=== draw_layer_arbiter ===
draw_layer_arbiter, cell placement:
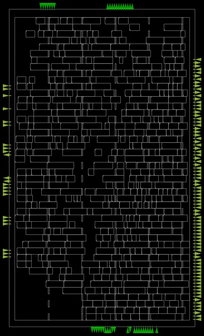

$ cat src/rtl/draw_layer_arbiter.sv
// Composites up to four sprite layers over the map background, with a frame-synchronous
// layer-enable mask and per-frame obstacle-collision flags.
module draw_layer_arbiter #(
   parameter int          MAP_LATENCY = 2,
   parameter logic [11:0] BG_RGB      = 12'hEC1
) (
   input  logic        clk,
   input  logic        rst,
   input  logic [10:0] hcount_in,
   input  logic [9:0]  vcount_in,
   input  logic        hsync_in,
   input  logic        vsync_in,
   input  logic        hblnk_in,
   input  logic        vblnk_in,
   input  logic [11:0] rgb_map_in,
   input  logic [3:0]  layer_valid,
   input  logic [47:0] layer_rgb,
   input  logic        cfg_req,
   input  logic [3:0]  cfg_en_in,
   output logic        cfg_ack,
   output logic        cfg_busy,
   output logic [3:0]  layer_en,
   output logic [10:0] hcount_out,
   output logic [9:0]  vcount_out,
   output logic        hsync_out,
   output logic        vsync_out,
   output logic        hblnk_out,
   output logic        vblnk_out,
   output logic [11:0] rgb_out,
   output logic [3:0]  col_frame,
   output logic        col_strobe
);

   localparam int TW    = 25;
   localparam int DEPTH = MAP_LATENCY + 1;

   typedef enum logic {IDLE, PENDING} cfg_state_t;

   logic [TW-1:0] tim_in;
   logic [TW-1:0] tim_q [DEPTH];
   logic [TW-1:0] tim_al;

   cfg_state_t  state_q;
   logic [3:0]  shadow_q;
   logic [3:0]  layer_en_q;
   logic        cfg_ack_q;
   logic [3:0]  acc_q;
   logic [3:0]  col_frame_q;
   logic        col_strobe_q;
   logic        vblnk_prev_q;
   logic [11:0] rgb_q;
   logic [11:0] rgb_d;

   logic       al_hblnk;
   logic       al_vblnk;
   logic       active;
   logic       vblank_rise;
   logic [3:0] hit;

   assign tim_in = {hcount_in, vcount_in, hsync_in, vsync_in, hblnk_in, vblnk_in};

   // Tap MAP_LATENCY-1 carries the timing that matches the map/layer pixel arriving now.
   generate
      if (MAP_LATENCY == 0) begin : g_no_lat
         assign tim_al = tim_in;
      end else begin : g_lat
         assign tim_al = tim_q[MAP_LATENCY-1];
      end
   endgenerate

   // NOTE: every clocked register below uses non-blocking assignment so all stages shift together.
   always_ff @(posedge clk) begin
      if (rst) begin
         for (int i = 0; i < DEPTH; i++) tim_q[i] <= '0;
      end else begin
         tim_q[0] <= tim_in;
         for (int i = 1; i < DEPTH; i++) tim_q[i] <= tim_q[i-1];
      end
   end

   assign al_hblnk    = tim_al[1];
   assign al_vblnk    = tim_al[0];
   assign active      = ~al_hblnk & ~al_vblnk;
   assign vblank_rise = al_vblnk & ~vblnk_prev_q;
   assign hit         = layer_valid & layer_en_q & {4{rgb_map_in != BG_RGB}};

   // NOTE: rgb_d gets a default before the loop, so no latch; later (higher) layers win.
   always_comb begin
      rgb_d = rgb_map_in;
      for (int k = 0; k < 4; k++) begin
         if (layer_valid[k] && layer_en_q[k]) rgb_d = layer_rgb[12*k +: 12];
      end
      if (!active) rgb_d = 12'h000;
   end

   always_ff @(posedge clk) begin
      if (rst) begin
         state_q      <= IDLE;
         shadow_q     <= 4'hF;
         layer_en_q   <= 4'hF;
         cfg_ack_q    <= 1'b0;
         acc_q        <= 4'h0;
         col_frame_q  <= 4'h0;
         col_strobe_q <= 1'b0;
         vblnk_prev_q <= 1'b0;
         rgb_q        <= 12'h000;
      end else begin
         vblnk_prev_q <= al_vblnk;
         rgb_q        <= rgb_d;
         cfg_ack_q    <= 1'b0;
         col_strobe_q <= 1'b0;

         case (state_q)
            IDLE: begin
               if (cfg_req) begin
                  shadow_q <= cfg_en_in;
                  state_q  <= PENDING;
               end
            end
            PENDING: begin
               // A request landing on the edge itself is the freshest one and wins.
               if (vblank_rise) begin
                  layer_en_q <= cfg_req ? cfg_en_in : shadow_q;
                  if (cfg_req) shadow_q <= cfg_en_in;
                  cfg_ack_q  <= 1'b1;
                  state_q    <= IDLE;
               end else if (cfg_req) begin
                  shadow_q <= cfg_en_in;
               end
            end
            default: state_q <= IDLE;
         endcase

         if (vblank_rise) begin
            col_frame_q  <= acc_q;
            acc_q        <= 4'h0;
            col_strobe_q <= 1'b1;
         end else if (active) begin
            acc_q <= acc_q | hit;
         end
      end
   end

   assign {hcount_out, vcount_out, hsync_out, vsync_out, hblnk_out, vblnk_out} = tim_q[DEPTH-1];

   assign rgb_out    = rgb_q;
   assign layer_en   = layer_en_q;
   assign cfg_ack    = cfg_ack_q;
   assign cfg_busy   = (state_q == PENDING);
   assign col_frame  = col_frame_q;
   assign col_strobe = col_strobe_q;

endmodule

$ cat config.mk
export PLATFORM = sky130hd
export DESIGN_NAME = draw_layer_arbiter
export DESIGN_NICKNAME = d
export VERILOG_FILES = /design/src/rtl/draw_layer_arbiter.sv
export SDC_FILE = /design/constraint.sdc
export NUM_CORES = 1
export LEC_CHECK = 0
export ABC_AREA = 0
export CAP_MARGIN = 20
export CORE_ASPECT_RATIO = 1.75
export CORE_MARGIN = 2
export CORE_UTILIZATION = 41
export CTS_BUF_LIST = sky130_fd_sc_hd__clkbuf_4
export CTS_CLUSTER_SIZE = 14
export DETAILED_ROUTE_END_ITERATION = 10
export GPL_TIMING_DRIVEN = 0
export PLACE_DENSITY = 0.8
export SYNTH_ARGS = -nofsm -noshare
export SYNTH_HDL_FRONTEND = slang
export SYNTH_SLANG_ARGS = --single-unit
$ cat constraint.sdc
create_clock -name clk -period 1.1 [get_ports clk]
set_input_delay 0.165 -clock clk [delete_from_list [all_inputs] [get_ports clk]]
set_output_delay 0.165 -clock clk [all_outputs]
set_load 0.005 [all_outputs]
=== io_interconnect_flat ===
File: config.mk
export PLATFORM = sky130hd
export DESIGN_NAME = io_interconnect_flat
export DESIGN_NICKNAME = d
export VERILOG_FILES = /design/src/rtl/io_interconnect_if.sv /design/src/rtl/io_interconnect.sv /design/src/flat_wrapper.sv
export SDC_FILE = /design/constraint.sdc
export NUM_CORES = 1
export LEC_CHECK = 0
export CAP_MARGIN = 20
export CORE_ASPECT_RATIO = 0.7
export CORE_UTILIZATION = 30
export DETAILED_ROUTE_END_ITERATION = 16
export SETUP_SLACK_MARGIN = 0.15
export SLEW_MARGIN = 20
export SYNTH_ARGS = -nofsm -noshare
export SYNTH_HDL_FRONTEND = slang
export SYNTH_SLANG_ARGS = --single-unit
File: constraint.sdc
create_clock -name clk -period 3.8 [get_ports clk]
set_input_delay 0.76 -clock clk [delete_from_list [all_inputs] [get_ports clk]]
set_output_delay 0.76 -clock clk [all_outputs]
set_load 0.05 [all_outputs]
File: src/rtl/io_interconnect_if.sv
// rtl/io_interconnect_if.sv - CPU request/response and shared MMIO slave bus bundle
interface io_interconnect_if #(
  parameter int NUM_SLAVES = 4
);
  logic                    cpu_req_valid;
  logic                    cpu_req_ready;
  logic                    cpu_req_wr;
  logic [31:0]             cpu_req_addr;
  logic [31:0]             cpu_req_wr_data;
  logic                    cpu_rsp_valid;
  logic [31:0]             cpu_rsp_rd_data;
  logic                    cpu_rsp_err;
  logic                    io_bus_s_rd_en;
  logic                    io_bus_s_wr_en;
  logic [31:0]             io_bus_s_address;
  logic [31:0]             io_bus_s_wr_data;
  logic [32*NUM_SLAVES-1:0] io_bus_s_rd_data;
  logic [NUM_SLAVES-1:0]   io_bus_s_rd_valid;

  // master: the bridge itself; slave: the CPU and peripherals around it
  modport master (
    input  cpu_req_valid, cpu_req_wr, cpu_req_addr, cpu_req_wr_data,
    input  io_bus_s_rd_data, io_bus_s_rd_valid,
    output cpu_req_ready, cpu_rsp_valid, cpu_rsp_rd_data, cpu_rsp_err,
    output io_bus_s_rd_en, io_bus_s_wr_en, io_bus_s_address, io_bus_s_wr_data
  );

  modport slave (
    output cpu_req_valid, cpu_req_wr, cpu_req_addr, cpu_req_wr_data,
    output io_bus_s_rd_data, io_bus_s_rd_valid,
    input  cpu_req_ready, cpu_rsp_valid, cpu_rsp_rd_data, cpu_rsp_err,
    input  io_bus_s_rd_en, io_bus_s_wr_en, io_bus_s_address, io_bus_s_wr_data
  );
endinterface

File: src/rtl/io_interconnect.sv
// rtl/io_interconnect.sv - single-master IO bridge broadcasting one request at a time to MMIO slaves
module io_interconnect #(
  parameter int NUM_SLAVES     = 4,
  parameter int TIMEOUT_CYCLES = 16
) (
  input  logic              clk,
  input  logic              rst,
  io_interconnect_if.master bus
);
  localparam int CW = (TIMEOUT_CYCLES > 2) ? $clog2(TIMEOUT_CYCLES) : 1;
  // counter is cleared in ISSUE and bumped every WAIT cycle, so the last WAIT sees TIMEOUT_CYCLES-2
  localparam logic [CW-1:0] CNT_LAST = CW'(TIMEOUT_CYCLES - 2);

  typedef enum logic [1:0] {IDLE, ISSUE, WAIT, RESP} state_t;

  state_t        state, state_nx;
  logic          lat_wr, lat_wr_nx;
  logic [31:0]   lat_addr, lat_addr_nx;
  logic [31:0]   lat_wdata, lat_wdata_nx;
  logic [CW-1:0] cnt, cnt_nx;
  logic [31:0]   rsp_data, rsp_data_nx;
  logic          rsp_err, rsp_err_nx;

  logic [31:0]   cap_data;
  logic          cap_any;
  logic          cap_multi;

  always_comb begin
    cap_data  = '0;
    cap_any   = 1'b0;
    cap_multi = 1'b0;
    for (int i = 0; i < NUM_SLAVES; i++) begin
      cap_data  = cap_data | (bus.io_bus_s_rd_data[32*i +: 32] & {32{bus.io_bus_s_rd_valid[i]}});
      cap_multi = cap_multi | (cap_any & bus.io_bus_s_rd_valid[i]);
      cap_any   = cap_any | bus.io_bus_s_rd_valid[i];
    end
  end

  always_comb begin
    state_nx     = state;
    lat_wr_nx    = lat_wr;
    lat_addr_nx  = lat_addr;
    lat_wdata_nx = lat_wdata;
    cnt_nx       = cnt;
    rsp_data_nx  = rsp_data;
    rsp_err_nx   = rsp_err;
    case (state)
      IDLE: begin
        if (bus.cpu_req_valid) begin
          lat_wr_nx    = bus.cpu_req_wr;
          lat_addr_nx  = bus.cpu_req_addr;
          lat_wdata_nx = bus.cpu_req_wr_data;
          state_nx     = ISSUE;
        end
      end
      ISSUE: begin
        cnt_nx = '0;
        if (lat_wr) begin
          rsp_data_nx = '0;
          rsp_err_nx  = 1'b0;
          state_nx    = RESP;
        end else if (cap_any) begin
          rsp_data_nx = cap_data;
          rsp_err_nx  = cap_multi;
          state_nx    = RESP;
        end else begin
          state_nx = WAIT;
        end
      end
      WAIT: begin
        cnt_nx = cnt + 1'b1;
        if (cap_any) begin
          rsp_data_nx = cap_data;
          rsp_err_nx  = cap_multi;
          state_nx    = RESP;
        end else if (cnt == CNT_LAST) begin
          rsp_data_nx = '0;
          rsp_err_nx  = 1'b1;
          state_nx    = RESP;
        end
      end
      RESP: begin
        state_nx = IDLE;
      end
      default: begin
        state_nx = IDLE;
      end
    endcase
  end

  always_ff @(posedge clk or posedge rst) begin
    if (rst) begin
      state     <= IDLE;
      lat_wr    <= 1'b0;
      lat_addr  <= '0;
      lat_wdata <= '0;
      cnt       <= '0;
      rsp_data  <= '0;
      rsp_err   <= 1'b0;
    end else begin
      state     <= state_nx;
      lat_wr    <= lat_wr_nx;
      lat_addr  <= lat_addr_nx;
      lat_wdata <= lat_wdata_nx;
      cnt       <= cnt_nx;
      rsp_data  <= rsp_data_nx;
      rsp_err   <= rsp_err_nx;
    end
  end

  // bus outputs decode from state so an async reset drops strobes immediately
  assign bus.cpu_req_ready    = (state == IDLE);
  assign bus.cpu_rsp_valid    = (state == RESP);
  assign bus.cpu_rsp_rd_data  = (state == RESP) ? rsp_data : 32'h0;
  assign bus.cpu_rsp_err      = (state == RESP) & rsp_err;
  assign bus.io_bus_s_rd_en   = (state == ISSUE) & ~lat_wr;
  assign bus.io_bus_s_wr_en   = (state == ISSUE) & lat_wr;
  assign bus.io_bus_s_address = (state == ISSUE) ? lat_addr : 32'h0;
  assign bus.io_bus_s_wr_data = (state == ISSUE) ? lat_wdata : 32'h0;
endmodule

File: src/flat_wrapper.sv
// flat-port wrapper written by rule: the top's interface ports become plain ports
module io_interconnect_flat 
#(
  parameter int NUM_SLAVES     = 4,
  parameter int TIMEOUT_CYCLES = 16
)
  (clk, rst, bus_cpu_req_valid, bus_cpu_req_wr, bus_cpu_req_addr, bus_cpu_req_wr_data, bus_io_bus_s_rd_data, bus_io_bus_s_rd_valid, bus_cpu_req_ready, bus_cpu_rsp_valid, bus_cpu_rsp_rd_data, bus_cpu_rsp_err, bus_io_bus_s_rd_en, bus_io_bus_s_wr_en, bus_io_bus_s_address, bus_io_bus_s_wr_data);
  io_interconnect_if #(.NUM_SLAVES(NUM_SLAVES)) bus_i ();
  input  logic clk;
  input  logic rst;
  input wire logic [$bits(bus_i.cpu_req_valid)-1:0] bus_cpu_req_valid;
  input wire logic [$bits(bus_i.cpu_req_wr)-1:0] bus_cpu_req_wr;
  input wire logic [$bits(bus_i.cpu_req_addr)-1:0] bus_cpu_req_addr;
  input wire logic [$bits(bus_i.cpu_req_wr_data)-1:0] bus_cpu_req_wr_data;
  input wire logic [$bits(bus_i.io_bus_s_rd_data)-1:0] bus_io_bus_s_rd_data;
  input wire logic [$bits(bus_i.io_bus_s_rd_valid)-1:0] bus_io_bus_s_rd_valid;
  output wire logic [$bits(bus_i.cpu_req_ready)-1:0] bus_cpu_req_ready;
  output wire logic [$bits(bus_i.cpu_rsp_valid)-1:0] bus_cpu_rsp_valid;
  output wire logic [$bits(bus_i.cpu_rsp_rd_data)-1:0] bus_cpu_rsp_rd_data;
  output wire logic [$bits(bus_i.cpu_rsp_err)-1:0] bus_cpu_rsp_err;
  output wire logic [$bits(bus_i.io_bus_s_rd_en)-1:0] bus_io_bus_s_rd_en;
  output wire logic [$bits(bus_i.io_bus_s_wr_en)-1:0] bus_io_bus_s_wr_en;
  output wire logic [$bits(bus_i.io_bus_s_address)-1:0] bus_io_bus_s_address;
  output wire logic [$bits(bus_i.io_bus_s_wr_data)-1:0] bus_io_bus_s_wr_data;
  assign bus_i.cpu_req_valid = bus_cpu_req_valid;
  assign bus_i.cpu_req_wr = bus_cpu_req_wr;
  assign bus_i.cpu_req_addr = bus_cpu_req_addr;
  assign bus_i.cpu_req_wr_data = bus_cpu_req_wr_data;
  assign bus_i.io_bus_s_rd_data = bus_io_bus_s_rd_data;
  assign bus_i.io_bus_s_rd_valid = bus_io_bus_s_rd_valid;
  assign bus_cpu_req_ready = bus_i.cpu_req_ready;
  assign bus_cpu_rsp_valid = bus_i.cpu_rsp_valid;
  assign bus_cpu_rsp_rd_data = bus_i.cpu_rsp_rd_data;
  assign bus_cpu_rsp_err = bus_i.cpu_rsp_err;
  assign bus_io_bus_s_rd_en = bus_i.io_bus_s_rd_en;
  assign bus_io_bus_s_wr_en = bus_i.io_bus_s_wr_en;
  assign bus_io_bus_s_address = bus_i.io_bus_s_address;
  assign bus_io_bus_s_wr_data = bus_i.io_bus_s_wr_data;
  io_interconnect #(.NUM_SLAVES(NUM_SLAVES), .TIMEOUT_CYCLES(TIMEOUT_CYCLES)) u_core (.clk(clk), .rst(rst), .bus(bus_i));
endmodule
draw_layer_arbiter, sequential cells grouped by signal name:
Other sequential cells in the stronger grey, the rest of the logic in the fainter grey.
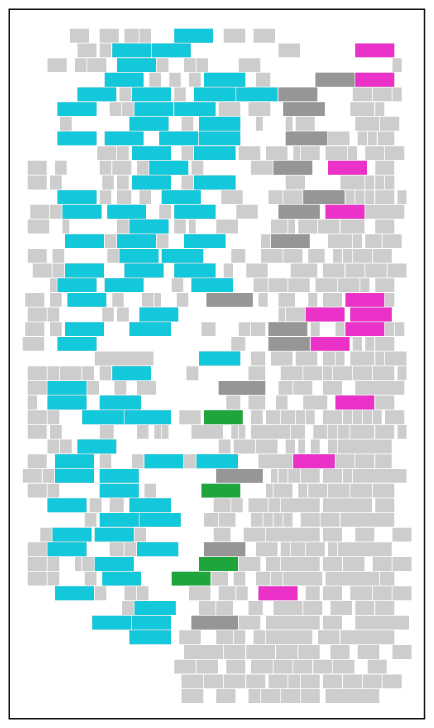
| signal | colour | sequential cells |
|---|---|---|
| shadow_q | green | 4 |
| tim_q | cyan | 75 |
| rgb_out | magenta | 12 |
register fraction of the total cell area: 36.90%
Core Util, Final: 65.37%

About 'cell placement' of draw_layer_arbiter:
Layout Cells excl Fill: 622
well tap count: 120
number of placement rows: 46
number of flip-flops and latches: 106
total core area: 0.009036 sq mm

==> summary.txt, draw_layer_arbiter <==
The full implementation flow was run.

The run finished, with violations left. The checks that failed: setup timing. Among all stages on the critical path, the largest delay is contributed by sky130_fd_sc_hd__dfxtp_4. For met2 alone, demand over resource in global routing was 36.79%. The setup slack of the worst register-to-register path stands at -270 ps. The final-layout non-clock buffer area share stands at 30.86%.

The post-detailed-route DRC marker count stands at 0. The post-layout worst setup margin stands at -271.2 ps. The worst hold path was traced through 4 stages. Setup repair after global routing could not meet its margin everywhere. Entering global routing, the biggest net connects 18 pins. The clock network burns 26.2% of the power. For this run, combinational gates with multiple inputs come to 194. Summed over all layers, the global routing overflow is 0.

Total power for the finished layout comes to 0.007329 W. Per the hold report, the tightest min-delay path originates at rst. The switching share of power stands at 24.41%.

The floorplan die width stands at 76.72 um. The finished design was reported to have a net count of 593. The total setup violations reported at the end of the flow stands at 26.

The floorplan utilization stands at 41.98%. The highest ir drop seen on vdd stands at 935.3 uV. In the final run the clock tree shows a worst skew of 10.79 ps.

The warning count from the yosys run stands at 0. The sequential share of power stands at 55.9%. Per the placement log, port buffering inserted 141 buffers.
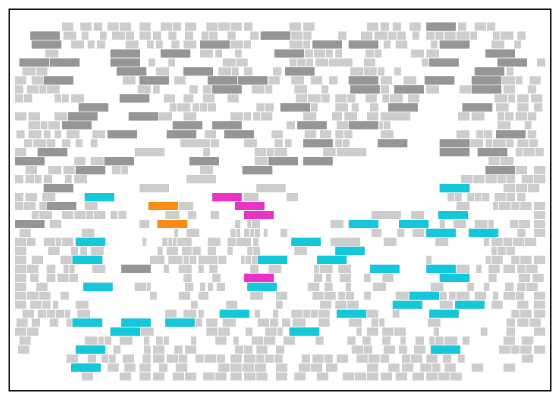
io_interconnect_flat: sequential cells grouped by signal name
Other sequential cells in the stronger grey, the rest of the logic in the fainter grey.
| signal | colour | sequential cells |
|---|---|---|
| u_core.cnt | magenta | 4 |
| u_core.rsp_data | cyan | 32 |
| u_core.state | orange | 2 |
Sequential Power: 0.00192 W
Sequential cell area: 0.002603 sq mm

==> summary.txt, io_interconnect_flat <==
The full implementation flow was run.

The layout report gives the register share of total cell area as 29.55%. Across all setup checks in the final design, the least slack found is 655.4 ps. The total met2 wirelength after detailed routing stands at 8.238 mm. The cell resize tally after clock tree synthesis stands at 0. The run finished with clean final reports. The final weighted congestion recorded by global placement is 0.7774. Hold timing on the final database bottoms out at a slack of 497.3 ps.

The count of antenna-violating nets left after detailed routing stands at 0. The number of antenna diodes stands at 0. The first-pass GRT wire length stands at 26.37 mm. Between clock sinks in the finished design, the worst skew comes to 6.132 ps. The commonest register cell is sky130_fd_sc_hd__dfrtp_1.

For met2 alone, demand over resource in global routing was 31.50%. Per the final layout report, the fraction of cells sized above drive strength 1 comes to 24.87%. The transition time at the pin with the least slew margin stands at 870.3 ps.

==> notes/layouts.md <==
Pictures saved along the way, in no particular order.

The metal 2 layer.
image #1
The bar under the picture is 20 um long.
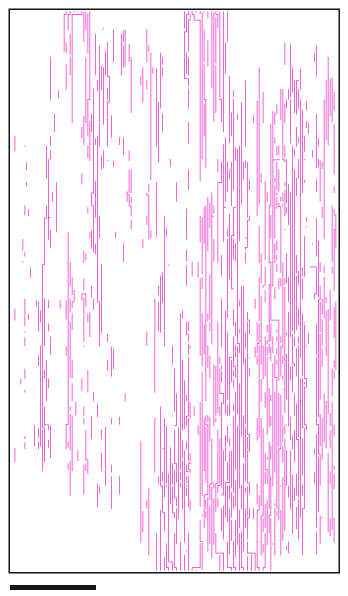
image #2
The bar under the picture is 50 um long.
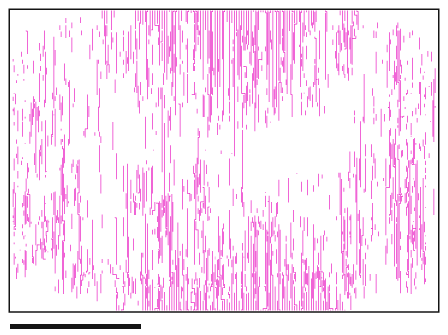
- largest die: image #2
- image #2 = io_interconnect_flat
- image #1 = draw_layer_arbiter

Key to image #1:
longest straight run: 60.2 um
wire length on this layer: 5670 um
main direction: vertical
share of all routed wire: 53%
nets with wire on the layer: 515


=== axi_mem_arbiter ===
axi_mem_arbiter, cell placement:
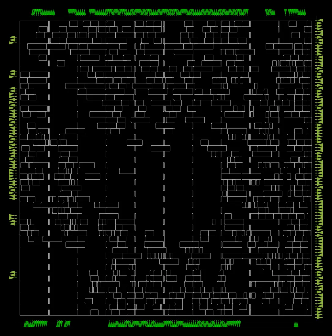

===== config.mk =====
export PLATFORM = sky130hd
export DESIGN_NAME = axi_mem_arbiter
export DESIGN_NICKNAME = d
export VERILOG_FILES = /design/src/rtl/axi_mem_arbiter.sv
export SDC_FILE = /design/constraint.sdc
export NUM_CORES = 1
export LEC_CHECK = 0
export CAP_MARGIN = 10
export CORE_AREA = 2 2 143 145
export CTS_CLUSTER_DIAMETER = 60
export DETAILED_ROUTE_END_ITERATION = 8
export DIE_AREA = 0 0 145 147
export PLACE_DENSITY_LB_ADDON = 0.12
export SLEW_MARGIN = 20
export SYNTH_ARGS = -nofsm -noshare
export SYNTH_HDL_FRONTEND = slang
export SYNTH_SLANG_ARGS = --single-unit

===== constraint.sdc =====
create_clock -name clk -period 3.05 [get_ports clk]
set_input_delay 0.4575 -clock clk [delete_from_list [all_inputs] [get_ports clk]]
set_output_delay 0.4575 -clock clk [all_outputs]
set_load 0.01 [all_outputs]

===== src/rtl/axi_mem_arbiter.sv =====
// rtl/axi_mem_arbiter.sv - single-outstanding AXI4-Lite arbiter, fetch + data onto one memory port
//
// Shares one single-port memory between the CPU instruction-fetch port
// (read-only) and the CPU data port (read/write). One request is accepted
// at a time, replayed on the memory-side channels, and its response is
// routed back to the requester that issued it.
//
// Ports:
//   clk, rst             clock (rising edge), asynchronous active-high reset
//   f_ar*/f_r*           fetch read address / read data channels (slave)
//   d_ar*/d_r*           data read address / read data channels (slave)
//   d_aw*/d_w*/d_b*      data write address / write data / write response (slave)
//   m_*                  memory-side AR/R/AW/W/B channels (master)
//   busy                 arbiter is serving a transaction
//   grant_id             current owner: 0 none, 1 fetch read, 2 data read, 3 data write
//
// Build option: ARB_ROUND_ROBIN_EN selects round-robin between the fetch
// and data classes; undefined gives fixed data-over-fetch priority.

module axi_mem_arbiter #(
  parameter int ADDR_WIDTH = 32,
  parameter int DATA_WIDTH = 32
) (
  input  logic                    clk,
  input  logic                    rst,
  input  logic [ADDR_WIDTH-1:0]   f_araddr,
  input  logic                    f_arvalid,
  output logic                    f_arready,
  output logic [DATA_WIDTH-1:0]   f_rdata,
  output logic [1:0]              f_rresp,
  output logic                    f_rvalid,
  input  logic                    f_rready,
  input  logic [ADDR_WIDTH-1:0]   d_araddr,
  input  logic                    d_arvalid,
  output logic                    d_arready,
  output logic [DATA_WIDTH-1:0]   d_rdata,
  output logic [1:0]              d_rresp,
  output logic                    d_rvalid,
  input  logic                    d_rready,
  input  logic [ADDR_WIDTH-1:0]   d_awaddr,
  input  logic                    d_awvalid,
  output logic                    d_awready,
  input  logic [DATA_WIDTH-1:0]   d_wdata,
  input  logic [DATA_WIDTH/8-1:0] d_wstrb,
  input  logic                    d_wvalid,
  output logic                    d_wready,
  output logic [1:0]              d_bresp,
  output logic                    d_bvalid,
  input  logic                    d_bready,
  output logic [ADDR_WIDTH-1:0]   m_araddr,
  output logic                    m_arvalid,
  input  logic                    m_arready,
  input  logic [DATA_WIDTH-1:0]   m_rdata,
  input  logic [1:0]              m_rresp,
  input  logic                    m_rvalid,
  output logic                    m_rready,
  output logic [ADDR_WIDTH-1:0]   m_awaddr,
  output logic                    m_awvalid,
  input  logic                    m_awready,
  output logic [DATA_WIDTH-1:0]   m_wdata,
  output logic [DATA_WIDTH/8-1:0] m_wstrb,
  output logic                    m_wvalid,
  input  logic                    m_wready,
  input  logic [1:0]              m_bresp,
  input  logic                    m_bvalid,
  output logic                    m_bready,
  output logic                    busy,
  output logic [1:0]              grant_id
);

  typedef enum logic [2:0] {IDLE, RD_ADDR, RD_DATA, WR_ADDR, WR_RESP} state_t;

  localparam logic [1:0] GNT_NONE = 2'd0;
  localparam logic [1:0] GNT_FR   = 2'd1;
  localparam logic [1:0] GNT_DR   = 2'd2;
  localparam logic [1:0] GNT_DW   = 2'd3;

  state_t                  state, next_state;
  logic [ADDR_WIDTH-1:0]   addr_q;
  logic [DATA_WIDTH-1:0]   data_q;
  logic [DATA_WIDTH/8-1:0] strb_q;
  logic                    arvalid_q, awvalid_q, wvalid_q, busy_q;
  logic [1:0]              grant_q;
  logic [1:0]              win;
  logic                    fr_req, dw_req, data_req;
  logic [1:0]              data_gnt;

  // A write needs AW and W together; a lone half is never accepted.
  assign fr_req   = f_arvalid;
  assign dw_req   = d_awvalid && d_wvalid;
  assign data_req = dw_req || d_arvalid;
  assign data_gnt = dw_req ? GNT_DW : GNT_DR;

`ifdef ARB_ROUND_ROBIN_EN
  // Set when the fetch class should win the next fetch/data tie.
  logic rr_fetch;

  always_ff @(posedge clk or posedge rst) begin
    if (rst) begin
      rr_fetch <= 1'b1;
    end else if (win != GNT_NONE) begin
      rr_fetch <= (win != GNT_FR);
    end
  end
`endif

  // Winner in IDLE; readies are decoded straight from it.
  always_comb begin
    win = GNT_NONE;
    if (state == IDLE) begin
`ifdef ARB_ROUND_ROBIN_EN
      if (fr_req && data_req) win = rr_fetch ? GNT_FR : data_gnt;
      else if (data_req)      win = data_gnt;
      else if (fr_req)        win = GNT_FR;
`else
      if (data_req)           win = data_gnt;
      else if (fr_req)        win = GNT_FR;
`endif
    end
  end

  assign f_arready = (win == GNT_FR);
  assign d_arready = (win == GNT_DR);
  assign d_awready = (win == GNT_DW);
  assign d_wready  = (win == GNT_DW);

  always_ff @(posedge clk or posedge rst) begin
    if (rst) state <= IDLE;
    else     state <= next_state;
  end

  always_comb begin
    next_state = state;
    case (state)
      IDLE: begin
        if (win == GNT_FR || win == GNT_DR) next_state = RD_ADDR;
        else if (win == GNT_DW)             next_state = WR_ADDR;
      end
      RD_ADDR: if (m_arready) next_state = RD_DATA;
      RD_DATA: if (m_rvalid && m_rready) next_state = IDLE;
      // AW and W complete independently; leave once neither is still pending.
      WR_ADDR: if ((!awvalid_q || m_awready) && (!wvalid_q || m_wready)) next_state = WR_RESP;
      WR_RESP: if (m_bvalid && d_bready) next_state = IDLE;
      default: next_state = IDLE;
    endcase
  end

  always_ff @(posedge clk or posedge rst) begin
    if (rst) begin
      addr_q    <= '0;
      data_q    <= '0;
      strb_q    <= '0;
      arvalid_q <= 1'b0;
      awvalid_q <= 1'b0;
      wvalid_q  <= 1'b0;
      busy_q    <= 1'b0;
      grant_q   <= GNT_NONE;
    end else begin
      busy_q <= (next_state != IDLE);
      if (next_state == IDLE) grant_q <= GNT_NONE;
      if (win != GNT_NONE) begin
        grant_q   <= win;
        addr_q    <= (win == GNT_FR) ? f_araddr : (win == GNT_DR) ? d_araddr : d_awaddr;
        data_q    <= d_wdata;
        strb_q    <= d_wstrb;
        arvalid_q <= (win != GNT_DW);
        awvalid_q <= (win == GNT_DW);
        wvalid_q  <= (win == GNT_DW);
      end
      if (state == RD_ADDR && m_arready) arvalid_q <= 1'b0;
      if (state == WR_ADDR && m_awready) awvalid_q <= 1'b0;
      if (state == WR_ADDR && m_wready)  wvalid_q  <= 1'b0;
    end
  end

  assign m_araddr  = addr_q;
  assign m_arvalid = arvalid_q;
  assign m_awaddr  = addr_q;
  assign m_awvalid = awvalid_q;
  assign m_wdata   = data_q;
  assign m_wstrb   = strb_q;
  assign m_wvalid  = wvalid_q;
  assign busy      = busy_q;
  assign grant_id  = grant_q;

  // Responses are pure pass-through, gated onto the owner only.
  assign f_rdata  = m_rdata;
  assign d_rdata  = m_rdata;
  assign f_rresp  = m_rresp;
  assign d_rresp  = m_rresp;
  assign f_rvalid = (state == RD_DATA) && (grant_q == GNT_FR) && m_rvalid;
  assign d_rvalid = (state == RD_DATA) && (grant_q == GNT_DR) && m_rvalid;
  assign m_rready = (state == RD_DATA) && ((grant_q == GNT_FR) ? f_rready : d_rready);
  assign d_bresp  = m_bresp;
  assign d_bvalid = (state == WR_RESP) && m_bvalid;
  assign m_bready = (state == WR_RESP) && d_bready;

endmodule


=== datamemory_hs ===
**config.mk**
```make
export PLATFORM = sky130hd
export DESIGN_NAME = datamemory_hs
export DESIGN_NICKNAME = d
export VERILOG_FILES = /design/src/rtl/dmem_pkg.sv /design/src/rtl/dmem_bank.sv /design/src/rtl/datamemory_hs.sv
export SDC_FILE = /design/constraint.sdc
export NUM_CORES = 2
export LEC_CHECK = 0
export CORE_MARGIN = 4
export CORE_UTILIZATION = 45
export DETAILED_ROUTE_END_ITERATION = 8
export PLACE_DENSITY = 0.58
export SETUP_SLACK_MARGIN = 0.05
export SLEW_MARGIN = 20
export SYNTH_ARGS = -nofsm -noshare
export SYNTH_HDL_FRONTEND = slang
export SYNTH_SLANG_ARGS = --single-unit
```
**constraint.sdc**
```tcl
create_clock -name clk -period 4.6 [get_ports clk]
set_input_delay 0.69 -clock clk [delete_from_list [all_inputs] [get_ports clk]]
set_output_delay 0.69 -clock clk [all_outputs]
set_load 0.05 [all_outputs]
```
**src/rtl/dmem_pkg.sv**
```systemverilog
// rtl/dmem_pkg.sv - shared types and helpers for the handshaked data memory
// Purpose: funct3 encodings, FSM state type, byte-enable / load-extend /
//          alignment helpers used by datamemory_hs.
// Ports:   none (package).
package dmem_pkg;

  localparam logic [2:0] F3_B  = 3'b000;
  localparam logic [2:0] F3_H  = 3'b001;
  localparam logic [2:0] F3_W  = 3'b010;
  localparam logic [2:0] F3_BU = 3'b100;
  localparam logic [2:0] F3_HU = 3'b101;

  typedef enum logic [1:0] {IDLE, RD_WAIT, RESP} dmem_state_t;

  // Lane mask for a store of the given size at byte offset off.
  function automatic logic [3:0] byte_en(input logic [2:0] funct3, input logic [1:0] off);
    case (funct3)
      F3_B:    byte_en = 4'b0001 << off;
      F3_H:    byte_en = 4'b0011 << {off[1], 1'b0};
      F3_W:    byte_en = 4'b1111;
      default: byte_en = 4'b0000;
    endcase
  endfunction

  // Select the addressed lane(s) from a RAM word and sign/zero extend.
  function automatic logic [31:0] load_ext(input logic [2:0] funct3, input logic [1:0] off,
                                           input logic [31:0] word);
    logic [31:0] sh;
    sh = word >> {off, 3'b000};
    case (funct3)
      F3_B:    load_ext = {{24{sh[7]}}, sh[7:0]};
      F3_H:    load_ext = {{16{sh[15]}}, sh[15:0]};
      F3_W:    load_ext = word;
      F3_BU:   load_ext = {24'd0, sh[7:0]};
      F3_HU:   load_ext = {16'd0, sh[15:0]};
      default: load_ext = 32'd0;
    endcase
  endfunction

  // funct3[1:0] encodes the access size for every legal load/store.
  function automatic logic is_misaligned(input logic [2:0] funct3, input logic [1:0] off);
    case (funct3[1:0])
      2'b01:   is_misaligned = off[0];
      2'b10:   is_misaligned = (off != 2'b00);
      default: is_misaligned = 1'b0;
    endcase
  endfunction

  function automatic logic is_legal(input logic we, input logic [2:0] funct3);
    if (we)
      is_legal = (funct3 == F3_B) || (funct3 == F3_H) || (funct3 == F3_W);
    else
      is_legal = (funct3 == F3_B) || (funct3 == F3_H) || (funct3 == F3_W) ||
                 (funct3 == F3_BU) || (funct3 == F3_HU);
  endfunction

endpackage

```
**src/rtl/dmem_bank.sv**
```systemverilog
// rtl/dmem_bank.sv - byte-lane RAM with one synchronous word port
// Purpose: NBYTES independent 8-bit lanes, per-lane write enable,
//          registered read output updated only when i_re is high.
// Ports:   clk; i_addr word index; i_we per-lane write enable; i_wdata write
//          word; i_re read strobe; o_rdata registered read word.
module dmem_bank #(
  parameter int AW     = 7,
  parameter int NBYTES = 4
) (
  input  logic                  clk,
  input  logic [AW-1:0]         i_addr,
  input  logic [NBYTES-1:0]     i_we,
  input  logic [8*NBYTES-1:0]   i_wdata,
  input  logic                  i_re,
  output logic [8*NBYTES-1:0]   o_rdata
);

  localparam int DEPTH = 2 ** AW;

  for (genvar g = 0; g < NBYTES; g++) begin : g_lane
    logic [7:0] r_mem [0:DEPTH-1];
    logic [7:0] r_q;

    always_ff @(posedge clk) begin
      if (i_we[g])
        r_mem[i_addr] <= i_wdata[8*g +: 8];
      if (i_re)
        r_q <= r_mem[i_addr];
    end

    assign o_rdata[8*g +: 8] = r_q;
  end

endmodule

```
**src/rtl/datamemory_hs.sv**
```systemverilog
// rtl/datamemory_hs.sv - handshaked RV32I data memory
// Purpose: accepts one load/store at a time over valid/ready, returns load
//          data or a store ack after LAT_RD (loads) / 1 (stores, faults)
//          cycles, held until rsp_ready.
// Ports:   clk, reset (sync, active high); req_valid/req_ready/req_we/
//          req_funct3/req_addr/req_wdata request channel; rsp_valid/
//          rsp_ready/rsp_rdata/rsp_fault response channel.
module datamemory_hs
  import dmem_pkg::*;
#(
  parameter int DM_ADDRESS = 9,
  parameter int DATA_W     = 32,
  parameter int LAT_RD     = 1
) (
  input  logic                  clk,
  input  logic                  reset,
  input  logic                  req_valid,
  output logic                  req_ready,
  input  logic                  req_we,
  input  logic [2:0]            req_funct3,
  input  logic [DM_ADDRESS-1:0] req_addr,
  input  logic [DATA_W-1:0]     req_wdata,
  output logic                  rsp_valid,
  input  logic                  rsp_ready,
  output logic [DATA_W-1:0]     rsp_rdata,
  output logic                  rsp_fault
);

  localparam int NBYTES = DATA_W / 8;
  localparam int WA     = DM_ADDRESS - 2;

  dmem_state_t       r_state;
  logic [2:0]        r_cnt;
  logic [2:0]        r_f3;
  logic [1:0]        r_off;
  logic              r_fault;
  logic              r_is_load;

  logic              w_accept;
  logic              w_fault;
  logic [NBYTES-1:0] w_be;
  logic              w_re;
  logic [DATA_W-1:0] w_wdata;
  logic [DATA_W-1:0] w_rdata;

  assign req_ready = (r_state == IDLE);
  assign w_accept  = req_valid && req_ready && !reset;
  assign w_fault   = !is_legal(req_we, req_funct3) || is_misaligned(req_funct3, req_addr[1:0]);

  // RAM is touched only on a clean accepted request; faults never write.
  assign w_be = (w_accept && req_we && !w_fault) ? byte_en(req_funct3, req_addr[1:0])
                                                 : '0;
  assign w_re = w_accept && !req_we && !w_fault;

  always_comb begin
    w_wdata = req_wdata;
    case (req_funct3)
      F3_B:    w_wdata = {NBYTES{req_wdata[7:0]}};
      F3_H:    w_wdata = {(NBYTES/2){req_wdata[15:0]}};
      default: w_wdata = req_wdata;
    endcase
  end

  dmem_bank #(
    .AW     (WA),
    .NBYTES (NBYTES)
  ) u_bank (
    .clk     (clk),
    .i_addr  (req_addr[DM_ADDRESS-1:2]),
    .i_we    (w_be),
    .i_wdata (w_wdata),
    .i_re    (w_re),
    .o_rdata (w_rdata)
  );

  always_ff @(posedge clk) begin
    if (reset) begin
      r_state   <= IDLE;
      r_cnt     <= 3'd0;
      r_f3      <= 3'd0;
      r_off     <= 2'd0;
      r_fault   <= 1'b0;
      r_is_load <= 1'b0;
    end else begin
      case (r_state)
        IDLE: begin
          if (req_valid) begin
            r_f3      <= req_funct3;
            r_off     <= req_addr[1:0];
            r_fault   <= w_fault;
            r_is_load <= !req_we && !w_fault;
            if (!req_we && !w_fault && (LAT_RD > 1)) begin
              r_state <= RD_WAIT;
              r_cnt   <= 3'(LAT_RD - 1);
            end else begin
              r_state <= RESP;
            end
          end
        end
        RD_WAIT: begin
          if (r_cnt == 3'd1) begin
            r_state <= RESP;
            r_cnt   <= 3'd0;
          end else begin
            r_cnt <= r_cnt - 3'd1;
          end
        end
        RESP: begin
          if (rsp_ready)
            r_state <= IDLE;
        end
        default: r_state <= IDLE;
      endcase
    end
  end

  // The bank read register only updates on an accepted load, which cannot
  // happen outside IDLE, so the response stays stable while stalled.
  assign rsp_valid = (r_state == RESP);
  assign rsp_fault = (r_state == RESP) && r_fault;
  assign rsp_rdata = ((r_state == RESP) && r_is_load) ? load_ext(r_f3, r_off, w_rdata)
                                                      : '0;

endmodule

```
=== l1_req_gen_flat ===
`config.mk`:
```
export PLATFORM = sky130hd
export DESIGN_NAME = l1_req_gen_flat
export DESIGN_NICKNAME = d
export VERILOG_FILES = /design/src/rtl/l1_req_gen_if.sv /design/src/rtl/l1_req_gen.sv /design/src/flat_wrapper.sv
export SDC_FILE = /design/constraint.sdc
export NUM_CORES = 1
export LEC_CHECK = 0
export CAP_MARGIN = 40
export CORE_MARGIN = 2
export CORE_UTILIZATION = 40
export DETAILED_ROUTE_END_ITERATION = 16
export PLACE_DENSITY = 0.68
export SYNTH_ARGS = -nofsm -noshare
export SYNTH_HDL_FRONTEND = slang
export SYNTH_SLANG_ARGS = --single-unit
```
`constraint.sdc`:
```
create_clock -name clk -period 5.9 [get_ports clk]
set_input_delay 1.18 -clock clk [delete_from_list [all_inputs] [get_ports clk]]
set_output_delay 1.18 -clock clk [all_outputs]
set_load 0.03 [all_outputs]
```
`src/rtl/l1_req_gen_if.sv`:
```
// Request/response channel between the L1 request generator (master) and the L1 cache (slave).
// One request address per valid/ready transfer; the cache answers with a single hit/miss pulse.
interface l1_req_gen_if #(
    parameter int ADDR_W = 16
);
    logic              req_valid;
    logic [ADDR_W-1:0] req_addr;
    logic              req_ready;
    logic              resp_valid;
    logic              resp_hit;

    modport master (
        output req_valid, req_addr,
        input  req_ready, resp_valid, resp_hit
    );

    modport slave (
        input  req_valid, req_addr,
        output req_ready, resp_valid, resp_hit
    );
endinterface

```
`src/rtl/l1_req_gen.sv`:
```
// Traffic generator that issues num_req L1 lookups one at a time and counts hits and misses.
// Address patterns: sequential, stride, 16-bit Galois LFSR, or repeated base address.
module l1_req_gen #(
    parameter int ADDR_W = 16,
    parameter int CNT_W  = 10
) (
    input  logic              clk,
    input  logic              reset,
    input  logic              start,
    input  logic [1:0]        mode,
    input  logic [ADDR_W-1:0] base_addr,
    input  logic [7:0]        stride,
    input  logic [CNT_W-1:0]  num_req,
    l1_req_gen_if.master      l1,
    output logic [CNT_W-1:0]  hit_count,
    output logic [CNT_W-1:0]  miss_count,
    output logic              busy,
    output logic              done
);

    typedef enum logic [1:0] {
        ST_IDLE,
        ST_ISSUE,
        ST_WAIT,
        ST_DONE
    } state_t;

    state_t r_state;
    state_t w_state_nxt;

    logic              r_start_d;
    logic [1:0]        r_mode;
    logic [7:0]        r_stride;
    logic [CNT_W-1:0]  r_num_req;
    logic [CNT_W-1:0]  r_issued;
    logic [ADDR_W-1:0] r_addr;
    logic [CNT_W-1:0]  r_hit_cnt;
    logic [CNT_W-1:0]  r_miss_cnt;
    logic              r_req_valid;
    logic              r_busy;
    logic              r_done;

    logic              w_start_rise;
    logic              w_load;
    logic              w_xfer;
    logic              w_resp;
    logic [ADDR_W-1:0] w_seed;
    logic [15:0]       w_lfsr_cur;
    logic [15:0]       w_lfsr_nxt;
    logic [ADDR_W-1:0] w_addr_adv;

    assign w_start_rise = start & ~r_start_d;

    // LFSR mode never seeds with zero, which would lock the register at zero.
    assign w_seed = (mode == 2'd2 && base_addr == '0) ? ADDR_W'(16'hACE1) : base_addr;

    assign w_lfsr_cur = 16'(r_addr);
    assign w_lfsr_nxt = {1'b0, w_lfsr_cur[15:1]} ^ (w_lfsr_cur[0] ? 16'hB400 : 16'h0000);

    always_comb begin
        case (r_mode)
            2'd0:    w_addr_adv = r_addr + 1'b1;
            2'd1:    w_addr_adv = r_addr + ADDR_W'(r_stride);
            2'd2:    w_addr_adv = ADDR_W'(w_lfsr_nxt);
            default: w_addr_adv = r_addr;
        endcase
    end

    // NOTE: every signal gets a default before the case so no path leaves one unassigned (no latches).
    always_comb begin
        w_state_nxt = r_state;
        w_load      = 1'b0;
        w_xfer      = 1'b0;
        w_resp      = 1'b0;
        case (r_state)
            ST_IDLE, ST_DONE: begin
                if (w_start_rise) begin
                    w_load      = 1'b1;
                    w_state_nxt = (num_req == '0) ? ST_DONE : ST_ISSUE;
                end
            end
            ST_ISSUE: begin
                if (l1.req_ready) begin
                    w_xfer      = 1'b1;
                    w_state_nxt = ST_WAIT;
                end
            end
            ST_WAIT: begin
                if (l1.resp_valid) begin
                    w_resp      = 1'b1;
                    w_state_nxt = (r_issued == r_num_req) ? ST_DONE : ST_ISSUE;
                end
            end
            default: w_state_nxt = ST_IDLE;
        endcase
    end

    // NOTE: sequential state uses non-blocking assignments so all registers update from pre-edge values.
    always_ff @(posedge clk or posedge reset) begin
        if (reset) begin
            r_state <= ST_IDLE;
        end else begin
            r_state <= w_state_nxt;
        end
    end

    always_ff @(posedge clk or posedge reset) begin
        if (reset) begin
            r_start_d   <= 1'b0;
            r_mode      <= 2'd0;
            r_stride    <= '0;
            r_num_req   <= '0;
            r_issued    <= '0;
            r_addr      <= '0;
            r_hit_cnt   <= '0;
            r_miss_cnt  <= '0;
            r_req_valid <= 1'b0;
            r_busy      <= 1'b0;
            r_done      <= 1'b0;
        end else begin
            r_start_d   <= start;
            // Status outputs are registered copies of the next state.
            r_req_valid <= (w_state_nxt == ST_ISSUE);
            r_busy      <= (w_state_nxt == ST_ISSUE) || (w_state_nxt == ST_WAIT);
            r_done      <= (w_state_nxt == ST_DONE);
            if (w_load) begin
                r_mode     <= mode;
                r_stride   <= stride;
                r_num_req  <= num_req;
                r_addr     <= w_seed;
                r_issued   <= '0;
                r_hit_cnt  <= '0;
                r_miss_cnt <= '0;
            end else begin
                if (w_xfer) begin
                    r_issued <= r_issued + 1'b1;
                end
                if (w_resp) begin
                    if (l1.resp_hit) begin
                        if (r_hit_cnt != '1) r_hit_cnt <= r_hit_cnt + 1'b1;
                    end else begin
                        if (r_miss_cnt != '1) r_miss_cnt <= r_miss_cnt + 1'b1;
                    end
                    if (w_state_nxt == ST_ISSUE) begin
                        r_addr <= w_addr_adv;
                    end
                end
            end
        end
    end

    assign l1.req_valid = r_req_valid;
    assign l1.req_addr  = r_addr;
    assign hit_count    = r_hit_cnt;
    assign miss_count   = r_miss_cnt;
    assign busy         = r_busy;
    assign done         = r_done;

endmodule

```
`src/flat_wrapper.sv`:
```
// flat-port wrapper written by rule: the top's interface ports become plain ports
module l1_req_gen_flat 
#(
    parameter int ADDR_W = 16,
    parameter int CNT_W  = 10
)
  (clk, reset, start, mode, base_addr, stride, num_req, hit_count, miss_count, busy, done, l1_req_valid, l1_req_addr, l1_req_ready, l1_resp_valid, l1_resp_hit);
  l1_req_gen_if #(.ADDR_W(ADDR_W)) l1_i ();
  input  logic clk;
  input  logic reset;
  input  logic start;
  input  logic [1:0] mode;
  input  logic [ADDR_W-1:0] base_addr;
  input  logic [7:0] stride;
  input  logic [CNT_W-1:0] num_req;
  output logic [CNT_W-1:0] hit_count;
  output logic [CNT_W-1:0] miss_count;
  output logic busy;
  output logic done;
  output wire logic [$bits(l1_i.req_valid)-1:0] l1_req_valid;
  output wire logic [$bits(l1_i.req_addr)-1:0] l1_req_addr;
  input wire logic [$bits(l1_i.req_ready)-1:0] l1_req_ready;
  input wire logic [$bits(l1_i.resp_valid)-1:0] l1_resp_valid;
  input wire logic [$bits(l1_i.resp_hit)-1:0] l1_resp_hit;
  assign l1_req_valid = l1_i.req_valid;
  assign l1_req_addr = l1_i.req_addr;
  assign l1_i.req_ready = l1_req_ready;
  assign l1_i.resp_valid = l1_resp_valid;
  assign l1_i.resp_hit = l1_resp_hit;
  l1_req_gen #(.ADDR_W(ADDR_W), .CNT_W(CNT_W)) u_core (.clk(clk), .reset(reset), .start(start), .mode(mode), .base_addr(base_addr), .stride(stride), .num_req(num_req), .l1(l1_i), .hit_count(hit_count), .miss_count(miss_count), .busy(busy), .done(done));
endmodule
```

==> gallery <==
I/O nets highlighted.
panel A
The bar under the picture is 20 um long.
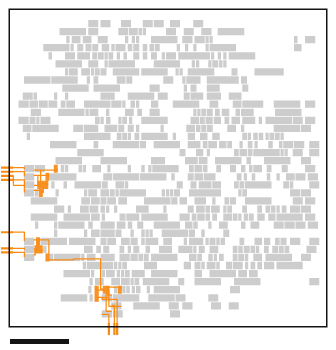
panel B
The bar under the picture is 50 um long.
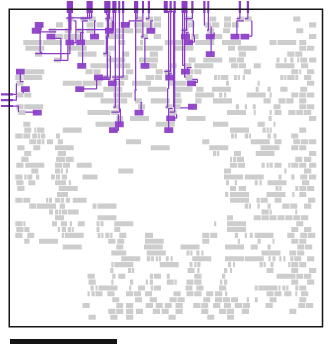
panel C
The bar under the picture is 200 um long.
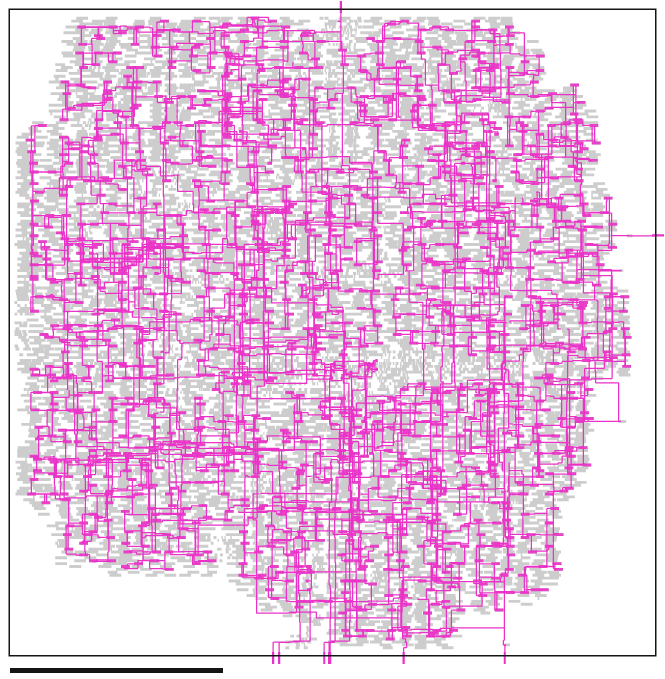
- largest die: panel C
- smallest die: panel A
| from | picture |
|---|---|
| l1_req_gen_flat | panel A |
| datamemory_hs | panel C |
| axi_mem_arbiter | panel B |

l1_req_gen_flat, cell placement:
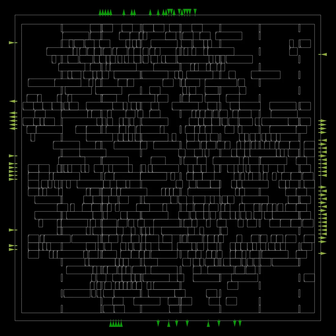
register fraction of the total cell area: 33.47%
Core Util, Final: 52.37%
well tap count: 136
Layout Cells excl Fill: 706

==> summary.txt, l1_req_gen_flat <==
The full implementation flow was run.

By instance count, the leading cell after synthesis is sky130_fd_sc_hd__nand2_1. The post-layout worst setup margin stands at 2188 ps. In the post-route report, total wirelength is listed as 10.66 mm.

The congestion estimate from routability-driven global placement came to 0.8818. For this run the aggregate overflow at the end of global routing stands at 0. Sequential elements use 42.82% of the synthesized area. In the final layout, multi-input gates take up 42.10% of the cell area. The number of signal-net inverters in the final layout stands at 12. The met2 track demand over resource stands at 31.30%.

The initial antenna violation count is 0. In this run, the clock network consumes 20.1% of the power. The first routing iteration left 242 violations. Across all checked pins, the minimum headroom to the slew limit is 61.34%.

The first global-routing pass estimated 17.66 mm of wire. The synthesized design contains 72 register bits. TritonCTS built the clock tree. The flow ran to the end, and the final reports show no timing, DRC or antenna violations.
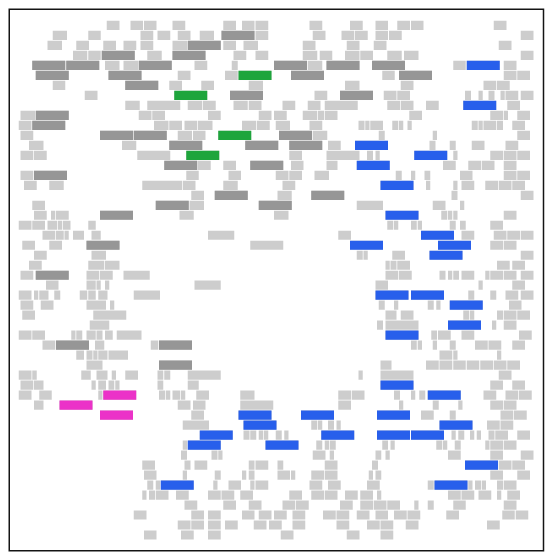
axi_mem_arbiter: sequential cells grouped by signal name
Other sequential cells in the stronger grey, the rest of the logic in the fainter grey.
| signal | colour | sequential cells |
|---|---|---|
| m_araddr | blue | 32 |
| state | magenta | 3 |
| m_wstrb | green | 4 |
not coloured: 38
Sequential cell area: 0.001927 sq mm
register fraction of the total cell area: 27.45%
Core Util, Final: 35.37%
Sequential Power: 0.00192 W

Notes on 'cell placement' of axi_mem_arbiter above:
number of flip-flops and latches: 77
fill count: 2004
total core area: 0.01984 sq mm
well tap count: 270
number of placement rows: 52

==> summary.txt, axi_mem_arbiter <==
The full implementation flow was run.

The flow ran to the end, and the final reports show no timing, DRC or antenna violations. Clock tree synthesis selected as its root buffer the cell sky130_fd_sc_hd__clkbuf_16. The power per cell area stands at 1006 mW/mm^2. Of all power groups, the one with the highest power is combinational cells. Looking at the hold checks, the worst path lands on m_wdata[0]$_DFFE_PP0P_. The switching power summed over all nets stands at 0.002569 W. The xor/xnor share of the synthesized area stands at 0%. Per STA, the library cell used most along the worst path is sky130_fd_sc_hd__clkdlybuf4s50_1.

Per the layout area report, the combinational fraction of cell area is 23.87%. Per the hold report, the tightest min-delay path originates at m_wdata[0]$_DFFE_PP0P_. The worst setup path is launched from an input pin. The number of buffer and inverter stages on the critical path stands at 3. The number of buffers on the longest clock path stands at 2. The total I/O pin count stands at 367. The via count of the first global-routing pass stands at 3845. Entering global routing, the biggest net connects 65 pins. The post-synthesis sequential area ratio stands at 42.68%. Compared with the post-synthesis result, the final layout area differs by 55.49%. The fraction of the mapped netlist area in compound gates stands at 9.645%. In this run, power in combinational logic comes to 0.00403 W. The worst clock skew stands at 5.282 ps. Checking hold timing, the worst path is listed with class reg -> reg. The clock network power reported by the tool is 0.00111 W.

Counting tap cells, the placed design contains a total of 870 instances. On the critical path the data arrives at 2330 ps. Cell internal power was estimated by the tool at 0.004494 W.

Measured along the x axis, the die boundary spans 145 um. The logic gate share of total power stands at 57.1%. The total routing resource utilization after global routing stands at 13.54%.

The first global-routing pass estimated 22.37 mm of wire.
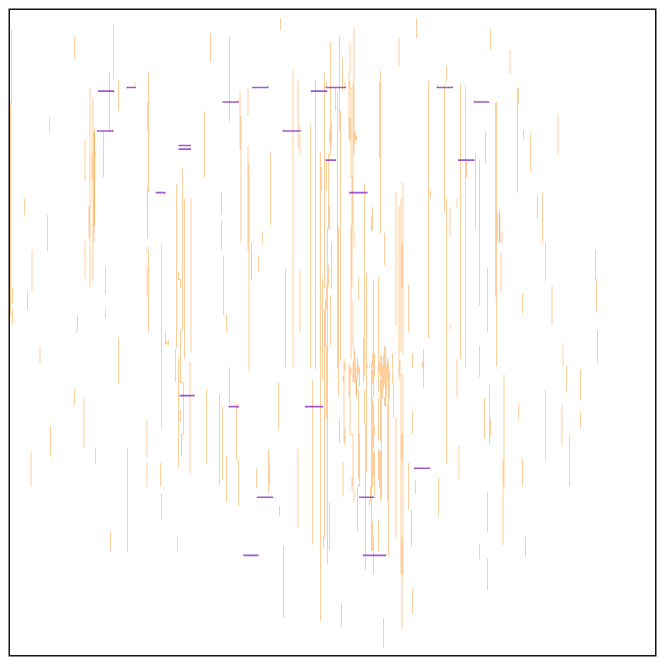
datamemory_hs: metal layers overlaid
Two of the layers only.
| layer | colour | wire length |
|---|---|---|
| metal 5 | purple | 312 um |
| metal 4 | orange | 17600 um |
post-detailed-routing wire length: 455.5 mm
Wirelength per Cell: 35.38 um
routed vias: 78330
overall global routing resource usage: 24.79%

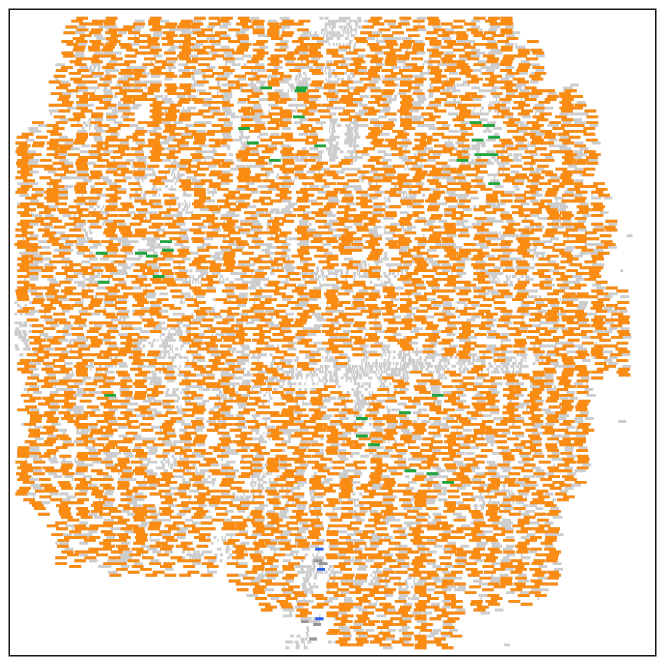
datamemory_hs: sequential cells grouped by signal name
Other sequential cells in the stronger grey, the rest of the logic in the fainter grey.
| signal | colour | sequential cells |
|---|---|---|
| u_bank.g_lane.r_mem | orange | 4096 |
| u_bank.g_lane.r_q | green | 32 |
| r_f3 | blue | 3 |
not coloured: 5
register fraction of the total cell area: 66.36%
Sequential Power: 0.0418 W

==> summary.txt, datamemory_hs <==
The full implementation flow was run.

The post-layout period usage of the worst path stands at 97.31%. The fraction of the mapped netlist area in compound gates stands at 0.3740%. The number of buffer and inverter stages on the critical path stands at 3. The report lists the cells along the critical path as inv_1 -> nor3_4 -> buf_4 -> a22oi_1 -> nor2_1 -> clkdlybuf4s50_1. The total number of tap cells stands at 4730. In the synthesized netlist, the dominant kind of combinational cell is multiplexers. The script extracted a total leakage power of 58.53 nW. In this run the worst hold path is classified as in -> reg.

The number of cell instances on the worst register-to-register path stands at 6. The run finished with clean final reports. TritonCTS built the clock tree. Of all cell types, the one taking the most synthesized area is sky130_fd_sc_hd__edfxtp_1. In this run the cell area measured after placement is 0.1731 sq mm. The area fraction of clock buffers and clock inverters stands at 7.392%. The total I/O pin count stands at 84.

The global router reports that the layer with the highest usage is met2. Cells fill 52.87% of the core in the end. The half-perimeter wire length of the detailed placement result stands at 296.9 mm. The final critical path time including I/O delays and setup stands at 4476 ps. The switching power summed over all nets stands at 0.01697 W. The number of logic stages on the critical path including buffering stands at 6.

The flip-flop count of the largest register after layout stands at 4096. The number of buffers on the longest clock path stands at 4. The number of signal-net inverters in the final layout stands at 8.

STA lists the maximum fanout along the critical path as 25. In the floorplan report the effective utilization is 45.30%. The via count of the first global-routing pass stands at 78000.

=== fifo_read_drain ===
fifo_read_drain, the metal 2 layer:
The bar under the picture is 20 um long.
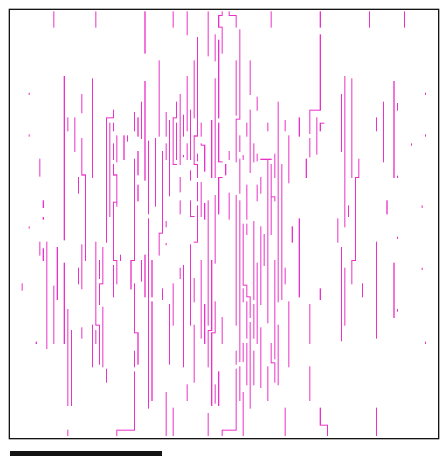

## config.mk

```make
export PLATFORM = sky130hd
export DESIGN_NAME = fifo_read_drain
export DESIGN_NICKNAME = d
export VERILOG_FILES = /design/src/rtl/fifo_read_drain.sv
export SDC_FILE = /design/constraint.sdc
export NUM_CORES = 1
export LEC_CHECK = 0
export ABC_AREA = 1
export CORE_UTILIZATION = 40
export DETAILED_ROUTE_END_ITERATION = 7
export PLACE_DENSITY = 0.75
export SLEW_MARGIN = 20
export SYNTH_ARGS = -nofsm -noshare
export SYNTH_HDL_FRONTEND = slang
export SYNTH_SLANG_ARGS = --single-unit
```

## constraint.sdc

```tcl
create_clock -name rclk -period 1.4 [get_ports rclk]
set_input_delay 0.28 -clock rclk [delete_from_list [all_inputs] [get_ports rclk]]
set_output_delay 0.28 -clock rclk [all_outputs]
set_load 0.02 [all_outputs]
```

## src/rtl/fifo_read_drain.sv

```systemverilog
// fifo_read_drain: pops an rclk-domain FIFO into a 2-entry in-order buffer feeding a valid/ready sink.
// Defining FIFO_RD_CNT_EN adds a wrapping count of words popped on rd_count.
`ifndef DATA
`define DATA 8
`endif

module fifo_read_drain #(
    parameter int DATA_W = `DATA,
    parameter int CNT_W  = 16
) (
    input  logic              rclk,
    input  logic              rrst,
    input  logic              rempty,
    input  logic [DATA_W-1:0] rdata,
    output logic              rinc,
    input  logic              drain_en,
    output logic [DATA_W-1:0] m_data,
    output logic              m_valid,
    input  logic              m_ready,
    output logic [1:0]        buf_lvl,
    output logic [CNT_W-1:0]  rd_count
);

    logic [1:0]        lvl_q, lvl_d;
    logic              valid_q, valid_d;
    logic [DATA_W-1:0] head_q, head_d;
    logic [DATA_W-1:0] tail_q, tail_d;
    logic              pop;

    // Pop permission looks only at local occupancy, so m_ready never reaches rinc.
    assign rinc = !rrst && drain_en && !rempty && (lvl_q != 2'd2);
    assign pop  = valid_q && m_ready;

    always_comb begin
        lvl_d  = lvl_q;
        head_d = head_q;
        tail_d = tail_q;
        case (lvl_q)
            2'd0: begin
                if (rinc) begin
                    head_d = rdata;
                    lvl_d  = 2'd1;
                end
            end
            2'd1: begin
                case ({rinc, pop})
                    2'b11: head_d = rdata;
                    2'b10: begin
                        tail_d = rdata;
                        lvl_d  = 2'd2;
                    end
                    2'b01: lvl_d = 2'd0;
                    default: ;
                endcase
            end
            2'd2: begin
                if (pop) begin
                    head_d = tail_q;
                    lvl_d  = 2'd1;
                end
            end
            default: lvl_d = 2'd0;
        endcase
        valid_d = (lvl_d != 2'd0);
    end

    always_ff @(posedge rclk) begin
        if (rrst) begin
            lvl_q   <= 2'd0;
            valid_q <= 1'b0;
            head_q  <= '0;
            tail_q  <= '0;
        end else begin
            lvl_q   <= lvl_d;
            valid_q <= valid_d;
            head_q  <= head_d;
            tail_q  <= tail_d;
        end
    end

    assign m_valid = valid_q;
    assign m_data  = head_q;
    assign buf_lvl = lvl_q;

`ifdef FIFO_RD_CNT_EN
    logic [CNT_W-1:0] cnt_q, cnt_d;

    always_comb begin
        cnt_d = cnt_q;
        if (rinc) cnt_d = cnt_q + CNT_W'(1);
    end

    always_ff @(posedge rclk) begin
        if (rrst) cnt_q <= '0;
        else      cnt_q <= cnt_d;
    end

    assign rd_count = cnt_q;
`else
    assign rd_count = '0;
`endif

endmodule

```

=== pix_cap_win ===
--- src/rtl/pix_cap_pkg.sv ---
// Types and constants shared by the pixel-capture front end.
package pix_cap_pkg;

   typedef enum logic [1:0] {
      IDLE    = 2'd0,
      WAIT_VS = 2'd1,
      ACTIVE  = 2'd2
   } cap_state_t;

   localparam int SYNC_DEPTH        = 2;
   localparam int DATA_W_DEF        = 8;
   localparam int BYTES_PER_PIX_DEF = 2;
   localparam int PIX_W             = DATA_W_DEF * BYTES_PER_PIX_DEF;

   function automatic int pix_width(input int data_w, input int bytes_per_pix);
      return data_w * bytes_per_pix;
   endfunction

endpackage

--- src/rtl/cam_sync_edge.sv ---
// Multi-FF synchroniser with one extra history stage; rise/fall compare
// the last synchronised stage against the history stage.
module cam_sync_edge
   import pix_cap_pkg::*;
#(
   parameter int W = 1
) (
   input  logic         clk,
   input  logic         rst_n,
   input  logic [W-1:0] raw,
   output logic [W-1:0] sync,
   output logic [W-1:0] rise,
   output logic [W-1:0] fall
);

   logic [W-1:0] stage [SYNC_DEPTH+1];

   always_ff @(posedge clk or negedge rst_n) begin
      if (!rst_n) begin
         for (int i = 0; i <= SYNC_DEPTH; i++) stage[i] <= '0;
      end else begin
         stage[0] <= raw;
         for (int i = 1; i <= SYNC_DEPTH; i++) stage[i] <= stage[i-1];
      end
   end

   assign sync = stage[SYNC_DEPTH-1];
   assign rise = stage[SYNC_DEPTH-1] & ~stage[SYNC_DEPTH];
   assign fall = ~stage[SYNC_DEPTH-1] & stage[SYNC_DEPTH];

endmodule

--- src/rtl/pix_cap_win.sv ---
// Camera pixel capture: oversampled sensor inputs, pixel assembly,
// horizontal crop into the line buffer, framing pulses and XCLK.
//
// state   | meaning
// IDLE    | capture disabled
// WAIT_VS | enabled, waiting for the first VSYNC rise
// ACTIVE  | inside a frame; lines are assembled and written
module pix_cap_win
   import pix_cap_pkg::*;
#(
   parameter int DATA_W        = 8,
   parameter int BYTES_PER_PIX = 2,
   parameter int ADDR_W        = 10,
   parameter int LINE_W        = 10,
   parameter int XCLK_DIV      = 4
) (
   input  logic                            CLK,
   input  logic                            RST_N,
   input  logic                            Enable,
   input  logic [ADDR_W-1:0]               WinXStart,
   input  logic [ADDR_W-1:0]               WinXEnd,
   input  logic                            CamPclk,
   input  logic                            CamHsync,
   input  logic                            CamVsync,
   input  logic [DATA_W-1:0]               CamData,
   output logic                            XCLK,
   output logic [ADDR_W-1:0]               LineWrAddr,
   output logic [DATA_W*BYTES_PER_PIX-1:0] LineWrData,
   output logic                            LineWrEn,
   output logic [LINE_W-1:0]               LineNum,
   output logic                            LineDone,
   output logic                            FrameStart,
   output logic                            FrameDone,
   output logic                            Busy,
   output logic                            ByteErr,
   output logic                            Overflow
);

   localparam int PIX_WIDTH = pix_width(DATA_W, BYTES_PER_PIX);
   localparam int BC_W      = (BYTES_PER_PIX > 1) ? $clog2(BYTES_PER_PIX) : 1;
   localparam int PX_W      = ADDR_W + 2;
   localparam int XC_W      = $clog2(XCLK_DIV);
   localparam logic [BC_W-1:0] LAST_BYTE = BC_W'(BYTES_PER_PIX - 1);
   localparam logic [PX_W-1:0] PX_MAX    = '1;

   logic pclk_sync_unused, pclk_rise, pclk_fall_unused;
   logic hs_sync, hs_rise, hs_fall;
   logic vs_sync_unused, vs_rise, vs_fall_unused;
   logic [DATA_W-1:0] data_sync, data_rise_unused, data_fall_unused;

   cam_sync_edge #(.W(1)) u_sync_pclk (
      .clk(CLK), .rst_n(RST_N), .raw(CamPclk),
      .sync(pclk_sync_unused), .rise(pclk_rise), .fall(pclk_fall_unused));
   cam_sync_edge #(.W(1)) u_sync_hs (
      .clk(CLK), .rst_n(RST_N), .raw(CamHsync),
      .sync(hs_sync), .rise(hs_rise), .fall(hs_fall));
   cam_sync_edge #(.W(1)) u_sync_vs (
      .clk(CLK), .rst_n(RST_N), .raw(CamVsync),
      .sync(vs_sync_unused), .rise(vs_rise), .fall(vs_fall_unused));
   cam_sync_edge #(.W(DATA_W)) u_sync_data (
      .clk(CLK), .rst_n(RST_N), .raw(CamData),
      .sync(data_sync), .rise(data_rise_unused), .fall(data_fall_unused));

   logic [XC_W-1:0] xclk_cnt;

   always_ff @(posedge CLK or negedge RST_N) begin
      if (!RST_N) begin
         xclk_cnt <= '0;
         XCLK     <= 1'b0;
      end else begin
         xclk_cnt <= (xclk_cnt == XC_W'(XCLK_DIV - 1)) ? '0 : xclk_cnt + 1'b1;
         if (xclk_cnt == XC_W'(XCLK_DIV/2 - 1) || xclk_cnt == XC_W'(XCLK_DIV - 1))
            XCLK <= ~XCLK;
      end
   end

   cap_state_t           state;
   logic [BC_W-1:0]      byte_cnt, bc_eff;
   logic [PX_W-1:0]      px_cnt, px_eff, offset, start_x, end_x;
   logic [PIX_WIDTH-1:0] pix_asm, pix_next;
   logic                 take_byte, pix_done, in_win, beyond, do_write, do_ovf;

   // A line start coinciding with a byte makes that byte byte 0 of pixel 0.
   always_comb begin
      bc_eff    = hs_rise ? '0 : byte_cnt;
      px_eff    = hs_rise ? '0 : px_cnt;
      start_x   = {2'b00, WinXStart};
      end_x     = {2'b00, WinXEnd};
      take_byte = (state == ACTIVE) && pclk_rise && hs_sync;
      pix_done  = take_byte && (bc_eff == LAST_BYTE);
      pix_next  = PIX_WIDTH'({pix_asm, data_sync});
      offset    = px_eff - start_x;
      in_win    = (px_eff >= start_x) && (px_eff <= end_x);
      beyond    = (px_eff >= start_x) && (offset[PX_W-1:ADDR_W] != '0);
      do_write  = pix_done && in_win && !beyond;
      do_ovf    = pix_done && beyond;
   end

   assign Busy = (state == ACTIVE);

   always_ff @(posedge CLK or negedge RST_N) begin
      if (!RST_N) begin
         state      <= IDLE;
         byte_cnt   <= '0;
         px_cnt     <= '0;
         pix_asm    <= '0;
         LineWrAddr <= '0;
         LineWrData <= '0;
         LineWrEn   <= 1'b0;
         LineNum    <= '0;
         LineDone   <= 1'b0;
         FrameStart <= 1'b0;
         FrameDone  <= 1'b0;
         ByteErr    <= 1'b0;
         Overflow   <= 1'b0;
      end else begin
         LineWrEn   <= 1'b0;
         LineDone   <= 1'b0;
         FrameStart <= 1'b0;
         FrameDone  <= 1'b0;
         case (state)
            IDLE: if (Enable) state <= WAIT_VS;
            WAIT_VS: begin
               if (!Enable) begin
                  state <= IDLE;
               end else if (vs_rise) begin
                  state      <= ACTIVE;
                  FrameStart <= 1'b1;
                  LineNum    <= '0;
                  ByteErr    <= 1'b0;
                  Overflow   <= 1'b0;
                  byte_cnt   <= '0;
                  px_cnt     <= '0;
               end
            end
            ACTIVE: begin
               if (hs_rise) begin
                  byte_cnt <= '0;
                  px_cnt   <= '0;
               end
               if (take_byte) begin
                  pix_asm <= pix_next;
                  if (pix_done) begin
                     byte_cnt <= '0;
                     px_cnt   <= (px_eff == PX_MAX) ? px_eff : px_eff + 1'b1;
                  end else begin
                     byte_cnt <= bc_eff + 1'b1;
                  end
               end
               if (do_write) begin
                  LineWrEn   <= 1'b1;
                  LineWrAddr <= offset[ADDR_W-1:0];
                  LineWrData <= pix_next;
               end
               if (do_ovf) Overflow <= 1'b1;
               if (hs_fall) begin
                  LineDone <= 1'b1;
                  LineNum  <= LineNum + 1'b1;
                  if (byte_cnt != '0) ByteErr <= 1'b1;
               end
               // Frame boundary overrides line-end updates made in the same cycle.
               if (vs_rise) begin
                  FrameDone <= 1'b1;
                  if (Enable) begin
                     FrameStart <= 1'b1;
                     LineNum    <= '0;
                     ByteErr    <= 1'b0;
                     Overflow   <= 1'b0;
                  end else begin
                     state <= IDLE;
                  end
               end
            end
            default: state <= IDLE;
         endcase
      end
   end

endmodule

--- config.mk ---
export PLATFORM = sky130hd
export DESIGN_NAME = pix_cap_win
export DESIGN_NICKNAME = d
export VERILOG_FILES = /design/src/rtl/pix_cap_pkg.sv /design/src/rtl/cam_sync_edge.sv /design/src/rtl/pix_cap_win.sv
export SDC_FILE = /design/constraint.sdc
export NUM_CORES = 1
export LEC_CHECK = 0
export ABC_AREA = 1
export CAP_MARGIN = 10
export CELL_PAD_IN_SITES_DETAIL_PLACEMENT = 0
export CELL_PAD_IN_SITES_GLOBAL_PLACEMENT = 1
export CORE_UTILIZATION = 47
export CTS_CLUSTER_DIAMETER = 120
export CTS_CLUSTER_SIZE = 14
export DETAILED_ROUTE_END_ITERATION = 6
export DONT_BUFFER_PORTS = 1
export PLACE_DENSITY = 0.84
export SLEW_MARGIN = 0
export SYNTH_ARGS = -nofsm -noshare
export SYNTH_HDL_FRONTEND = slang
export SYNTH_HIERARCHICAL = 1
export SYNTH_SLANG_ARGS = --single-unit
export TNS_END_PERCENT = 20
--- constraint.sdc ---
create_clock -name CLK -period 3.3 [get_ports CLK]
set_input_delay 0.66 -clock CLK [delete_from_list [all_inputs] [get_ports CLK]]
set_output_delay 0.66 -clock CLK [all_outputs]
set_load 0.01 [all_outputs]
=== dma_channel ===
**src/rtl/gba_pkg.sv**
```systemverilog
// Shared GBA bus definitions: transfer width codes, DMA address-control codes,
// DMA3 register offsets and CNT_H bit positions.
package gba_pkg;

  localparam logic [1:0] W_BYTE = 2'd0;
  localparam logic [1:0] W_HALF = 2'd1;
  localparam logic [1:0] W_WORD = 2'd2;

  localparam logic [1:0] AC_INC        = 2'd0;
  localparam logic [1:0] AC_DEC        = 2'd1;
  localparam logic [1:0] AC_FIXED      = 2'd2;
  localparam logic [1:0] AC_INC_RELOAD = 2'd3;

  localparam logic [23:0] DMA3_BASE = 24'h0000D4;
  localparam logic [23:0] OFS_SAD   = 24'd0;
  localparam logic [23:0] OFS_DAD   = 24'd4;
  localparam logic [23:0] OFS_CNT   = 24'd8;

  localparam int CNTH_DST_LO = 5;
  localparam int CNTH_SRC_LO = 7;
  localparam int CNTH_WORD   = 10;
  localparam int CNTH_IRQ    = 14;
  localparam int CNTH_EN     = 15;

  typedef enum logic [2:0] {
    ST_IDLE,
    ST_REQ,
    ST_READ,
    ST_WRITE,
    ST_DONE
  } dma_state_e;

endpackage

```
**src/rtl/dma_addr_step.sv**
```systemverilog
// Next DMA address for one unit: +/- 2 or 4 bytes, or unchanged, with 32-bit wrap.
module dma_addr_step
  import gba_pkg::*;
(
  input  logic [31:0] addr,
  input  logic [1:0]  ctrl,
  input  logic        word,
  output logic [31:0] next_addr
);

  logic [31:0] delta;

  always_comb begin
    delta = word ? 32'd4 : 32'd2;
    case (ctrl)
      AC_DEC:   next_addr = addr - delta;
      AC_FIXED: next_addr = addr;
      default:  next_addr = addr + delta;
    endcase
  end

endmodule

```
**src/rtl/dma_channel.sv**
```systemverilog
// Single DMA channel with the DMA3 register layout, acting as bus initiator.
// Copies COUNT half/word units (read then write), then clears enable and may pulse irq.
module dma_channel
  import gba_pkg::*;
#(
  parameter logic [23:0] REG_BASE = DMA3_BASE
) (
  input  logic        clk,
  input  logic        rst,
  input  logic [23:0] io_addr,
  input  logic [31:0] io_data_in,
  input  logic [1:0]  io_width,
  input  logic        io_write,
  input  logic        io_read,
  output logic [31:0] io_data_out,
  output logic        dma_req,
  input  logic        dma_gnt,
  output logic [31:0] bus_addr,
  output logic [31:0] bus_wdata,
  input  logic [31:0] bus_rdata,
  output logic [1:0]  bus_width,
  output logic        bus_read,
  output logic        bus_write,
  input  logic        bus_ok,
  output logic        irq
);

  logic [31:0] sad_q, sad_d, dad_q, dad_d;
  logic [15:0] cnt_l_q, cnt_l_d, cnt_h_q, cnt_h_d;
  dma_state_e  state_q, state_d;
  logic [31:0] src_q, src_d, dst_q, dst_d, data_q, data_d;
  logic [16:0] rem_q, rem_d;
  logic        rd_seen_q, rd_seen_d, word_q, word_d;
  logic [1:0]  src_ctrl_q, src_ctrl_d, dst_ctrl_q, dst_ctrl_d;
  logic [31:0] src_step, dst_step, rd_word, rd_shift;
  logic [23:0] io_word_addr;
  logic        sel_sad, sel_dad, sel_cnt, start, new_word;

  assign io_word_addr = {io_addr[23:2], 2'b00};
  assign sel_sad = (io_word_addr == REG_BASE + OFS_SAD);
  assign sel_dad = (io_word_addr == REG_BASE + OFS_DAD);
  assign sel_cnt = (io_word_addr == REG_BASE + OFS_CNT);

  // Register file; the CPU write is applied after DONE's enable clear so it wins.
  always_comb begin
    sad_d   = sad_q;
    dad_d   = dad_q;
    cnt_l_d = cnt_l_q;
    cnt_h_d = cnt_h_q;
    if (state_q == ST_DONE) cnt_h_d[CNTH_EN] = 1'b0;
    if (io_write && io_width == W_WORD && io_addr[1:0] == 2'b00) begin
      if (sel_sad) sad_d = io_data_in;
      if (sel_dad) dad_d = io_data_in;
      if (sel_cnt) begin
        cnt_l_d = io_data_in[15:0];
        cnt_h_d = io_data_in[31:16];
      end
    end else if (io_write && io_width == W_HALF && !io_addr[0]) begin
      if (sel_sad && io_addr[1])  sad_d[31:16] = io_data_in[15:0];
      if (sel_sad && !io_addr[1]) sad_d[15:0]  = io_data_in[15:0];
      if (sel_dad && io_addr[1])  dad_d[31:16] = io_data_in[15:0];
      if (sel_dad && !io_addr[1]) dad_d[15:0]  = io_data_in[15:0];
      if (sel_cnt && io_addr[1])  cnt_h_d      = io_data_in[15:0];
      if (sel_cnt && !io_addr[1]) cnt_l_d      = io_data_in[15:0];
    end
  end

  always_comb begin
    rd_word = 32'h0;
    if (sel_sad) rd_word = sad_q;
    if (sel_dad) rd_word = dad_q;
    if (sel_cnt) rd_word = {cnt_h_q, cnt_l_q};
    rd_shift    = rd_word >> {io_addr[1:0], 3'b000};
    io_data_out = 32'h0;
    if (io_read) begin
      case (io_width)
        W_BYTE:  io_data_out = {24'h0, rd_shift[7:0]};
        W_HALF:  io_data_out = {16'h0, rd_shift[15:0]};
        W_WORD:  io_data_out = rd_word;
        default: io_data_out = 32'h0;
      endcase
    end
  end

  assign start    = (state_q == ST_IDLE) && cnt_h_d[CNTH_EN] && !cnt_h_q[CNTH_EN];
  assign new_word = cnt_h_d[CNTH_WORD];

  dma_addr_step u_src_step (
    .addr      (src_q),
    .ctrl      (src_ctrl_q),
    .word      (word_q),
    .next_addr (src_step)
  );

  dma_addr_step u_dst_step (
    .addr      (dst_q),
    .ctrl      (dst_ctrl_q),
    .word      (word_q),
    .next_addr (dst_step)
  );

  always_comb begin
    state_d    = state_q;
    src_d      = src_q;
    dst_d      = dst_q;
    rem_d      = rem_q;
    data_d     = data_q;
    rd_seen_d  = rd_seen_q;
    word_d     = word_q;
    src_ctrl_d = src_ctrl_q;
    dst_ctrl_d = dst_ctrl_q;
    case (state_q)
      ST_IDLE: begin
        if (start) begin
          state_d    = ST_REQ;
          word_d     = new_word;
          src_d      = new_word ? {sad_d[31:2], 2'b00} : {sad_d[31:1], 1'b0};
          dst_d      = new_word ? {dad_d[31:2], 2'b00} : {dad_d[31:1], 1'b0};
          rem_d      = (cnt_l_d == 16'h0) ? 17'h10000 : {1'b0, cnt_l_d};
          src_ctrl_d = cnt_h_d[CNTH_SRC_LO +: 2];
          dst_ctrl_d = cnt_h_d[CNTH_DST_LO +: 2];
        end
      end
      ST_REQ: begin
        rd_seen_d = 1'b0;
        if (dma_gnt) state_d = ST_READ;
      end
      ST_READ: begin
        // Synchronous RAM: data is only trusted after one full granted read cycle.
        if (dma_gnt) begin
          rd_seen_d = 1'b1;
          if (rd_seen_q && bus_ok) begin
            data_d  = word_q ? bus_rdata : {16'h0, bus_rdata[15:0]};
            state_d = ST_WRITE;
          end
        end
      end
      ST_WRITE: begin
        if (dma_gnt && bus_ok) begin
          src_d     = src_step;
          dst_d     = dst_step;
          rem_d     = rem_q - 17'd1;
          rd_seen_d = 1'b0;
          state_d   = (rem_q != 17'd1 && cnt_h_d[CNTH_EN]) ? ST_READ : ST_DONE;
        end
      end
      ST_DONE: state_d = ST_IDLE;
      default: state_d = ST_IDLE;
    endcase
  end

  always_comb begin
    dma_req   = (state_q == ST_REQ) || (state_q == ST_READ) || (state_q == ST_WRITE);
    irq       = (state_q == ST_DONE) && cnt_h_q[CNTH_IRQ];
    bus_addr  = 32'h0;
    bus_wdata = 32'h0;
    bus_width = 2'd0;
    bus_read  = 1'b0;
    bus_write = 1'b0;
    if (dma_gnt && state_q == ST_READ) begin
      bus_addr  = src_q;
      bus_read  = 1'b1;
      bus_width = word_q ? W_WORD : W_HALF;
    end else if (dma_gnt && state_q == ST_WRITE) begin
      bus_addr  = dst_q;
      bus_write = 1'b1;
      bus_wdata = data_q;
      bus_width = word_q ? W_WORD : W_HALF;
    end
  end

  always_ff @(posedge clk or posedge rst) begin
    if (rst) begin
      sad_q      <= 32'h0;
      dad_q      <= 32'h0;
      cnt_l_q    <= 16'h0;
      cnt_h_q    <= 16'h0;
      state_q    <= ST_IDLE;
      src_q      <= 32'h0;
      dst_q      <= 32'h0;
      rem_q      <= 17'h0;
      data_q     <= 32'h0;
      rd_seen_q  <= 1'b0;
      word_q     <= 1'b0;
      src_ctrl_q <= 2'd0;
      dst_ctrl_q <= 2'd0;
    end else begin
      sad_q      <= sad_d;
      dad_q      <= dad_d;
      cnt_l_q    <= cnt_l_d;
      cnt_h_q    <= cnt_h_d;
      state_q    <= state_d;
      src_q      <= src_d;
      dst_q      <= dst_d;
      rem_q      <= rem_d;
      data_q     <= data_d;
      rd_seen_q  <= rd_seen_d;
      word_q     <= word_d;
      src_ctrl_q <= src_ctrl_d;
      dst_ctrl_q <= dst_ctrl_d;
    end
  end

endmodule
```
**config.mk**
```make
export PLATFORM = sky130hd
export DESIGN_NAME = dma_channel
export DESIGN_NICKNAME = d
export VERILOG_FILES = /design/src/rtl/gba_pkg.sv /design/src/rtl/dma_addr_step.sv /design/src/rtl/dma_channel.sv
export SDC_FILE = /design/constraint.sdc
export NUM_CORES = 1
export LEC_CHECK = 0
export CORE_AREA = 10 10 263 202
export CTS_BUF_LIST = sky130_fd_sc_hd__clkbuf_4 sky130_fd_sc_hd__clkbuf_8 sky130_fd_sc_hd__clkbuf_16
export DETAILED_ROUTE_END_ITERATION = 10
export DIE_AREA = 0 0 273 212
export DONT_BUFFER_PORTS = 1
export PLACE_DENSITY_LB_ADDON = 0.15
export SLEW_MARGIN = 25
export SYNTH_ARGS = -nofsm -noshare
export SYNTH_HDL_FRONTEND = slang
export SYNTH_SLANG_ARGS = --single-unit
```
**constraint.sdc**
```tcl
create_clock -name clk -period 11.1 [get_ports clk]
set_clock_uncertainty 0.15 [all_clocks]
set_input_delay 3.33 -clock clk [delete_from_list [all_inputs] [get_ports clk]]
set_output_delay 3.33 -clock clk [all_outputs]
set_load 0.02 [all_outputs]
```
=== router_input_unit ===
===== config.mk =====
export PLATFORM = sky130hd
export DESIGN_NAME = router_input_unit
export DESIGN_NICKNAME = d
export VERILOG_FILES = /design/src/rtl/router_input_unit.sv
export SDC_FILE = /design/constraint.sdc
export NUM_CORES = 1
export LEC_CHECK = 0
export CORE_UTILIZATION = 55
export DETAILED_ROUTE_END_ITERATION = 7
export GPL_ROUTABILITY_DRIVEN = 0
export PLACE_DENSITY = 0.84
export SETUP_SLACK_MARGIN = 0.5
export SKIP_LAST_GASP = 1
export SLEW_MARGIN = 25
export SYNTH_ARGS = -nofsm -noshare
export SYNTH_HDL_FRONTEND = slang
export SYNTH_SLANG_ARGS = --single-unit

===== constraint.sdc =====
create_clock -name i_clk -period 3.1 [get_ports i_clk]
set_input_delay 0.31 -clock i_clk [delete_from_list [all_inputs] [get_ports i_clk]]
set_output_delay 0.31 -clock i_clk [all_outputs]
set_load 0.03 [all_outputs]

===== src/rtl/router_input_unit.sv =====
// Router input unit: buffers flits from one upstream link in a circular FIFO,
// requests the switch allocator with the head flit, and registers each granted
// flit into a single switch-traversal stage toward the crossbar.
//
// Starvation FSM states:
//   state  | meaning
//   S_IDLE | no request pending, or the head was granted this cycle
//   S_WAIT | head is requesting and has gone ungranted; wait counter running
module router_input_unit #(
  parameter int DEPTH             = 4,
  parameter int DATA_WIDTH        = 32,
  parameter int STARVE_LIMIT      = 15,
  parameter int ROUTER_INFO_WIDTH = 2,
  parameter int ROUTER_ADDR_WIDTH = 8
) (
  input  logic                         i_clk,
  input  logic                         i_rst,
  input  logic                         i_in_valid,
  output logic                         o_in_ready,
  input  logic [ROUTER_INFO_WIDTH-1:0] i_in_info,
  input  logic [ROUTER_ADDR_WIDTH-1:0] i_in_addr,
  input  logic [DATA_WIDTH-1:0]        i_in_data,
  output logic                         o_sa_request,
  output logic [ROUTER_INFO_WIDTH-1:0] o_sa_info,
  output logic [ROUTER_ADDR_WIDTH-1:0] o_sa_addr,
  input  logic                         i_sa_grant,
  output logic                         o_st_valid,
  output logic [ROUTER_INFO_WIDTH-1:0] o_st_info,
  output logic [ROUTER_ADDR_WIDTH-1:0] o_st_addr,
  output logic [DATA_WIDTH-1:0]        o_st_data,
  output logic                         o_sa_starve,
  output logic [$clog2(DEPTH+1)-1:0]   o_occupancy
);

  localparam int PTR_W  = $clog2(DEPTH);
  localparam int CNT_W  = $clog2(DEPTH + 1);
  localparam int WORD_W = ROUTER_INFO_WIDTH + ROUTER_ADDR_WIDTH + DATA_WIDTH;

  typedef enum logic {
    S_IDLE = 1'b0,
    S_WAIT = 1'b1
  } state_t;

  logic [WORD_W-1:0]            r_mem [DEPTH];
  logic [PTR_W-1:0]             r_wr_ptr;
  logic [PTR_W-1:0]             r_rd_ptr;
  logic [CNT_W-1:0]             r_count;
  state_t                       r_state;
  logic [7:0]                   r_wait_cnt;
  logic                         r_starve;
  logic                         r_st_valid;
  logic [ROUTER_INFO_WIDTH-1:0] r_st_info;
  logic [ROUTER_ADDR_WIDTH-1:0] r_st_addr;
  logic [DATA_WIDTH-1:0]        r_st_data;

  logic                         w_ready;
  logic                         w_request;
  logic                         w_push;
  logic                         w_pop;
  logic [WORD_W-1:0]            w_head;
  logic [ROUTER_INFO_WIDTH-1:0] w_head_info;
  logic [ROUTER_ADDR_WIDTH-1:0] w_head_addr;
  logic [DATA_WIDTH-1:0]        w_head_data;
  state_t                       w_state_nxt;
  logic [7:0]                   w_wait_cnt_nxt;
  logic                         w_starve_nxt;

  // Handshake decode; ready looks only at the registered count, so a pop in
  // the same cycle never frees a slot for a push.
  always_comb begin
    w_ready     = (r_count != CNT_W'(DEPTH));
    w_request   = (r_count != '0);
    w_push      = i_in_valid && w_ready;
    w_pop       = w_request && i_sa_grant;
    w_head      = r_mem[r_rd_ptr];
    w_head_info = w_head[WORD_W-1 -: ROUTER_INFO_WIDTH];
    w_head_addr = w_head[DATA_WIDTH +: ROUTER_ADDR_WIDTH];
    w_head_data = w_head[DATA_WIDTH-1:0];
  end

  // FIFO storage; contents need no reset because the count gates visibility.
  always_ff @(posedge i_clk) begin
    if (w_push) begin
      r_mem[r_wr_ptr] <= {i_in_info, i_in_addr, i_in_data};
    end
  end

  // Pointer and occupancy bookkeeping; pointers wrap naturally at DEPTH.
  always_ff @(posedge i_clk) begin
    if (i_rst) begin
      r_wr_ptr <= '0;
      r_rd_ptr <= '0;
      r_count  <= '0;
    end else begin
      if (w_push) r_wr_ptr <= r_wr_ptr + PTR_W'(1);
      if (w_pop)  r_rd_ptr <= r_rd_ptr + PTR_W'(1);
      case ({w_push, w_pop})
        2'b10:   r_count <= r_count + CNT_W'(1);
        2'b01:   r_count <= r_count - CNT_W'(1);
        default: r_count <= r_count;
      endcase
    end
  end

  // Switch-traversal stage: capture the head on a pop, otherwise hold fields.
  always_ff @(posedge i_clk) begin
    if (i_rst) begin
      r_st_valid <= 1'b0;
      r_st_info  <= '0;
      r_st_addr  <= '0;
      r_st_data  <= '0;
    end else if (w_pop) begin
      r_st_valid <= 1'b1;
      r_st_info  <= w_head_info;
      r_st_addr  <= w_head_addr;
      r_st_data  <= w_head_data;
    end else begin
      r_st_valid <= 1'b0;
    end
  end

  // Starvation FSM next state. The counter counts ungranted request cycles,
  // including the one that leaves IDLE, and the starve flag is cleared on
  // the granting edge so it drops the cycle right after the pop.
  always_comb begin
    w_state_nxt    = r_state;
    w_wait_cnt_nxt = r_wait_cnt;
    w_starve_nxt   = 1'b0;
    case (r_state)
      S_IDLE: begin
        w_wait_cnt_nxt = 8'd0;
        if (w_request && !w_pop) begin
          w_state_nxt    = S_WAIT;
          w_wait_cnt_nxt = 8'd1;
        end
      end
      S_WAIT: begin
        if (w_pop || !w_request) begin
          w_state_nxt    = S_IDLE;
          w_wait_cnt_nxt = 8'd0;
        end else begin
          if (r_wait_cnt != 8'hFF) w_wait_cnt_nxt = r_wait_cnt + 8'd1;
          w_starve_nxt = (r_wait_cnt >= 8'(STARVE_LIMIT));
        end
      end
      default: begin
        w_state_nxt    = S_IDLE;
        w_wait_cnt_nxt = 8'd0;
      end
    endcase
  end

  // Starvation FSM state register.
  always_ff @(posedge i_clk) begin
    if (i_rst) begin
      r_state    <= S_IDLE;
      r_wait_cnt <= 8'd0;
      r_starve   <= 1'b0;
    end else begin
      r_state    <= w_state_nxt;
      r_wait_cnt <= w_wait_cnt_nxt;
      r_starve   <= w_starve_nxt;
    end
  end

  // Output drive; the allocator sees zeros rather than stale data when empty.
  always_comb begin
    o_in_ready   = w_ready;
    o_sa_request = w_request;
    o_sa_info    = w_request ? w_head_info : '0;
    o_sa_addr    = w_request ? w_head_addr : '0;
    o_st_valid   = r_st_valid;
    o_st_info    = r_st_info;
    o_st_addr    = r_st_addr;
    o_st_data    = r_st_data;
    o_sa_starve  = r_starve;
    o_occupancy  = r_count;
  end

endmodule



==> screenshots <==
I/O nets highlighted.
(a)
The bar under the picture is 100 um long.
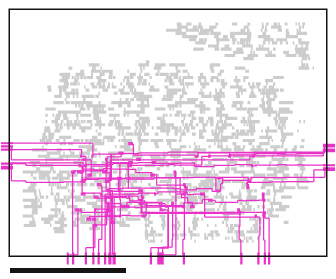
(b)
The bar under the picture is 20 um long.
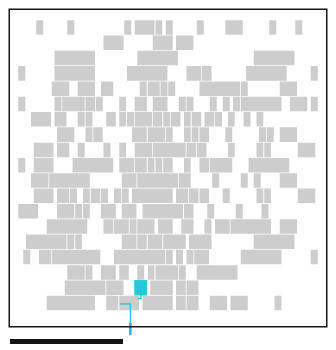
(c)
The bar under the picture is 50 um long.
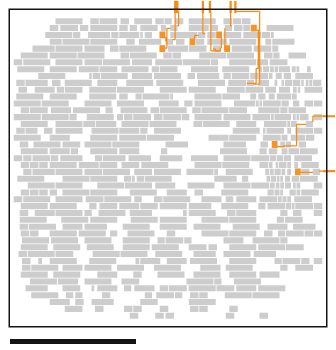
(d)
The bar under the picture is 20 um long.
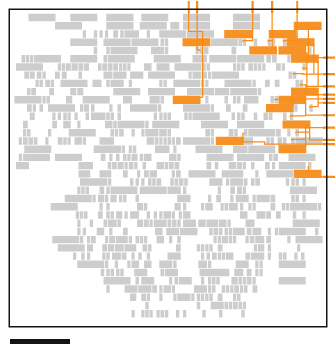
Of these, fewest cells: (b)
Of these, smallest die: (b)
(a) comes from dma_channel.
(c) comes from router_input_unit.
(d) comes from pix_cap_win.
(b) comes from fifo_read_drain.

pix_cap_win, sequential cells grouped by signal name:
Other sequential cells in the stronger grey, the rest of the logic in the fainter grey.
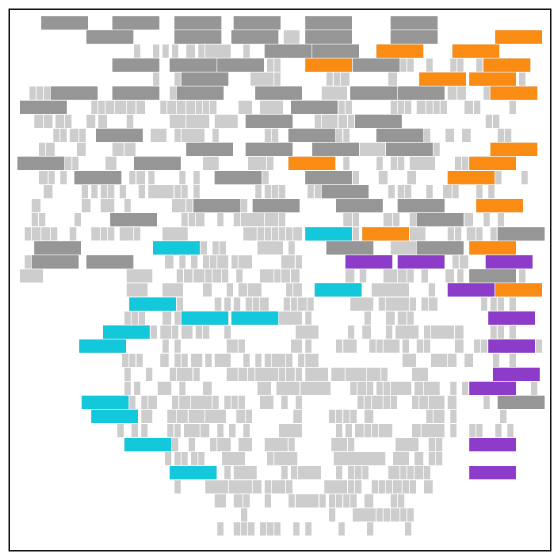
| signal | colour | sequential cells |
|---|---|---|
| LineWrAddr | purple | 10 |
| LineWrData | orange | 16 |
| px_cnt | cyan | 12 |
not coloured: 55
Core Util, Final: 51.47%
Sequential cell area: 0.002327 sq mm
register fraction of the total cell area: 43.99%

==> summary.txt, pix_cap_win <==
The full implementation flow was run.

The fraction of final cell area spent on non-clock buffers in this run is 2.507%. The run finished with clean final reports. met2 is the most crowded layer. The count of mapped cells out of synthesis stands at 618. The clock buffer count in the final layout stands at 9. In this run the worst setup path terminates at LineWrData[10]$_DFFE_PN0P_.

met3 track demand over resource after global routing is 5.075%. The detail-routed via count per cell stands at 5.026. The final layout net count stands at 687.

For the final database, setup skew stands at 12.48 ps. The initial antenna violation count is 0. According to the timing report, the data required time at the worst endpoint equals 3610 ps.

The total I/O pin count stands at 78. The global routing report lists combined usage of all routing layers as 20.94%. The total length of routed met3 wires stands at 538 um. The flop count stands at 93.

The worst setup path is captured at a flip-flop. The total CTS buffers stands at 9. In this run the number of cells on the critical path is 14. The count of antenna-violating nets left after detailed routing stands at 0. Static timing analysis puts the maximum clock frequency at 0.3588 GHz. The floorplan die width stands at 104.5 um.
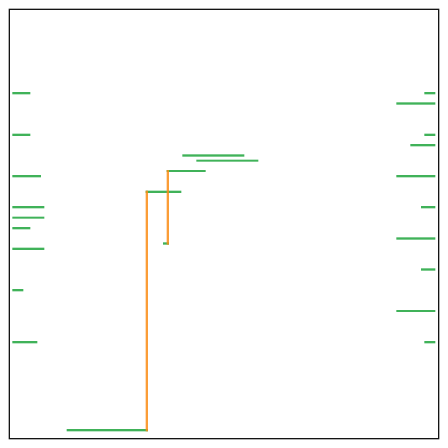
fifo_read_drain: metal layers overlaid
Two of the layers only.
| layer | colour | wire length |
|---|---|---|
| metal 4 | orange | 40.8 um |
| metal 3 | green | 89.9 um |
routed vias: 1021
Wirelength per Cell: 11.02 um

About 'the metal 2 layer' of fifo_read_drain:
share of all routed wire: 52%
nets with wire on the layer: 166
longest straight run: 26.2 um
wire length on this layer: 1280 um
main direction: vertical
post-detailed-routing wire length: 2.490 mm
grt met2 use: 29.59%

==> summary.txt, fifo_read_drain <==
The full implementation flow was run.

The run finished, with violations left. The checks that failed: setup timing. The detailed router finished its first iteration with 20 violations.

The post-layout worst setup margin stands at -7.693 ps. Global routing used 2.093% of the available met3 tracks. The total met2 wirelength after detailed routing stands at 1.284 mm. Counting the fill cells in the layout gives 279. The highest ir drop seen on vdd stands at 569.1 uV. The final non-filler cell area stands at 0.001526 sq mm. After Yosys synthesis, XOR and XNOR cells account for 0% of the synthesized area.

For the worst min-delay path, the startpoint reported by OpenROAD is m_data[4]$_SDFFE_PP0P_. Endpoints with negative setup slack in the final report add up to 1. Routing resource usage on met1 recorded by global route was 20.72%. The count of antenna-violating nets left after detailed routing stands at 0. Signal routing reaches up to met4.
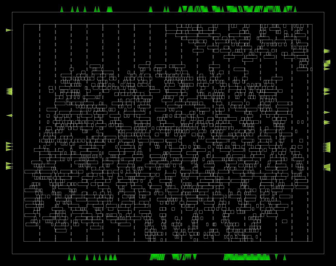
dma_channel: cell placement
Layout Cells excl Fill: 2302
register fraction of the total cell area: 34.22%
total core area: 0.04808 sq mm

==> summary.txt, dma_channel <==
The full implementation flow was run.

TritonRoute reported its final design rule violation total as 0. The number of fill cells in the layout stands at 5009. TritonCTS created 25 clock buffers.

The sequential share of power stands at 44.7%. The worst register-to-register path ends at src_q[30]$_DFFE_PP0P_. The global routing report lists met2 layer usage as 28.84%. Once the clock tree was built, the resizer swapped 0 gates to a different size. At the end of routability-driven placement, the weighted congestion stood at 0.8804.

The via count of the first global-routing pass came to 12060. The met1 wire length stands at 25.98 mm. The run finished with clean final reports. The reported clock group power stands at 0.000942 W. Along the worst path, the maximum fanout reaches 16. The largest registers in the layout are dad_q (32), data_q (32), sad_q (32). Hold-check failures listed in the final report amount to 0.
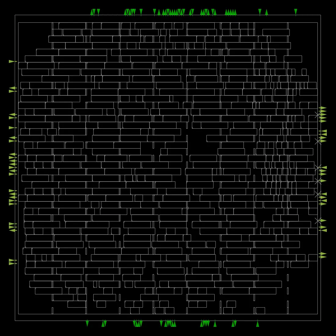
router_input_unit: cell placement
fill count: 884
Layout Cells excl Fill: 751
number of flip-flops and latches: 230

==> summary.txt, router_input_unit <==
The full implementation flow was run.

Counting the inverters off the clock network in the layout gives 8. Ranked by power, first place goes to sequential cells. In this run the tightest slew margin relative to its limit is 60.56%.

The area fraction of clock buffers and clock inverters stands at 7.598%. The checks that failed: DRC. TritonCTS reports the number of clock sinks as 230.

The adder-cell area share of the yosys netlist stands at 1.134%. The post-detailed-route DRC marker count stands at 6. The cell count after synthesis came out at 433. The simple-gate area share of the yosys netlist stands at 3.759%.

The transition time at the pin with the least slew margin stands at 591.6 ps. The initial antenna violation count stands at 0. The run finished, with violations left. STA classifies the critical path endpoint as an output port. Before CTS, the worst setup slack after placement is 592.9 ps. The initialized floorplan defines 44 standard-cell rows.

The final non-filler cell area stands at 0.01047 sq mm. The data arrival time reported for the critical path is 2130 ps. The met1 wire length stands at 6.720 mm.


==> gallery <==
Sequential cells grouped by signal name.
Other sequential cells in the stronger grey, the rest of the logic in the fainter grey.
shot_01.png
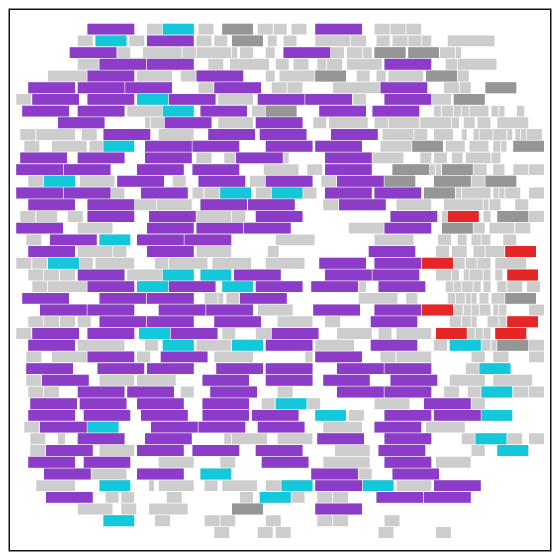
shot_02.png
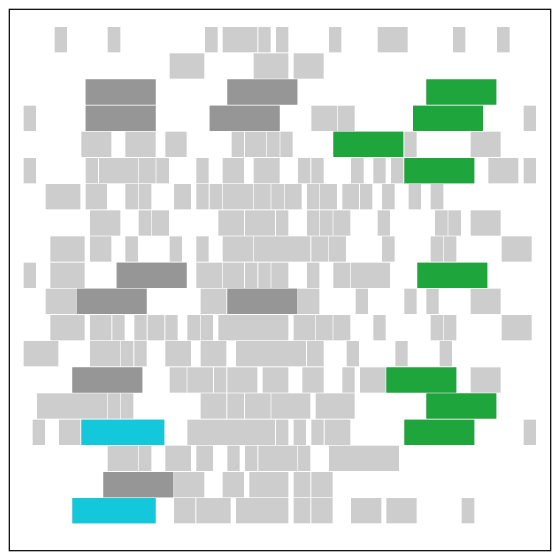
shot_03.png
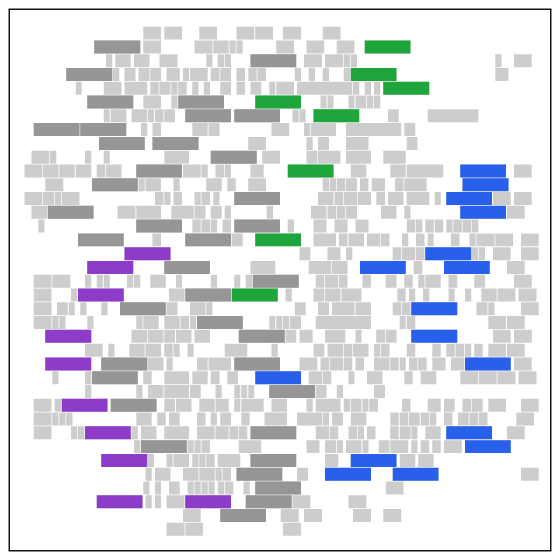
shot_04.png
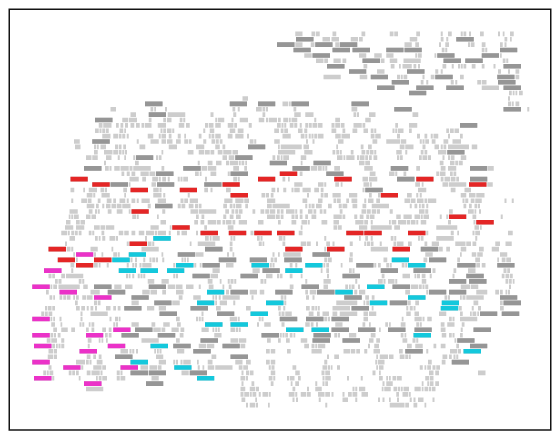
Of these, fewest sequential cells: shot_02.png
Of these, most cells: shot_04.png
For fifo_read_drain, see shot_02.png.
For l1_req_gen_flat, see shot_03.png.
For router_input_unit, see shot_01.png.
For dma_channel, see shot_04.png.


==> layout pictures side by side <==
Metal layers overlaid.
Two of the layers only.
picture 1
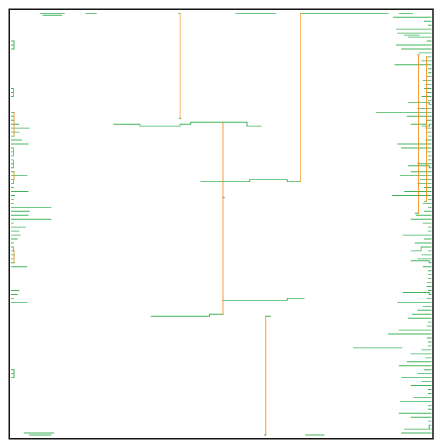
picture 2
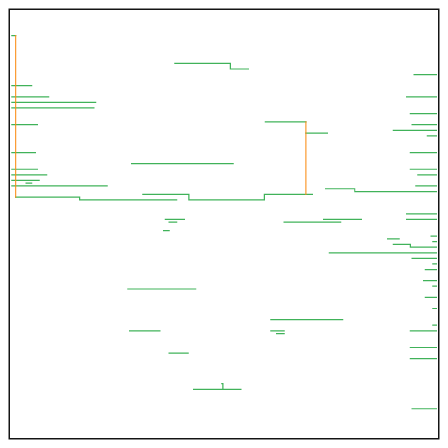
picture 3
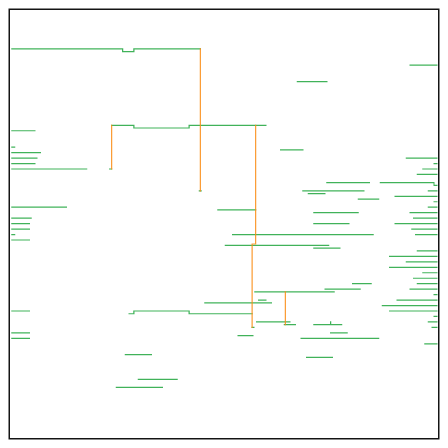
picture 4
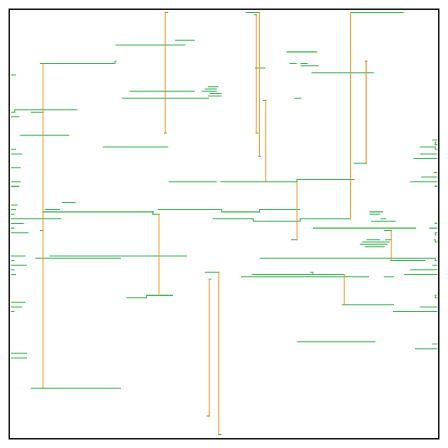
picture 5
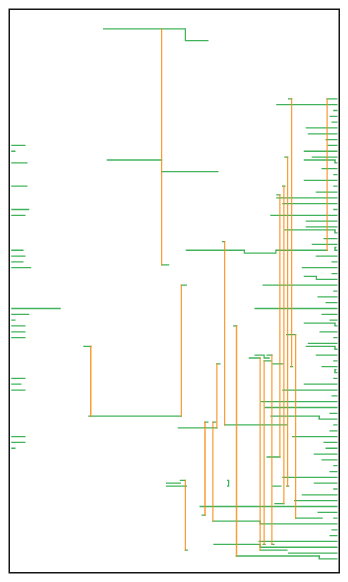
picture 6
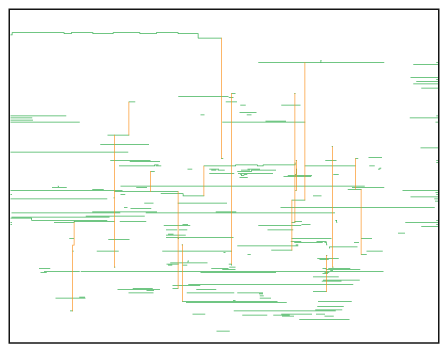
axi_mem_arbiter is picture 1.
router_input_unit is picture 4.
draw_layer_arbiter is picture 5.
l1_req_gen_flat is picture 3.
pix_cap_win is picture 2.
dma_channel is picture 6.
Of these, most wire: picture 6

Key to picture 4:
| layer | colour | wire length |
|---|---|---|
| metal 4 | orange | 468 um |
| metal 3 | green | 917 um |

Power figures rest on the tool's default switching activity, not on a simulated workload.
